######## touch_key_cond_flat ########
touch_key_cond_flat, M3 wires:
Scale bar: 20 µm.
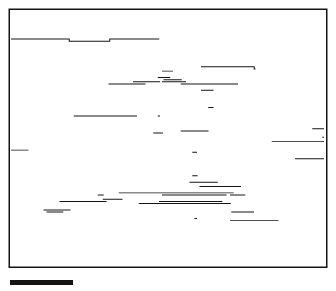

===== config.mk =====
export PLATFORM = sky130hd
export DESIGN_NAME = touch_key_cond_flat
export DESIGN_NICKNAME = d
export VERILOG_FILES = /design/src/rtl/touch_key_cond_pkg.sv /design/src/rtl/touch_key_cond_if.sv /design/src/rtl/touch_key_cond_key_debounce.sv /design/src/rtl/touch_key_cond.sv /design/src/flat_wrapper.sv
export SDC_FILE = /design/constraint.sdc
export NUM_CORES = 1
export LEC_CHECK = 0
export CORE_ASPECT_RATIO = 0.8
export CORE_MARGIN = 3
export CORE_UTILIZATION = 42
export DETAILED_ROUTE_END_ITERATION = 10
export HOLD_SLACK_MARGIN = 0.12
export SYNTH_ARGS = -nofsm -noshare
export SYNTH_HDL_FRONTEND = slang
export SYNTH_SLANG_ARGS = --single-unit

===== constraint.sdc =====
create_clock -name sys_clk -period 2.9 [get_ports sys_clk]
set_input_delay 0.58 -clock sys_clk [delete_from_list [all_inputs] [get_ports sys_clk]]
set_output_delay 0.58 -clock sys_clk [all_outputs]
set_load 0.005 [all_outputs]

===== src/rtl/touch_key_cond_pkg.sv =====
// Shared definitions for the touch-key conditioner: click FSM states and default counts.
package touch_key_cond_pkg;

  typedef enum logic [2:0] {
    ST_IDLE  = 3'd0,
    ST_HOLD  = 3'd1,
    ST_LONG  = 3'd2,
    ST_WAIT2 = 3'd3,
    ST_HOLD2 = 3'd4
  } state_t;

  localparam int unsigned      DEF_CNT_W        = 25;
  localparam logic [24:0]      DEF_DEBOUNCE_CNT = 25'd1_000_000;
  localparam logic [24:0]      DEF_LONG_CNT     = 25'd25_000_000;
  localparam logic [24:0]      DEF_DOUBLE_GAP   = 25'd12_500_000;

endpackage


===== src/rtl/touch_key_cond_if.sv =====
// Touch-key signal bundle: raw sensor in, debounced level and event strobes out.
interface touch_key_cond_if;
  logic touch_key;
  logic key_level;
  logic press_pulse;
  logic release_pulse;
  logic click_single;
  logic click_double;
  logic long_press;

  modport master (
    output touch_key,
    input  key_level, press_pulse, release_pulse, click_single, click_double, long_press
  );

  modport slave (
    input  touch_key,
    output key_level, press_pulse, release_pulse, click_single, click_double, long_press
  );
endinterface


===== src/rtl/touch_key_cond_key_debounce.sv =====
// Two-flop synchroniser, stability counter and one-cycle edge strobes for the touch key.
module touch_key_cond_key_debounce #(
  parameter int unsigned      CNT_W        = 25,
  parameter logic [CNT_W-1:0] DEBOUNCE_CNT = 25'd1_000_000
) (
  input  logic sys_clk,
  input  logic sys_rst,
  input  logic touch_key,
  output logic key_level,
  output logic press_pulse,
  output logic release_pulse
);

  logic             sync_p0;
  logic             sync_p1;
  logic [CNT_W-1:0] db_cnt;

  always_ff @(posedge sys_clk) begin
    if (sys_rst) begin
      sync_p0       <= 1'b0;
      sync_p1       <= 1'b0;
      db_cnt        <= '0;
      key_level     <= 1'b0;
      press_pulse   <= 1'b0;
      release_pulse <= 1'b0;
    end else begin
      // synchroniser stage boundary
      sync_p0       <= touch_key;
      sync_p1       <= sync_p0;
      press_pulse   <= 1'b0;
      release_pulse <= 1'b0;
      // any agreement with the current level restarts the stability window
      if (sync_p1 == key_level) begin
        db_cnt <= '0;
      end else if (db_cnt == DEBOUNCE_CNT - 1'b1) begin
        db_cnt        <= '0;
        key_level     <= sync_p1;
        press_pulse   <= sync_p1;
        release_pulse <= ~sync_p1;
      end else begin
        db_cnt <= db_cnt + 1'b1;
      end
    end
  end

endmodule


===== src/rtl/touch_key_cond.sv =====
// Touch-key conditioner top: debounce plus click/long-press FSM with hold and gap counters.
// Define TOUCH_DBL_CLICK_EN to build double-click detection (delays click_single by the gap).
module touch_key_cond
  import touch_key_cond_pkg::*;
#(
  parameter int unsigned      CNT_W        = DEF_CNT_W,
  parameter logic [CNT_W-1:0] DEBOUNCE_CNT = DEF_DEBOUNCE_CNT,
  parameter logic [CNT_W-1:0] LONG_CNT     = DEF_LONG_CNT,
  parameter logic [CNT_W-1:0] DOUBLE_GAP   = DEF_DOUBLE_GAP
) (
  input logic              sys_clk,
  input logic              sys_rst,
  touch_key_cond_if.slave  kif
);

  state_t           state, state_nx;
  logic [CNT_W-1:0] hold_cnt, hold_cnt_nx;
  logic             single_nx, long_nx;
`ifdef TOUCH_DBL_CLICK_EN
  logic [CNT_W-1:0] gap_cnt, gap_cnt_nx;
  logic             double_nx;
`endif

  touch_key_cond_key_debounce #(
    .CNT_W        (CNT_W),
    .DEBOUNCE_CNT (DEBOUNCE_CNT)
  ) u_key_debounce (
    .sys_clk       (sys_clk),
    .sys_rst       (sys_rst),
    .touch_key     (kif.touch_key),
    .key_level     (kif.key_level),
    .press_pulse   (kif.press_pulse),
    .release_pulse (kif.release_pulse)
  );

  always_ff @(posedge sys_clk) begin
    if (sys_rst) begin
      state            <= ST_IDLE;
      hold_cnt         <= '0;
      kif.click_single <= 1'b0;
      kif.long_press   <= 1'b0;
`ifdef TOUCH_DBL_CLICK_EN
      gap_cnt          <= '0;
      kif.click_double <= 1'b0;
`endif
    end else begin
      state            <= state_nx;
      hold_cnt         <= hold_cnt_nx;
      kif.click_single <= single_nx;
      kif.long_press   <= long_nx;
`ifdef TOUCH_DBL_CLICK_EN
      gap_cnt          <= gap_cnt_nx;
      kif.click_double <= double_nx;
`endif
    end
  end

`ifndef TOUCH_DBL_CLICK_EN
  assign kif.click_double = 1'b0;
`endif

  // Release is tested before hold expiry and press before gap expiry, so ties favour clicks.
  always_comb begin
    state_nx    = state;
    hold_cnt_nx = hold_cnt;
    single_nx   = 1'b0;
    long_nx     = 1'b0;
`ifdef TOUCH_DBL_CLICK_EN
    gap_cnt_nx  = gap_cnt;
    double_nx   = 1'b0;
`endif
    case (state)
      ST_IDLE: begin
        if (kif.press_pulse) begin
          state_nx    = ST_HOLD;
          hold_cnt_nx = '0;
        end
      end
      ST_HOLD: begin
        hold_cnt_nx = hold_cnt + 1'b1;
        if (kif.release_pulse) begin
`ifdef TOUCH_DBL_CLICK_EN
          state_nx   = ST_WAIT2;
          gap_cnt_nx = '0;
`else
          state_nx  = ST_IDLE;
          single_nx = 1'b1;
`endif
        end else if (hold_cnt == LONG_CNT - 1'b1) begin
          state_nx = ST_LONG;
          long_nx  = 1'b1;
        end
      end
      ST_LONG: begin
        if (kif.release_pulse) state_nx = ST_IDLE;
      end
`ifdef TOUCH_DBL_CLICK_EN
      ST_WAIT2: begin
        gap_cnt_nx = gap_cnt + 1'b1;
        if (kif.press_pulse) begin
          state_nx    = ST_HOLD2;
          hold_cnt_nx = '0;
        end else if (gap_cnt == DOUBLE_GAP - 1'b1) begin
          state_nx  = ST_IDLE;
          single_nx = 1'b1;
        end
      end
      ST_HOLD2: begin
        hold_cnt_nx = hold_cnt + 1'b1;
        if (kif.release_pulse) begin
          state_nx  = ST_IDLE;
          double_nx = 1'b1;
        end else if (hold_cnt == LONG_CNT - 1'b1) begin
          state_nx = ST_LONG;
          long_nx  = 1'b1;
        end
      end
`endif
      default: state_nx = ST_IDLE;
    endcase
  end

endmodule

===== src/flat_wrapper.sv =====
// flat-port wrapper written by rule: the top's interface ports become plain ports
module touch_key_cond_flat import touch_key_cond_pkg::*;
#(
  parameter int unsigned      CNT_W        = DEF_CNT_W,
  parameter logic [CNT_W-1:0] DEBOUNCE_CNT = DEF_DEBOUNCE_CNT,
  parameter logic [CNT_W-1:0] LONG_CNT     = DEF_LONG_CNT,
  parameter logic [CNT_W-1:0] DOUBLE_GAP   = DEF_DOUBLE_GAP
)
  (sys_clk, sys_rst, kif_touch_key, kif_key_level, kif_press_pulse, kif_release_pulse, kif_click_single, kif_click_double, kif_long_press);
  touch_key_cond_if kif_i ();
  input logic sys_clk;
  input logic sys_rst;
  input wire logic [$bits(kif_i.touch_key)-1:0] kif_touch_key;
  output wire logic [$bits(kif_i.key_level)-1:0] kif_key_level;
  output wire logic [$bits(kif_i.press_pulse)-1:0] kif_press_pulse;
  output wire logic [$bits(kif_i.release_pulse)-1:0] kif_release_pulse;
  output wire logic [$bits(kif_i.click_single)-1:0] kif_click_single;
  output wire logic [$bits(kif_i.click_double)-1:0] kif_click_double;
  output wire logic [$bits(kif_i.long_press)-1:0] kif_long_press;
  assign kif_i.touch_key = kif_touch_key;
  assign kif_key_level = kif_i.key_level;
  assign kif_press_pulse = kif_i.press_pulse;
  assign kif_release_pulse = kif_i.release_pulse;
  assign kif_click_single = kif_i.click_single;
  assign kif_click_double = kif_i.click_double;
  assign kif_long_press = kif_i.long_press;
  touch_key_cond #(.CNT_W(CNT_W), .DEBOUNCE_CNT(DEBOUNCE_CNT), .LONG_CNT(LONG_CNT), .DOUBLE_GAP(DOUBLE_GAP)) u_core (.sys_clk(sys_clk), .sys_rst(sys_rst), .kif(kif_i));
endmodule

######## reg_wb_arbiter ########
`src/rtl/reg_wb_arbiter.sv`:
```
// Register-file write-port arbiter for MEM, buffered ALU and RA sources, with a pending-write stall scoreboard.
// Latency: MEM/ALU one cycle to wb_*; RA one cycle after it becomes pending. Issue order: MEM, promoted RA, FIFO head, ALU bypass, RA.
// Backpressure: alu_ready is a pure not-full check, ra_ready drops while RA is pending, and MEM is never stalled.
module reg_wb_arbiter #(
    parameter int DATA_W      = 16,
    parameter int ADDR_W      = 4,
    parameter int FIFO_DEPTH  = 2,
    parameter int RA_ADDR     = 13,
    parameter int RA_MAX_WAIT = 4
) (
    input  logic              clk,
    input  logic              rst,
    input  logic              mem_req,
    input  logic [ADDR_W-1:0] mem_addr,
    input  logic [DATA_W-1:0] mem_value,
    input  logic              alu_req,
    input  logic [ADDR_W-1:0] alu_addr,
    input  logic [DATA_W-1:0] alu_value,
    output logic              alu_ready,
    input  logic              ra_req,
    input  logic [DATA_W-1:0] ra_value,
    output logic              ra_ready,
    input  logic              readable1,
    input  logic [ADDR_W-1:0] read_addr1,
    input  logic              readable2,
    input  logic [ADDR_W-1:0] read_addr2,
    output logic              stall,
    output logic              wb_writable,
    output logic [ADDR_W-1:0] wb_addr,
    output logic [DATA_W-1:0] wb_value
);
    localparam int PTR_W  = $clog2(FIFO_DEPTH);
    localparam int CNT_W  = PTR_W + 1;
    localparam int WAIT_W = $clog2(RA_MAX_WAIT + 1);
    localparam int NREG   = 1 << ADDR_W;
    localparam logic [CNT_W-1:0]  DEPTH_C  = CNT_W'(FIFO_DEPTH);
    localparam logic [WAIT_W-1:0] WAIT_MAX = WAIT_W'(RA_MAX_WAIT);
    localparam logic [ADDR_W-1:0] RA_A     = ADDR_W'(RA_ADDR);

    typedef struct packed {
        logic [ADDR_W-1:0] addr;
        logic [DATA_W-1:0] value;
    } wr_t;

    typedef enum logic [2:0] {SEL_NONE, SEL_MEM, SEL_RA, SEL_FIFO, SEL_BYP} sel_t;

    wr_t               fifo_mem [FIFO_DEPTH];
    logic [PTR_W-1:0]  wr_ptr;
    logic [PTR_W-1:0]  rd_ptr;
    logic [CNT_W-1:0]  count;
    logic              ra_pending;
    logic [DATA_W-1:0] ra_value_q;
    logic [WAIT_W-1:0] ra_wait;
    logic              fifo_empty;
    logic              alu_acc;
    logic              mem_win;
    logic              ra_promote;
    logic              push;
    logic              pop;
    sel_t              sel;
    logic [NREG-1:0]   pending;
    logic [FIFO_DEPTH-1:0] slot_vld;

    assign fifo_empty = (count == '0);
    assign alu_ready  = (count != DEPTH_C);
    assign ra_ready   = !ra_pending;
    // Address-0 requests complete the handshake but are otherwise ignored.
    assign alu_acc    = alu_req && alu_ready && (alu_addr != '0);
    assign mem_win    = mem_req && (mem_addr != '0);
    assign ra_promote = ra_pending && (ra_wait >= WAIT_MAX);

    always_comb begin
        sel = SEL_NONE;
        if (mem_win)          sel = SEL_MEM;
        else if (ra_promote)  sel = SEL_RA;
        else if (!fifo_empty) sel = SEL_FIFO;
        else if (alu_acc)     sel = SEL_BYP;
        else if (ra_pending)  sel = SEL_RA;
    end

    assign push = alu_acc && (sel != SEL_BYP);
    assign pop  = (sel == SEL_FIFO);

    for (genvar g = 0; g < FIFO_DEPTH; g++) begin : g_slot
        logic [PTR_W-1:0] off;
        assign off         = PTR_W'(g) - rd_ptr;
        assign slot_vld[g] = ({1'b0, off} < count);
    end

    always_comb begin
        pending = '0;
        for (int i = 0; i < FIFO_DEPTH; i++) begin
            if (slot_vld[i]) pending[fifo_mem[i].addr] = 1'b1;
        end
        if (ra_pending) pending[RA_A] = 1'b1;
        pending[0] = 1'b0;
    end

    assign stall = (readable1 && pending[read_addr1]) || (readable2 && pending[read_addr2]);

    always_ff @(posedge clk) begin
        if (rst && push) fifo_mem[wr_ptr] <= '{addr: alu_addr, value: alu_value};
    end

    always_ff @(posedge clk) begin
        if (!rst) begin
            wr_ptr      <= '0;
            rd_ptr      <= '0;
            count       <= '0;
            ra_pending  <= 1'b0;
            ra_value_q  <= '0;
            ra_wait     <= '0;
            wb_writable <= 1'b0;
            wb_addr     <= '0;
            wb_value    <= '0;
        end else begin
            if (push) wr_ptr <= wr_ptr + PTR_W'(1);
            if (pop)  rd_ptr <= rd_ptr + PTR_W'(1);
            count <= count + CNT_W'(push) - CNT_W'(pop);

            wb_writable <= (sel != SEL_NONE);
            unique case (sel)
                SEL_MEM: begin
                    wb_addr  <= mem_addr;
                    wb_value <= mem_value;
                end
                SEL_RA: begin
                    wb_addr    <= RA_A;
                    wb_value   <= ra_value_q;
                    ra_pending <= 1'b0;
                    ra_wait    <= '0;
                end
                SEL_FIFO: begin
                    wb_addr  <= fifo_mem[rd_ptr].addr;
                    wb_value <= fifo_mem[rd_ptr].value;
                end
                SEL_BYP: begin
                    wb_addr  <= alu_addr;
                    wb_value <= alu_value;
                end
                default: ;
            endcase

            // Only ALU wins age a pending RA; MEM wins never promote it.
            if (ra_pending && (sel == SEL_FIFO || sel == SEL_BYP) && ra_wait < WAIT_MAX)
                ra_wait <= ra_wait + WAIT_W'(1);

            if (ra_req && ra_ready) begin
                ra_pending <= 1'b1;
                ra_value_q <= ra_value;
            end
        end
    end
endmodule

```
`config.mk`:
```
export PLATFORM = sky130hd
export DESIGN_NAME = reg_wb_arbiter
export DESIGN_NICKNAME = d
export VERILOG_FILES = /design/src/rtl/reg_wb_arbiter.sv
export SDC_FILE = /design/constraint.sdc
export NUM_CORES = 1
export LEC_CHECK = 0
export CAP_MARGIN = 10
export CORE_UTILIZATION = 34
export CTS_CLUSTER_DIAMETER = 100
export DETAILED_ROUTE_END_ITERATION = 16
export PLACE_DENSITY_LB_ADDON = 0.15
export SKIP_LAST_GASP = 1
export SLEW_MARGIN = 20
export SYNTH_ARGS = -nofsm -noshare
export SYNTH_HDL_FRONTEND = slang
export SYNTH_SLANG_ARGS = --single-unit
```
`constraint.sdc`:
```
create_clock -name clk -period 2.8 [get_ports clk]
set_input_delay 0.56 -clock clk [delete_from_list [all_inputs] [get_ports clk]]
set_output_delay 0.56 -clock clk [all_outputs]
set_load 0.02 [all_outputs]
```
touch_key_cond_flat, routing congestion:
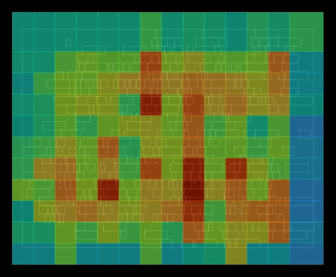
GRT Total Usage: 17.88%
GR Layer Usage met2: 24.18%
Most Crowded Layer GR: met1
M1 GR Usage: 26.75%

About 'M3 wires' of touch_key_cond_flat:
longest straight run = 36.3 µm
main direction = horizontal
wire length on this layer = 386 µm
share of all routed wire = 5.6%

==> results.txt, touch_key_cond_flat <==
Initial antenna violation count - 0
1st-iter DRT viols - 153
CTS resizes - 0
Final period util - 74.86%
FP Util - 45.08%
MI comb area - 1678 µm²
Synth top cells by count - 59 x dfxtp_1, 31 x nand2_1, 24 x nand3_1
Via Count - 2682
FP Rows - 26
OpenROAD warning count - 26
Sequential cell area - 1181 µm²
Mean Syn Cell Area - 8.542 µm²
Fin area - 3292 µm²
GRT Residual Overflow - 0
Largest net degree at the start of global routing - 27
I/O pin cnt - 9
Worst slew margin - 48.02%
Well Taps - 84
Top_reg_cell synth - dfxtp_1
Place WS - 0.7358 ns
Worst Setup EP - u_core.u_key_debounce.db_cnt[24]
Max-slew violation count - 0
Seq share, synth - 39.28%
Final nets - 359
Hold_buf cts - 0
Clock group - 0.675 mW
Critical setup path kind - flop to flop
Post-synth ARST share - 0%
Hold Crit Depth - 1
NetSw - 0.3395 mW
Power per standard cell area - 457.9 nW/µm²
Buffers excl. clock - 13
Unique cell type count in the Yosys netlist - 58
Post-Synthesis Cells - 352
Minimum clock period - 2.171 ns
Post-CTS setup buffers - 0
Buffers on Ports - 7
Top class by area - combinational gates
R2R Setup Slk - 0.73 ns
Adder share - 0.8323%
Top cells by area - dfxtp_1 39%, nand3_1 4.0%, nand2_1 3.9%, nor3_1 3.5%, xnor2_1 2.9%
CP max FO - 11
Status - finished clean
YS chip area - 3007 µm²
Yosys Instances - 352
Total power - 1.507 mW
Worst R2R Path Depth - 5
Area Overhead vs Synth - 9.488%
Clk pwr share - 44.7%
Routed len/inst - 15.55 µm
Die Ht - 81.68 µm
Cell family with most CP delay - simple AND/OR/NAND/NOR gates
Synth warnings - 0
Setup WS post-layout - 0.7291 ns
Remaining DRCs - 0
Max-cap viol count - 0
Cell-internal power - 1.168 mW
#MultiIn Comb - 262
Proportion of layout cells with a drive suffix above 1 - 10.58%
Routed wl met2 - 2695 µm
Post-synth EDFFs - 0
Synth top cell by count - dfxtp_1
MUX share of area - 0.3745%
Top logic family - simple AND/OR/NAND/NOR gates
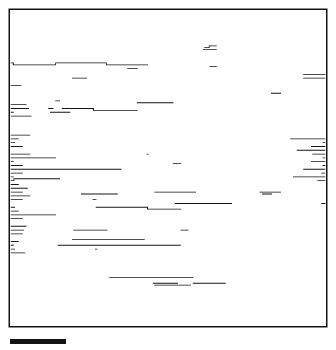
reg_wb_arbiter: M3 wires
Scale bar: 20 µm.
wire length on this layer = 638 µm
longest straight run = 43.7 µm
Via Count: 3895
final WL: 12320 µm
GR Util met3: 4.392%

==> results.txt, reg_wb_arbiter <==
Critical setup path kind - flop to primary output
Fraction of area in non-clock buffers - 25.60%
H-tree depth - 3
CP required - 2.24 ns
Slew at the pin closest to its max-slew limit - 0.6332 ns
Top logic family - AND-OR/OR-AND gates
Yosys Instances - 414
Worst slew margin - 57.68%
Final period util - 109.3%
Max reg flops - 40
Largest area contributor in the netlist - edfxtp_1
Hold Crit Depth - 2
Routed wl met2 - 5847 µm
Comb. pwr - 1.67 mW
Biggest regs - fifo_mem x40, ra_value_q x16, wb_value x16
Final setup viols - 1
Sw Share - 31.61%
Adder share - 0.8942%
Post-Syn Area - 4198 µm²
Top cells excl fill/tap - 93 x clkdlybuf4s50_1, 78 x buf_4, 60 x nand2_1
Seq area share - 33.18%
Clock buffer depth - 2
Flop pwr share - 35.9%
Ant. Diodes - 0
Critical Path AT - 2.50 ns
Combinational power share - 36.7%
1st-iter DRT viols - 177
Mean Syn Cell Area - 10.14 µm²
Setup WS post-layout - -0.2614 ns
Final nets - 655
Cell Count Post-Placement - 714
GRT Total Usage - 20.30%
Post-synth ARST share - 0%
Die X - 113.1 µm
Max-area cell share - 28.61%
Crit. End Element - primary output
Status - finished with violations
Fin. Hold Viols - 0
Failing checks - setup timing
Proportion of layout cells with a drive suffix above 1 - 24.06%
Vias in the first global route - 3872
Group drawing the most power - combinational cells
Initial antenna violation count - 0
Reg2reg start - count[1]
Die Ht - 113.1 µm
Largest net degree at the start of global routing - 34
WHS Endpoint - wb_value[4]
Most frequent CP cell - buf_6
R2R Setup Slk - 0.44 ns
Detailed route wirelength on metal3 - 637 µm
Total power - 4.569 mW
Routed met1 length - 5725 µm
Clock Sinks - 86
YS chip area - 4198 µm²
Worst Hold Class - flop to flop
FP Util - 34.95%
FP Rows - 40
Routed len/inst - 16.81 µm
Area Overhead vs Synth - 53.00%
Hpwl dp - 8924 µm
Top cells by area - edfxtp_1 29%, dfxtp_1 22%, nand2_1 5.5%, o21ai_0 5.0%, mux2i_1 4.3%
Top class by area - flip-flops and latches
Routability congestion estimate - 0.8450
Place WS - -0.6113 ns

==> gallery <==
Sequential cells coloured by netlist name.
panel A
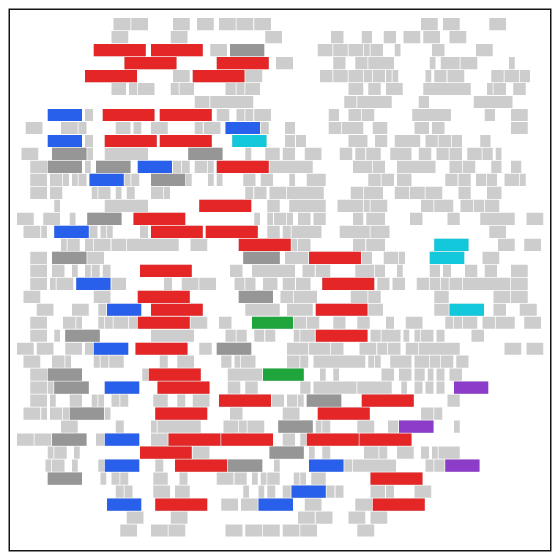
panel B
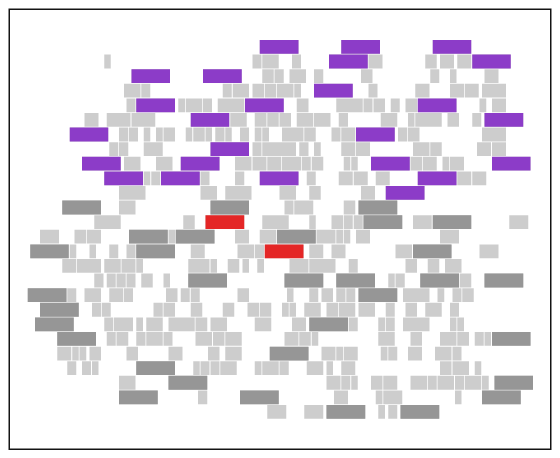
panel B: touch_key_cond_flat
panel A: reg_wb_arbiter
- most cells: panel A
- most sequential cells: panel A

Key to panel B:
u_core.u_key_debounce.db_cnt -> purple  # flops 25
u_core.state -> red  # flops 2
not coloured = 32


######## axi_bus_arbiter ########
axi_bus_arbiter, signal wires on met2:
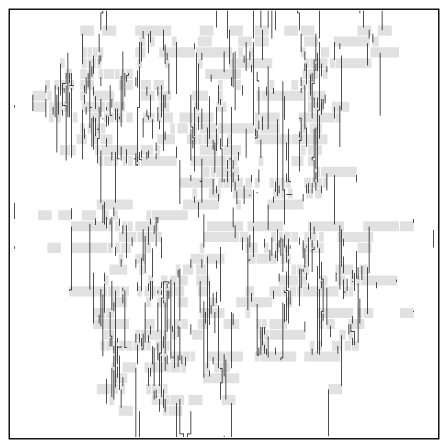

File: src/rtl/axi_bus_arbiter.sv
// Round-robin AXI-lite bus arbiter: independent write and read channel engines,
// each holding its grant from arbitration until the response handshake or a watchdog release.
module axi_arb_channel #(
  parameter int MASTERS = 4,
  parameter int TIMEOUT = 256,
  parameter int IW      = 2
) (
  input  logic               i_clk,
  input  logic               i_rst_n,
  input  logic [MASTERS-1:0] i_req,
  input  logic               i_addr_hs,
  input  logic               i_resp_hs,
  output logic [MASTERS-1:0] o_grant,
  output logic [IW-1:0]      o_owner,
  output logic               o_taken,
  output logic               o_timeout
);

  typedef enum logic [1:0] {S_IDLE, S_ADDR, S_RESP} state_t;

  localparam int                 CW   = (TIMEOUT > 0) ? $clog2(TIMEOUT + 1) : 1;
  localparam logic [CW-1:0]      LAST = (TIMEOUT > 0) ? CW'(TIMEOUT - 1) : '0;
  localparam logic [MASTERS-1:0] ONE  = MASTERS'(1);

  state_t             r_state;
  logic [IW-1:0]      r_ptr;
  logic [CW-1:0]      r_cnt;
  logic [MASTERS-1:0] r_grant;
  logic [IW-1:0]      r_owner;
  logic               r_timeout;

  logic               w_found;
  logic [IW-1:0]      w_win;
  logic [IW-1:0]      w_idx;
  logic               w_done;
  logic               w_expire;

  // First requester at or after the pointer, wrapping past the last master.
  always_comb begin
    w_found = 1'b0;
    w_win   = '0;
    w_idx   = '0;
    for (int k = 0; k < MASTERS; k++) begin
      w_idx = IW'((int'(r_ptr) + k) % MASTERS);
      if (!w_found && i_req[w_idx]) begin
        w_found = 1'b1;
        w_win   = w_idx;
      end
    end
  end

  // A response together with the address handshake also closes the transaction.
  assign w_done   = ((r_state == S_ADDR) && i_addr_hs && i_resp_hs) ||
                    ((r_state == S_RESP) && i_resp_hs);
  assign w_expire = (TIMEOUT != 0) && (r_state != S_IDLE) && (r_cnt == LAST) && !w_done;

  always_ff @(posedge i_clk or negedge i_rst_n) begin
    if (!i_rst_n) begin
      r_state   <= S_IDLE;
      r_ptr     <= '0;
      r_cnt     <= '0;
      r_grant   <= '0;
      r_owner   <= '0;
      r_timeout <= 1'b0;
    end else begin
      r_timeout <= 1'b0;
      case (r_state)
        S_IDLE: begin
          if (w_found) begin
            r_state <= S_ADDR;
            r_grant <= ONE << w_win;
            r_owner <= w_win;
            r_ptr   <= (w_win == IW'(MASTERS - 1)) ? '0 : w_win + 1'b1;
            r_cnt   <= '0;
          end
        end
        default: begin
          if (TIMEOUT != 0) r_cnt <= r_cnt + 1'b1;
          if (w_done) begin
            r_state <= S_IDLE;
            r_grant <= '0;
          end else if (w_expire) begin
            r_state   <= S_IDLE;
            r_grant   <= '0;
            r_timeout <= 1'b1;
          end else if ((r_state == S_ADDR) && i_addr_hs) begin
            r_state <= S_RESP;
          end
        end
      endcase
    end
  end

  assign o_grant   = r_grant;
  assign o_owner   = r_owner;
  assign o_taken   = (r_state != S_IDLE);
  assign o_timeout = r_timeout;

endmodule

module axi_bus_arbiter #(
  parameter  int MASTERS = 4,
  parameter  int TIMEOUT = 256,
  localparam int IW      = (MASTERS > 1) ? $clog2(MASTERS) : 1
) (
  input  logic               axi_ACLK,
  input  logic               axi_ARESETN,
  input  logic [MASTERS-1:0] write_request_i,
  output logic [MASTERS-1:0] write_grant_o,
  output logic [IW-1:0]      write_owner_o,
  output logic               write_bus_taken_o,
  input  logic               write_addr_hs_i,
  input  logic               write_resp_hs_i,
  output logic               write_timeout_o,
  input  logic [MASTERS-1:0] read_request_i,
  output logic [MASTERS-1:0] read_grant_o,
  output logic [IW-1:0]      read_owner_o,
  output logic               read_bus_taken_o,
  input  logic               read_addr_hs_i,
  input  logic               read_resp_hs_i,
  output logic               read_timeout_o
);

  axi_arb_channel #(.MASTERS(MASTERS), .TIMEOUT(TIMEOUT), .IW(IW)) u_write (
    .i_clk     (axi_ACLK),
    .i_rst_n   (axi_ARESETN),
    .i_req     (write_request_i),
    .i_addr_hs (write_addr_hs_i),
    .i_resp_hs (write_resp_hs_i),
    .o_grant   (write_grant_o),
    .o_owner   (write_owner_o),
    .o_taken   (write_bus_taken_o),
    .o_timeout (write_timeout_o)
  );

  axi_arb_channel #(.MASTERS(MASTERS), .TIMEOUT(TIMEOUT), .IW(IW)) u_read (
    .i_clk     (axi_ACLK),
    .i_rst_n   (axi_ARESETN),
    .i_req     (read_request_i),
    .i_addr_hs (read_addr_hs_i),
    .i_resp_hs (read_resp_hs_i),
    .o_grant   (read_grant_o),
    .o_owner   (read_owner_o),
    .o_taken   (read_bus_taken_o),
    .o_timeout (read_timeout_o)
  );

endmodule
File: config.mk
export PLATFORM = sky130hd
export DESIGN_NAME = axi_bus_arbiter
export DESIGN_NICKNAME = d
export VERILOG_FILES = /design/src/rtl/axi_bus_arbiter.sv
export SDC_FILE = /design/constraint.sdc
export NUM_CORES = 1
export LEC_CHECK = 0
export ABC_AREA = 1
export CAP_MARGIN = 20
export CORE_MARGIN = 3
export CORE_UTILIZATION = 25
export DETAILED_ROUTE_END_ITERATION = 16
export HOLD_SLACK_MARGIN = 0.02
export PLACE_DENSITY = 0.44
export SKIP_LAST_GASP = 1
export SLEW_MARGIN = 25
export SYNTH_ARGS = -nofsm -noshare
export SYNTH_HDL_FRONTEND = slang
export SYNTH_SLANG_ARGS = --single-unit
File: constraint.sdc
create_clock -name axi_ACLK -period 2.5 [get_ports axi_ACLK]
set_clock_uncertainty 0.2 [all_clocks]
set_input_delay 0.5 -clock axi_ACLK [delete_from_list [all_inputs] [get_ports axi_ACLK]]
set_output_delay 0.5 -clock axi_ACLK [all_outputs]
set_load 0.01 [all_outputs]
######## hex_entry_display_flat ########
`src/rtl/hex_entry_display_pkg.sv`:
```
// seg_pkg: shared seven-segment definitions for the hex entry display.
// Cathode byte order is {dp,g,f,e,d,c,b,a}, all segments active-low.
package seg_pkg;

    // Every segment and the decimal point off.
    localparam logic [7:0] SEG_BLANK = 8'hFF;

    // Bit order of one cathode byte.
    typedef struct packed {
        logic dp;
        logic g;
        logic f;
        logic e;
        logic d;
        logic c;
        logic b;
        logic a;
    } cathode_t;

    // Active-low {g,f,e,d,c,b,a} pattern per hex digit, indexed by the nibble.
    localparam logic [15:0][6:0] SEG_TABLE = {
        7'b0001110,  // F
        7'b0000110,  // E
        7'b0100001,  // d
        7'b1000110,  // C
        7'b0000011,  // b
        7'b0001000,  // A
        7'b0010000,  // 9
        7'b0000000,  // 8
        7'b1111000,  // 7
        7'b0000010,  // 6
        7'b0010010,  // 5
        7'b0011001,  // 4
        7'b0110000,  // 3
        7'b0100100,  // 2
        7'b1111001,  // 1
        7'b1000000   // 0
    };

    // Full cathode byte for a nibble; the decimal point is never lit.
    function automatic cathode_t seg_encode(input logic [3:0] nib);
        cathode_t c;
        c = {1'b1, SEG_TABLE[nib]};
        return c;
    endfunction

endpackage

```
`src/rtl/hex_entry_display_if.sv`:
```
// Bundle of the entry pulses and display/status outputs of hex_entry_display.
//
// Handshake: there is no ready/backpressure. enter_en, del_en and clr_en are
// synchronous one-cycle pulses sampled on every rising clk edge; a level held
// for k cycles is acted on k times. When several are high in one cycle only
// the highest priority one (clr > del > enter) takes effect, the rest are
// dropped. value/count/overflow are valid one cycle after the pulse.
interface hex_entry_display_if #(
    parameter int DIGITS = 8
);
    localparam int CW = $clog2(DIGITS + 1);

    logic [3:0]          nibble;
    logic                enter_en;
    logic                del_en;
    logic                clr_en;
    logic [4*DIGITS-1:0] value;
    logic [CW-1:0]       count;
    logic                overflow;
    logic [DIGITS-1:0]   anodes;
    logic [7:0]          cathodes;

    // Board-side driver of the pulses, observer of the display.
    modport master (
        output nibble,
        output enter_en,
        output del_en,
        output clr_en,
        input  value,
        input  count,
        input  overflow,
        input  anodes,
        input  cathodes
    );

    // The entry/display block itself.
    modport slave (
        input  nibble,
        input  enter_en,
        input  del_en,
        input  clr_en,
        output value,
        output count,
        output overflow,
        output anodes,
        output cathodes
    );

endinterface

```
`src/rtl/hex_entry_display_hex7seg.sv`:
```
// hex7seg_decoder: combinational nibble-to-cathode decode with a blank override.
module hex7seg_decoder
    import seg_pkg::*;
(
    input  logic [3:0] nibble_i,
    input  logic       blank_i,
    output logic [7:0] cathodes_o
);

    // Blanked digits go fully dark; otherwise look up the hex glyph.
    always_comb begin
        cathodes_o = SEG_BLANK;
        if (!blank_i) begin
            cathodes_o = seg_encode(nibble_i);
        end
    end

endmodule

```
`src/rtl/hex_entry_display.sv`:
```
// hex_entry_display: hex nibble entry register with a multiplexed
// common-anode seven-segment scanner, all on the system clock.
// Optional macro HEX_ENTRY_BLANK_LZ_EN: blank digits at index >= count
// (digit 0 still shows "0" when nothing is entered).
module hex_entry_display
    import seg_pkg::*;
#(
    parameter int DIGITS   = 8,
    parameter int SCAN_DIV = 1000
) (
    input  logic                clk,
    input  logic                rst,
    hex_entry_display_if.slave  bus
);

    localparam int VW = 4 * DIGITS;
    localparam int CW = $clog2(DIGITS + 1);
    localparam int PW = (SCAN_DIV > 1) ? $clog2(SCAN_DIV) : 1;
    localparam int IW = (DIGITS > 1) ? $clog2(DIGITS) : 1;

    localparam logic [CW-1:0]     COUNT_MAX = CW'(DIGITS);
    localparam logic [CW-1:0]     COUNT_ONE = CW'(1);
    localparam logic [PW-1:0]     PRESC_MAX = PW'(SCAN_DIV - 1);
    localparam logic [PW-1:0]     PRESC_ONE = PW'(1);
    localparam logic [IW-1:0]     IDX_MAX   = IW'(DIGITS - 1);
    localparam logic [IW-1:0]     IDX_ONE   = IW'(1);
    localparam logic [DIGITS-1:0] AN_ONE    = DIGITS'(1);

    // Entry state
    logic [VW-1:0] value_q, value_d;
    logic [CW-1:0] count_q, count_d;
    logic          overflow_q, overflow_d;

    // Scan state
    logic [PW-1:0]     presc_q, presc_d;
    logic [IW-1:0]     idx_q, idx_d;
    logic              tick;
    logic [DIGITS-1:0] anodes_q, anodes_d;
    logic [7:0]        cathodes_q, cathodes_d;
    logic [3:0]        cur_nibble;
    logic              blank;

    // Next entry state: one action per cycle, clear beats delete beats enter.
    always_comb begin
        value_d    = value_q;
        count_d    = count_q;
        overflow_d = 1'b0;
        if (bus.clr_en) begin
            value_d = '0;
            count_d = '0;
        end else if (bus.del_en) begin
            if (count_q != '0) begin
                value_d = value_q >> 4;
                count_d = count_q - COUNT_ONE;
            end
        end else if (bus.enter_en) begin
            if (count_q < COUNT_MAX) begin
                // For a single digit the shift empties the register entirely.
                value_d = (value_q << 4) | VW'(bus.nibble);
                count_d = count_q + COUNT_ONE;
            end else begin
                overflow_d = 1'b1;
            end
        end
    end

    // Entry register, count and overflow pulse.
    always_ff @(posedge clk or posedge rst) begin
        if (rst) begin
            value_q    <= '0;
            count_q    <= '0;
            overflow_q <= 1'b0;
        end else begin
            value_q    <= value_d;
            count_q    <= count_d;
            overflow_q <= overflow_d;
        end
    end

    assign tick = (presc_q == PRESC_MAX);

    // Prescaler wrap and digit index advance. idx_q names the digit loaded on
    // the coming tick, so starting at 0 makes the first tick show digit 0.
    always_comb begin
        presc_d = presc_q + PRESC_ONE;
        idx_d   = idx_q;
        if (tick) begin
            presc_d = '0;
            idx_d   = (idx_q == IDX_MAX) ? '0 : (idx_q + IDX_ONE);
        end
    end

    assign cur_nibble = value_q[{idx_q, 2'b00} +: 4];

`ifdef HEX_ENTRY_BLANK_LZ_EN
    // Leading-zero blanking, keeping a lone "0" on digit 0 when empty.
    always_comb begin
        blank = 1'b0;
        if (32'(idx_q) >= 32'(count_q)) begin
            blank = 1'b1;
        end
        if ((count_q == '0) && (idx_q == '0)) begin
            blank = 1'b0;
        end
    end
`else
    assign blank = 1'b0;
`endif

    hex7seg_decoder u_dec (
        .nibble_i   (cur_nibble),
        .blank_i    (blank),
        .cathodes_o (cathodes_d)
    );

    assign anodes_d = ~(AN_ONE << idx_q);

    // Scan counters and the display outputs, anode and cathode loaded together.
    always_ff @(posedge clk or posedge rst) begin
        if (rst) begin
            presc_q    <= '0;
            idx_q      <= '0;
            anodes_q   <= '1;
            cathodes_q <= SEG_BLANK;
        end else begin
            presc_q <= presc_d;
            idx_q   <= idx_d;
            if (tick) begin
                anodes_q   <= anodes_d;
                cathodes_q <= cathodes_d;
            end
        end
    end

    assign bus.value    = value_q;
    assign bus.count    = count_q;
    assign bus.overflow = overflow_q;
    assign bus.anodes   = anodes_q;
    assign bus.cathodes = cathodes_q;

endmodule

```
`src/flat_wrapper.sv`:
```
// flat-port wrapper written by rule: the top's interface ports become plain ports
module hex_entry_display_flat import seg_pkg::*;
#(
    parameter int DIGITS   = 8,
    parameter int SCAN_DIV = 1000
)
  (clk, rst, bus_nibble, bus_enter_en, bus_del_en, bus_clr_en, bus_value, bus_count, bus_overflow, bus_anodes, bus_cathodes);
  hex_entry_display_if #(.DIGITS(DIGITS)) bus_i ();
  input  logic clk;
  input  logic rst;
  input wire logic [$bits(bus_i.nibble)-1:0] bus_nibble;
  input wire logic [$bits(bus_i.enter_en)-1:0] bus_enter_en;
  input wire logic [$bits(bus_i.del_en)-1:0] bus_del_en;
  input wire logic [$bits(bus_i.clr_en)-1:0] bus_clr_en;
  output wire logic [$bits(bus_i.value)-1:0] bus_value;
  output wire logic [$bits(bus_i.count)-1:0] bus_count;
  output wire logic [$bits(bus_i.overflow)-1:0] bus_overflow;
  output wire logic [$bits(bus_i.anodes)-1:0] bus_anodes;
  output wire logic [$bits(bus_i.cathodes)-1:0] bus_cathodes;
  assign bus_i.nibble = bus_nibble;
  assign bus_i.enter_en = bus_enter_en;
  assign bus_i.del_en = bus_del_en;
  assign bus_i.clr_en = bus_clr_en;
  assign bus_value = bus_i.value;
  assign bus_count = bus_i.count;
  assign bus_overflow = bus_i.overflow;
  assign bus_anodes = bus_i.anodes;
  assign bus_cathodes = bus_i.cathodes;
  hex_entry_display #(.DIGITS(DIGITS), .SCAN_DIV(SCAN_DIV)) u_core (.clk(clk), .rst(rst), .bus(bus_i));
endmodule
```
`config.mk`:
```
export PLATFORM = sky130hd
export DESIGN_NAME = hex_entry_display_flat
export DESIGN_NICKNAME = d
export VERILOG_FILES = /design/src/rtl/hex_entry_display_pkg.sv /design/src/rtl/hex_entry_display_if.sv /design/src/rtl/hex_entry_display_hex7seg.sv /design/src/rtl/hex_entry_display.sv /design/src/flat_wrapper.sv
export SDC_FILE = /design/constraint.sdc
export NUM_CORES = 1
export LEC_CHECK = 0
export CAP_MARGIN = 40
export CORE_MARGIN = 5
export CORE_UTILIZATION = 55
export DETAILED_ROUTE_END_ITERATION = 6
export GPL_TIMING_DRIVEN = 0
export PLACE_DENSITY = 0.92
export SETUP_SLACK_MARGIN = 0.2
export SYNTH_ARGS = -nofsm -noshare
export SYNTH_HDL_FRONTEND = slang
export SYNTH_SLANG_ARGS = --single-unit
```
`constraint.sdc`:
```
create_clock -name clk -period 4.85 [get_ports clk]
set_input_delay 0.97 -clock clk [delete_from_list [all_inputs] [get_ports clk]]
set_output_delay 0.97 -clock clk [all_outputs]
set_load 0.005 [all_outputs]
```
######## l2_arbiter ########
### src/rtl/l2_arbiter_pkg.sv
// Shared constants for the dual-core L2 arbiter: opcodes, FSM encoding, default widths.
package l2_arbiter_pkg;

    localparam int unsigned TAG_WIDTH_DEF    = 4;
    localparam int unsigned DATA_WIDTH_DEF   = 8;
    localparam int unsigned OPCODE_WIDTH_DEF = 2;

    localparam logic [1:0] OP_FLASH   = 2'b00;
    localparam logic [1:0] OP_READ    = 2'b01;
    localparam logic [1:0] OP_WRITE   = 2'b10;
    localparam logic [1:0] OP_ILLEGAL = 2'b11;

    typedef logic [1:0] state_t;

    localparam state_t S_IDLE    = 2'd0;
    localparam state_t S_ISSUE   = 2'd1;
    localparam state_t S_CAPTURE = 2'd2;

endpackage

### src/rtl/rr_arb2.sv
// Two-requester round-robin picker; on contention the requester other than last_i wins.
module rr_arb2 (
    input  logic [1:0] req_i,
    input  logic       last_i,
    output logic [1:0] gnt_o,
    output logic       gnt_id_o
);

    always_comb begin
        gnt_o    = 2'b00;
        gnt_id_o = 1'b0;
        if (req_i == 2'b11) begin
            gnt_id_o = ~last_i;
        end else begin
            gnt_id_o = req_i[1];
        end
        if (req_i != 2'b00) begin
            gnt_o = gnt_id_o ? 2'b10 : 2'b01;
        end
    end

endmodule

### src/rtl/l2_arbiter.sv
// Round-robin arbiter sharing one L2 between two L1 miss paths; one transaction at a time,
// command held stable on the L2 for two cycles and the result registered back to the winner.
module l2_arbiter
    import l2_arbiter_pkg::*;
#(
    parameter int unsigned TAG_WIDTH    = TAG_WIDTH_DEF,
    parameter int unsigned DATA_WIDTH   = DATA_WIDTH_DEF,
    parameter int unsigned OPCODE_WIDTH = OPCODE_WIDTH_DEF,
    parameter int unsigned LINE_WIDTH   = OPCODE_WIDTH + TAG_WIDTH + DATA_WIDTH
) (
    input  logic                    clk,
    input  logic                    reset,
    input  logic                    c0_req,
    input  logic [OPCODE_WIDTH-1:0] c0_op,
    input  logic [TAG_WIDTH-1:0]    c0_tag,
    input  logic [DATA_WIDTH-1:0]   c0_wdata,
    output logic                    c0_ack,
    output logic [DATA_WIDTH-1:0]   c0_rdata,
    output logic                    c0_hit,
    input  logic                    c1_req,
    input  logic [OPCODE_WIDTH-1:0] c1_op,
    input  logic [TAG_WIDTH-1:0]    c1_tag,
    input  logic [DATA_WIDTH-1:0]   c1_wdata,
    output logic                    c1_ack,
    output logic [DATA_WIDTH-1:0]   c1_rdata,
    output logic                    c1_hit,
    output logic [LINE_WIDTH-1:0]   l2_vector,
    output logic                    l2_enable,
    input  logic [DATA_WIDTH-1:0]   l2_data,
    input  logic                    l2_hit
);

    state_t                  state_q, state_d;
    logic [LINE_WIDTH-1:0]   cmd_q, cmd_d;
    logic                    gnt_id_q, gnt_id_d;
    logic                    illegal_q, illegal_d;
    logic                    rr_last_q, rr_last_d;
    logic [1:0]              ack_q, ack_d;
    logic [DATA_WIDTH-1:0]   rdata0_q, rdata0_d, rdata1_q, rdata1_d;
    logic                    hit0_q, hit0_d, hit1_q, hit1_d;

    logic [1:0]              eligible;
    logic [1:0]              arb_gnt;
    logic                    arb_id;
    logic [LINE_WIDTH-1:0]   new_cmd;
    logic [DATA_WIDTH-1:0]   resp_data;
    logic                    resp_hit;

    // A core whose ack is high this cycle is finishing, so its stale req must not re-win.
    assign eligible = {c1_req & ~ack_q[1], c0_req & ~ack_q[0]};

    rr_arb2 u_rr_arb2 (
        .req_i   (eligible),
        .last_i  (rr_last_q),
        .gnt_o   (arb_gnt),
        .gnt_id_o(arb_id)
    );

    assign new_cmd   = arb_id ? {c1_op, c1_tag, c1_wdata} : {c0_op, c0_tag, c0_wdata};
    assign resp_data = illegal_q ? '0 : l2_data;
    assign resp_hit  = illegal_q ? 1'b0 : l2_hit;

    always_comb begin
        state_d   = state_q;
        cmd_d     = cmd_q;
        gnt_id_d  = gnt_id_q;
        illegal_d = illegal_q;
        rr_last_d = rr_last_q;
        ack_d     = 2'b00;
        rdata0_d  = rdata0_q;
        rdata1_d  = rdata1_q;
        hit0_d    = hit0_q;
        hit1_d    = hit1_q;
        case (state_q)
            S_IDLE: begin
                if (|arb_gnt) begin
                    cmd_d     = new_cmd;
                    gnt_id_d  = arb_id;
                    illegal_d = (new_cmd[LINE_WIDTH-1 -: OPCODE_WIDTH] ==
                                 OPCODE_WIDTH'(OP_ILLEGAL));
                    // Illegal ops skip the settle cycle and answer without touching the L2.
                    state_d   = illegal_d ? S_CAPTURE : S_ISSUE;
                end
            end
            S_ISSUE: begin
                state_d = S_CAPTURE;
            end
            S_CAPTURE: begin
                ack_d[gnt_id_q] = 1'b1;
                if (gnt_id_q) begin
                    rdata1_d = resp_data;
                    hit1_d   = resp_hit;
                end else begin
                    rdata0_d = resp_data;
                    hit0_d   = resp_hit;
                end
                rr_last_d = gnt_id_q;
                state_d   = S_IDLE;
            end
            default: begin
                state_d = S_IDLE;
            end
        endcase
    end

    always_ff @(posedge clk) begin
        if (reset) begin
            state_q   <= S_IDLE;
            cmd_q     <= '0;
            gnt_id_q  <= 1'b0;
            illegal_q <= 1'b0;
            rr_last_q <= 1'b1;
            ack_q     <= 2'b00;
            rdata0_q  <= '0;
            rdata1_q  <= '0;
            hit0_q    <= 1'b0;
            hit1_q    <= 1'b0;
        end else begin
            state_q   <= state_d;
            cmd_q     <= cmd_d;
            gnt_id_q  <= gnt_id_d;
            illegal_q <= illegal_d;
            rr_last_q <= rr_last_d;
            ack_q     <= ack_d;
            rdata0_q  <= rdata0_d;
            rdata1_q  <= rdata1_d;
            hit0_q    <= hit0_d;
            hit1_q    <= hit1_d;
        end
    end

    assign l2_enable = (state_q == S_ISSUE) || ((state_q == S_CAPTURE) && !illegal_q);
    assign l2_vector = l2_enable ? cmd_q : '0;

    assign c0_ack   = ack_q[0];
    assign c1_ack   = ack_q[1];
    assign c0_rdata = rdata0_q;
    assign c1_rdata = rdata1_q;
    assign c0_hit   = hit0_q;
    assign c1_hit   = hit1_q;

endmodule

### config.mk
export PLATFORM = sky130hd
export DESIGN_NAME = l2_arbiter
export DESIGN_NICKNAME = d
export VERILOG_FILES = /design/src/rtl/l2_arbiter_pkg.sv /design/src/rtl/rr_arb2.sv /design/src/rtl/l2_arbiter.sv
export SDC_FILE = /design/constraint.sdc
export NUM_CORES = 1
export LEC_CHECK = 0
export CORE_MARGIN = 3
export CORE_UTILIZATION = 42
export CTS_CLUSTER_SIZE = 14
export DETAILED_ROUTE_END_ITERATION = 16
export GPL_ROUTABILITY_DRIVEN = 0
export HOLD_SLACK_MARGIN = 0.06
export PLACE_DENSITY = 0.8
export SLEW_MARGIN = 20
export SYNTH_ARGS = -nofsm -noshare
export SYNTH_HDL_FRONTEND = slang
export SYNTH_SLANG_ARGS = --single-unit
### constraint.sdc
create_clock -name clk -period 1.8 [get_ports clk]
set_input_delay 0.36 -clock clk [delete_from_list [all_inputs] [get_ports clk]]
set_output_delay 0.36 -clock clk [all_outputs]
set_load 0.01 [all_outputs]
######## tile_fetch_ctrl ########
$ cat config.mk
export PLATFORM = sky130hd
export DESIGN_NAME = tile_fetch_ctrl
export DESIGN_NICKNAME = d
export VERILOG_FILES = /design/src/rtl/tile_fetch_ctrl_pkg.sv /design/src/rtl/tile_pos_cnt.sv /design/src/rtl/tile_fetch_ctrl.sv
export SDC_FILE = /design/constraint.sdc
export NUM_CORES = 1
export LEC_CHECK = 0
export CAP_MARGIN = 10
export CORE_MARGIN = 2
export CORE_UTILIZATION = 25
export DETAILED_ROUTE_END_ITERATION = 10
export PLACE_DENSITY = 0.65
export SYNTH_ARGS = -nofsm -noshare
export SYNTH_HDL_FRONTEND = slang
export SYNTH_SLANG_ARGS = --single-unit
$ cat constraint.sdc
create_clock -name clk -period 14.3 [get_ports clk]
set_input_delay 2.145 -clock clk [delete_from_list [all_inputs] [get_ports clk]]
set_output_delay 2.145 -clock clk [all_outputs]
set_load 0.01 [all_outputs]
$ cat src/rtl/tile_fetch_ctrl_pkg.sv
`default_nettype none
// ============================================================================
//  Module   : tile_fetch_ctrl_pkg
//  Brief    : Shared state encoding and fetch constants for tile_fetch_ctrl.
//  Revision : 1.0  initial release
// ============================================================================
package tile_fetch_ctrl_pkg;

    localparam int FETCH_LEN = 13;
    localparam int DRAIN_LEN = 2;
    localparam int K_W       = $clog2(FETCH_LEN);

    typedef enum logic [1:0] {
        S_IDLE     = 2'd0,
        S_ISSUE    = 2'd1,
        S_DRAIN    = 2'd2,
        S_WAIT_ACK = 2'd3
    } state_t;

    // One line-buffer word packs four pixels.
    function automatic int word_w(input int dw);
        return dw * 4;
    endfunction

endpackage
`default_nettype wire

$ cat src/rtl/tile_pos_cnt.sv
`default_nettype none
// ============================================================================
//  Module   : tile_pos_cnt
//  Brief    : Tile row/column position counters with wrap and last-tile flag.
//  Revision : 1.0  initial release
// ============================================================================
module tile_pos_cnt #(
    parameter int ROW_CNT_WIDTH = 4,
    parameter int COL_CNT_WIDTH = 5,
    parameter int NUM_TILE_ROWS = 8,
    parameter int NUM_TILE_COLS = 16
) (
    input  logic                     clk,
    input  logic                     rst,
    input  logic                     clear,
    input  logic                     advance,
    output logic [ROW_CNT_WIDTH-1:0] row_cnt,
    output logic [COL_CNT_WIDTH-1:0] col_cnt,
    output logic [COL_CNT_WIDTH-1:0] next_col,
    output logic                     last_tile
);

    localparam logic [ROW_CNT_WIDTH-1:0] c_last_row = ROW_CNT_WIDTH'(NUM_TILE_ROWS - 1);
    localparam logic [COL_CNT_WIDTH-1:0] c_last_col = COL_CNT_WIDTH'(NUM_TILE_COLS - 1);

    logic                     w_col_last;
    logic                     w_row_last;
    logic [ROW_CNT_WIDTH-1:0] w_next_row;

    assign w_col_last = (col_cnt == c_last_col);
    assign w_row_last = (row_cnt == c_last_row);
    assign last_tile  = w_col_last & w_row_last;

    // Advancing past the last tile wraps both counters back to the origin.
    assign next_col   = w_col_last ? '0 : col_cnt + COL_CNT_WIDTH'(1);
    assign w_next_row = !w_col_last ? row_cnt :
                        (w_row_last ? '0 : row_cnt + ROW_CNT_WIDTH'(1));

    always_ff @(posedge clk or posedge rst) begin
        if (rst) begin
            row_cnt <= '0;
            col_cnt <= '0;
        end else if (clear) begin
            row_cnt <= '0;
            col_cnt <= '0;
        end else if (advance) begin
            row_cnt <= w_next_row;
            col_cnt <= next_col;
        end
    end

endmodule
`default_nettype wire

$ cat src/rtl/tile_fetch_ctrl.sv
`default_nettype none
// ============================================================================
//  Module   : tile_fetch_ctrl
//  Brief    : Walks the frame tile by tile, fetching 13 line-buffer words per
//             tile and handing them to the tile array loader.
//  Revision : 1.0  initial release
// ============================================================================
module tile_fetch_ctrl
    import tile_fetch_ctrl_pkg::*;
#(
    parameter int DW_IN         = 10,
    parameter int ROW_CNT_WIDTH = 4,
    parameter int COL_CNT_WIDTH = 5,
    parameter int ADDR_W        = 9,
    parameter int NUM_TILE_ROWS = 8,
    parameter int NUM_TILE_COLS = 16,
    parameter int TILE_STRIDE   = 7
) (
    input  logic                       clk,
    input  logic                       rst,
    input  logic                       frame_start,
    input  logic                       tile_ack,
    output logic                       rd_en,
    output logic [ROW_CNT_WIDTH-1:0]   rd_row,
    output logic [ADDR_W-1:0]          rd_addr,
    input  logic [word_w(DW_IN)-1:0]   rd_data1,
    input  logic [word_w(DW_IN)-1:0]   rd_data2,
    input  logic [word_w(DW_IN)-1:0]   rd_data3,
    input  logic [word_w(DW_IN)-1:0]   rd_data4,
    input  logic [word_w(DW_IN)-1:0]   rd_data5,
    input  logic [word_w(DW_IN)-1:0]   rd_data6,
    input  logic [word_w(DW_IN)-1:0]   rd_data7,
    output logic [word_w(DW_IN)-1:0]   data_out1,
    output logic [word_w(DW_IN)-1:0]   data_out2,
    output logic [word_w(DW_IN)-1:0]   data_out3,
    output logic [word_w(DW_IN)-1:0]   data_out4,
    output logic [word_w(DW_IN)-1:0]   data_out5,
    output logic [word_w(DW_IN)-1:0]   data_out6,
    output logic [word_w(DW_IN)-1:0]   data_out7,
    output logic                       array_load_start,
    output logic [ROW_CNT_WIDTH-1:0]   row_cnt,
    output logic [COL_CNT_WIDTH-1:0]   col_cnt,
    output logic                       busy,
    output logic                       frame_done
);

    localparam logic [K_W-1:0] c_last_k     = K_W'(FETCH_LEN - 1);
    localparam logic [K_W-1:0] c_last_drain = K_W'(DRAIN_LEN - 1);

    state_t                   r_state;
    logic [K_W-1:0]           r_k;
    logic                     r_rd_en_d1;
    logic                     r_rd_en_d2;

    logic                     w_start;
    logic                     w_advance;
    logic                     w_last_tile;
    logic [COL_CNT_WIDTH-1:0] w_next_col;
    logic [COL_CNT_WIDTH-1:0] w_issue_col;
    logic [ADDR_W-1:0]        w_base;

    assign w_start     = (r_state == S_IDLE) && frame_start;
    assign w_advance   = (r_state == S_WAIT_ACK) && tile_ack;
    assign w_issue_col = w_start ? '0 : w_next_col;
    assign w_base      = ADDR_W'(32'(w_issue_col) * 32'(TILE_STRIDE));
    assign rd_row      = row_cnt;

    tile_pos_cnt #(
        .ROW_CNT_WIDTH (ROW_CNT_WIDTH),
        .COL_CNT_WIDTH (COL_CNT_WIDTH),
        .NUM_TILE_ROWS (NUM_TILE_ROWS),
        .NUM_TILE_COLS (NUM_TILE_COLS)
    ) u_pos (
        .clk       (clk),
        .rst       (rst),
        .clear     (w_start),
        .advance   (w_advance),
        .row_cnt   (row_cnt),
        .col_cnt   (col_cnt),
        .next_col  (w_next_col),
        .last_tile (w_last_tile)
    );

    // The address register simply increments, so wrap past 2^ADDR_W falls out naturally.
    always_ff @(posedge clk or posedge rst) begin
        if (rst) begin
            r_state    <= S_IDLE;
            r_k        <= '0;
            rd_en      <= 1'b0;
            rd_addr    <= '0;
            busy       <= 1'b0;
            frame_done <= 1'b0;
        end else begin
            frame_done <= 1'b0;
            case (r_state)
                S_IDLE: begin
                    if (frame_start) begin
                        r_state <= S_ISSUE;
                        busy    <= 1'b1;
                        rd_en   <= 1'b1;
                        rd_addr <= w_base;
                        r_k     <= '0;
                    end
                end
                S_ISSUE: begin
                    if (r_k == c_last_k) begin
                        r_state <= S_DRAIN;
                        rd_en   <= 1'b0;
                        r_k     <= '0;
                    end else begin
                        r_k     <= r_k + K_W'(1);
                        rd_addr <= rd_addr + ADDR_W'(1);
                    end
                end
                S_DRAIN: begin
                    if (r_k == c_last_drain) begin
                        r_state <= S_WAIT_ACK;
                        r_k     <= '0;
                    end else begin
                        r_k <= r_k + K_W'(1);
                    end
                end
                S_WAIT_ACK: begin
                    if (tile_ack) begin
                        if (w_last_tile) begin
                            r_state    <= S_IDLE;
                            busy       <= 1'b0;
                            frame_done <= 1'b1;
                        end else begin
                            r_state <= S_ISSUE;
                            rd_en   <= 1'b1;
                            rd_addr <= w_base;
                        end
                    end
                end
                default: r_state <= S_IDLE;
            endcase
        end
    end

    // Words arrive one cycle after rd_en and are re-registered before the loader.
    always_ff @(posedge clk or posedge rst) begin
        if (rst) begin
            r_rd_en_d1       <= 1'b0;
            r_rd_en_d2       <= 1'b0;
            array_load_start <= 1'b0;
            data_out1        <= '0;
            data_out2        <= '0;
            data_out3        <= '0;
            data_out4        <= '0;
            data_out5        <= '0;
            data_out6        <= '0;
            data_out7        <= '0;
        end else begin
            r_rd_en_d1       <= rd_en;
            r_rd_en_d2       <= r_rd_en_d1;
            array_load_start <= r_rd_en_d1 & ~r_rd_en_d2;
            if (r_rd_en_d1) begin
                data_out1 <= rd_data1;
                data_out2 <= rd_data2;
                data_out3 <= rd_data3;
                data_out4 <= rd_data4;
                data_out5 <= rd_data5;
                data_out6 <= rd_data6;
                data_out7 <= rd_data7;
            end
        end
    end

endmodule
`default_nettype wire


## Gallery

M3 wires.
Scale bar: 20 µm.
image #1
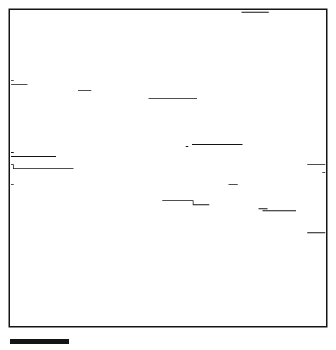
image #2
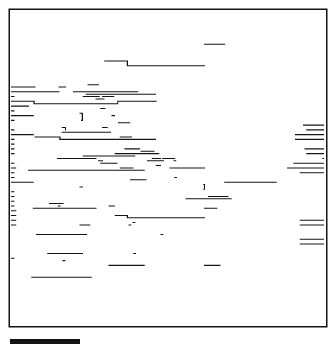
image #3
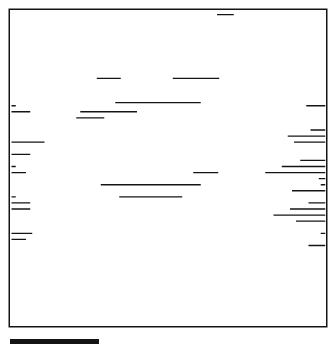
Image #2 is hex_entry_display_flat.
Image #1 is axi_bus_arbiter.
Image #3 is l2_arbiter.

Key to image #3:
nets with wire on the layer = 33
main direction = horizontal
share of all routed wire = 4.8%
wire length on this layer = 223 µm
longest straight run = 22.1 µm

hex_entry_display_flat, sequential cells coloured by netlist name:
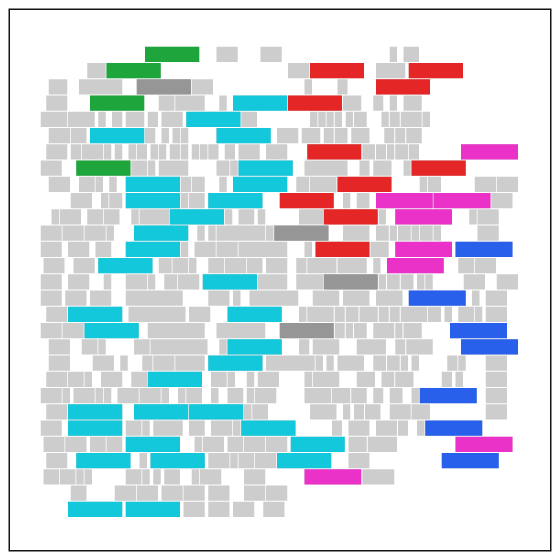
u_core.bus.count -> green  # flops 4, where north-west
u_core.bus.value -> cyan  # flops 32
u_core.bus.cathodes -> blue  # flops 7
u_core.presc_q -> red  # flops 10
u_core.bus.anodes -> magenta  # flops 8
not coloured = 4
Seq area share: 37.16%
final core occ: 70.13%
sequential cell area: 1645 µm²
Power Sequential: 0.786 mW

==> results.txt, hex_entry_display_flat <==
Status - finished clean
Drt first pass iters - 4
Clock Skews - 0.01060 ns
Proportion of layout cells with a drive suffix above 1 - 10.81%
Max incr delay on CP - 0.49 ns
Critical setup path kind - primary input to flop
Routed len/inst - 19.02 µm
Most frequent CP cell - clkbuf_1
Hold_buf cts - 0
Fraction of area in non-clock buffers - 16.36%
Top_reg_cell synth - dfrtp_1
GRT Total Usage - 23.72%
Unique cell type count in the Yosys netlist - 48
Group drawing the most power - sequential cells
Post-CTS setup buffers - 0
Flop pwr share - 39.8%
Synth top cells by count - 50 x dfrtp_1, 50 x nor2_1, 35 x mux2i_1
Max stage delay cell, worst path - clkdlybuf4s50_1
Initial antenna violation count - 0
Vias/cell - 6.163
CP max FO - 10
Adder share - 5.843%
CTS resizes - 0
Die Ht - 90.39 µm
Vias in the first global route - 3082
Fin area - 4428 µm²
Placed instance area - 4262 µm²
#MultiIn Comb - 234
Fillers - 481
Remaining DRCs - 0
Minimum clock period - 3.030 ns
Hold Crit Depth - 2
Mean Syn Cell Area - 10.74 µm²
Num CTS Buffers - 9
Well Taps - 77
Hold Path Origin - u_core.bus.cathodes[0]
Die X - 90.39 µm
NetSw - 0.7431 mW
Routed Antenna Nets - 0
Worst path depth - 8
Total power - 1.973 mW
Core area - 6314 µm²
Crit. End Element - flop
Fin. Hold Viols - 0
Buffers excl. clock - 83
CP required - 5.09 ns
Final period util - 62.47%
Max reg flops - 32
Post-synth ARST share - 100.0%
Slew at the pin closest to its max-slew limit - 0.7326 ns
RSZ-0062 raised after global routing - no
Comb. pwr - 0.785 mW
Clock group - 0.403 mW
Yosys Instances - 331
Clk pwr share - 20.4%
Place WS - 1.536 ns
Root Buffer - clkbuf_8
Cell-internal power - 1.230 mW
Final WL - 9207 µm
Syn_nets - 356
Critical Path AT - 3.27 ns
First-pass GRT wire length - 15620 µm
Worst Hold Class - flop to flop
Area Overhead vs Synth - 24.57%
GR Util met3 - 6.917%
Detailed route wirelength on metal3 - 607 µm
Buffers on Ports - 59
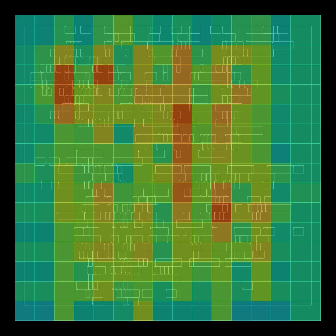
axi_bus_arbiter: routing congestion
GRT Total Usage: 10.68%
GR Util met3: 1.927%

About 'signal wires on met2' of axi_bus_arbiter:
share of all routed wire = 45%
nets with wire on the layer = 323
main direction = vertical
wire length on this layer = 2510 µm
final WL: 5617 µm
GR Layer Usage met2: 16.85%
Via Count: 2206

==> results.txt, axi_bus_arbiter <==
Seq area share - 30.67%
Status - finished clean
Place WS - -0.1019 ns
Cell-internal power - 2.232 mW
WHS Endpoint - u_write.o_grant[3]
Syn_nets - 368
Power Sequential - 1.04 mW
Cell family with most CP delay - buffers and inverters
Num CTS Buffers - 5
Largest net degree at the start of global routing - 39
CTS resizes - 0
Non-filler cells, final - 534
Synth top cell by count - nand2_1
Die X - 107.2 µm
NetSw - 1.932 mW
Unique cell type count in the Yosys netlist - 30
Maximum vdd ir drop - 0.3439 mV
Clk pwr share - 10.8%
Highest Signal Layer - met4
Synth top cells by count - 126 x nand2_1, 40 x dfrtp_1, 34 x inv_1
M1 GR Usage - 14.85%
Critical Path AT - 1.60 ns
CP required - 1.80 ns
Worst path depth - 3
Seq_cells - 40
Fin area - 3272 µm²
Slew at the pin closest to its max-slew limit - 0.2708 ns
Core area - 9864 µm²
Detailed route wirelength on metal3 - 136 µm
#MultiIn Comb - 255
Simple-Gate Area Share - 37.70%
Clock buffer depth - 2
Sequential cell area - 1003 µm²
GRT Residual Overflow - 0
Fillers - 1064
Clkbuf count - 8
Multi-input combinational area share - 41.19%
Worst Setup EP - write_bus_taken_o
Critical path, cell by cell - nor2_2, clkinv_1, clkdlybuf4s50_1
Die Ht - 107.2 µm
Hpwl dp - 4326 µm
Hold Crit Depth - 2
Post-synth ARST share - 100.0%
Yosys Instances - 342
Fin. Hold Viols - 0
YS chip area - 2559 µm²
Seq share, synth - 39.12%
Top cells by area - dfrtp_1 39%, nand2_1 18%, ha_1 5.9%, nand3_1 5.3%, inv_1 5.0%
Critical setup path kind - flop to primary output
Placed instance area - 3166 µm²
RR Endpoint - u_read.o_grant[0]
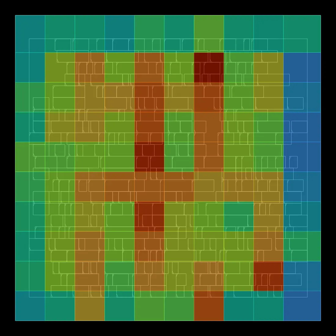
l2_arbiter: routing congestion
final core occ: 73.08%
routed len/inst: 13.78 µm
GR Layer Usage met2: 33.06%
GR Util met3: 4.403%
GRT Total Usage: 19.45%

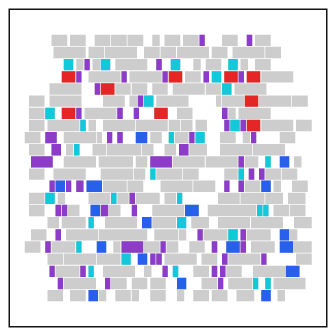
l2_arbiter: selected gate families
nor cells -> cyan  # cells 30
non-inverting ao/oa cells -> red  # cells 9
and/or cells -> blue  # cells 17
nand cells -> purple  # cells 59

==> results.txt, l2_arbiter <==
Worst R2R Path Depth - 6
Flop pwr share - 39.9%
Cell-internal power - 1.823 mW
1st-iter DRT viols - 75
Largest area contributor in the netlist - dfxtp_1
XORs/XNORs by Area - 0%
Most Crowded Layer GR - met2
R2R Setup Slk - 0.28 ns
Routed wl met2 - 2347 µm
Status - finished clean
WHS Endpoint - c0_rdata[4]
Synth top cell by count - nand2_1
NetSw - 0.6225 mW
Seq_cells - 39
Clk latency late pin - 0.29 ns
Routed met1 length - 2025 µm
RSZ-0062 raised after global routing - yes
Final period util - 97.20%
GRT Residual Overflow - 0
Yosys Instances - 197
Hold Path Origin - c0_rdata[4]
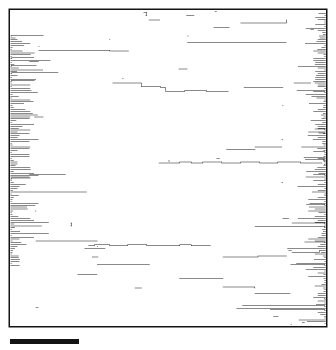
tile_fetch_ctrl: M3 wires
Scale bar: 50 µm.
nets with wire on the layer = 306
longest straight run = 71.5 µm

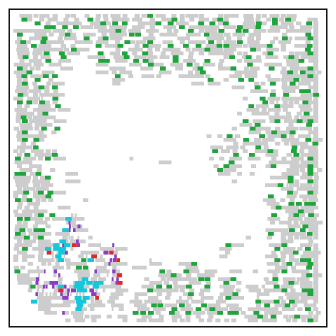
tile_fetch_ctrl: selected gate families
mux cells -> green  # cells 284, where all over the die
fa/ha/maj cells -> cyan  # cells 26, where south-west
non-inverting ao/oa cells -> red  # cells 9, where south-west
nand cells -> purple  # cells 42, where south-west

==> results.txt, tile_fetch_ctrl <==
Status - finished clean
Seq share, synth - 61.48%
Fillers - 4714
Final WL - 39640 µm
Combinational power share - 22.6%
Post-CTS setup buffers - 0
Final setup viols - 0
CTS tree - built
Most frequent CP cell - fa_1
Worst R2R Path Depth - 12
Max-area cell share - 61.48%
Unique cell type count in the Yosys netlist - 61
Maximum vdd ir drop - 0.07991 mV
Drt first pass iters - 4
Top_reg_cell synth - dfrtp_1
Setup WS post-layout - 9.088 ns
Top cells by area - dfrtp_1 61%, mux2_2 25%, ha_1 2.1%, buf_2 1.2%, fa_1 0.79%
#MultiIn Comb - 451
Worst slew margin - 28.93%
Via Count - 9120
Slew at the pin closest to its max-slew limit - 1.066 ns
Seq_cells - 310
Vias/cell - 4.294
WHS Endpoint - array_load_start
R2R Setup Slk - 10.36 ns
Buffers and inverters on the worst path - 2
Routed len/inst - 18.66 µm
Buffers on Ports - 589
CTS resizes - 0
Hold Path Origin - r_rd_en_d2
Clock buffer depth - 3
Top logic family - multiplexers
Total power - 2.464 mW
Cell Count Post-Placement - 2052
FP Rows - 82
Die X - 228.7 µm
Hold WS - 0.3940 ns
I/O pin cnt - 590
FP Util - 25.25%
First-pass GRT wire length - 59500 µm
Most numerous logic cell after layout - clkdlybuf4s50_1
RSZ-0062 raised after global routing - no
Area Overhead vs Synth - 61.49%
Clock-pin transition on the worst setup and hold timing paths - 0.05 ns
Fraction of area in non-clock buffers - 29.16%
Sw Share - 27.39%
Max Clock Freq - 191.9 MHz
Vias in the first global route - 9605
GRT Residual Overflow - 0
MUX share of area - 25.32%
Worst Hold Class - flop to flop
GR Util met3 - 5.601%
Worst Setup EP - rd_addr[6]
GRT Total Usage - 14.81%
Leakage - 8.427 nW
Largest area contributor in the netlist - dfrtp_1
Max stage delay cell, worst path - fa_1
Sequential cell area - 7761 µm²


==> layout pictures side by side <==
Signal wires on met2.
Plate I
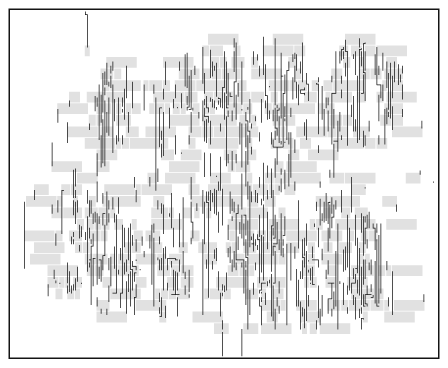
Plate II
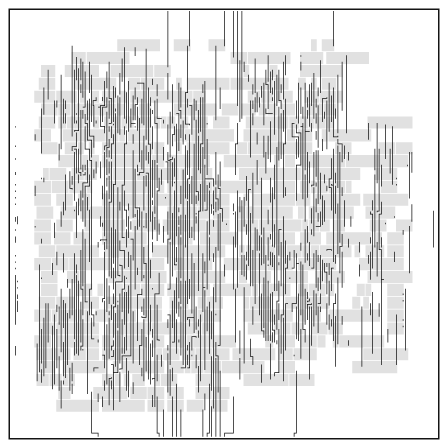
Plate III
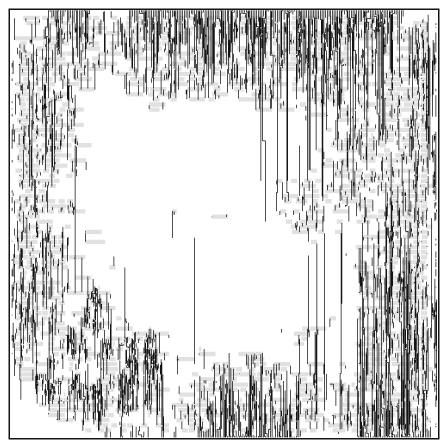
Plate IV
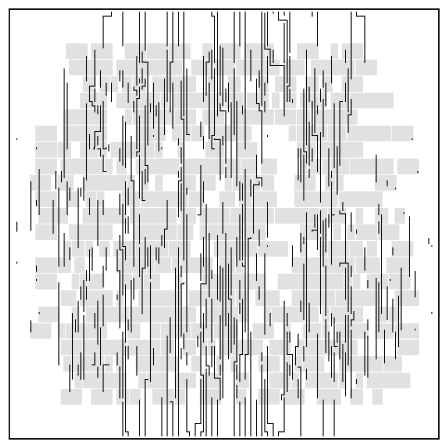
Plate V
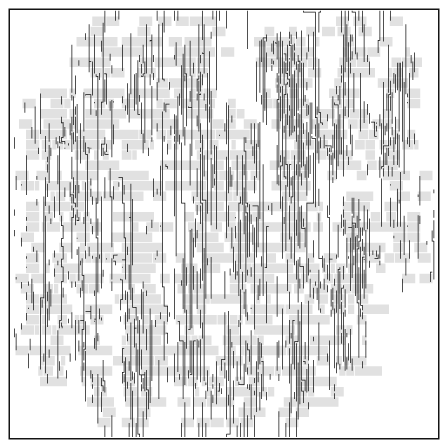
Plate V is reg_wb_arbiter.
Plate II is hex_entry_display_flat.
Plate IV is l2_arbiter.
Plate III is tile_fetch_ctrl.
Plate I is touch_key_cond_flat.

Key to Plate V:
wire length on this layer = 5850 µm
main direction = vertical
longest straight run = 46.2 µm
nets with wire on the layer = 544


==> gallery <==
Selected gate families.
picture 1
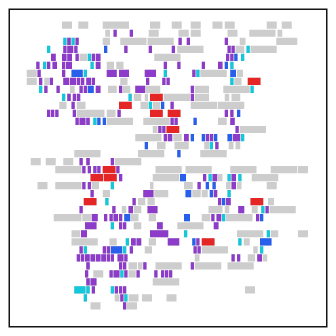
picture 2
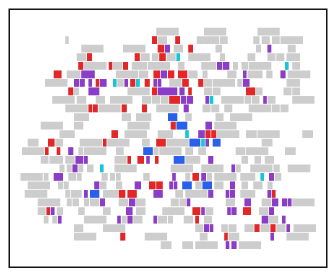
picture 3
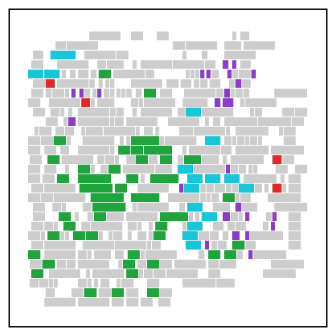
picture 4
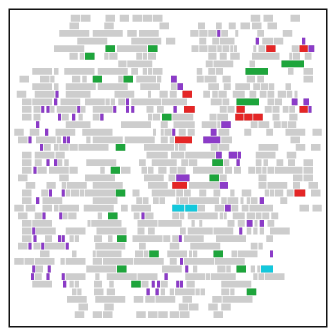
picture 1: axi_bus_arbiter
picture 3: hex_entry_display_flat
picture 2: touch_key_cond_flat
picture 4: reg_wb_arbiter
The one with the most cells is picture 4.

Key to picture 2:
non-inverting ao/oa cells -> blue  # cells 9, where centre
nand cells -> purple  # cells 74
nor cells -> red  # cells 54
inv cells -> cyan  # cells 9

Power figures rest on the tool's default switching activity, not on a simulated workload.
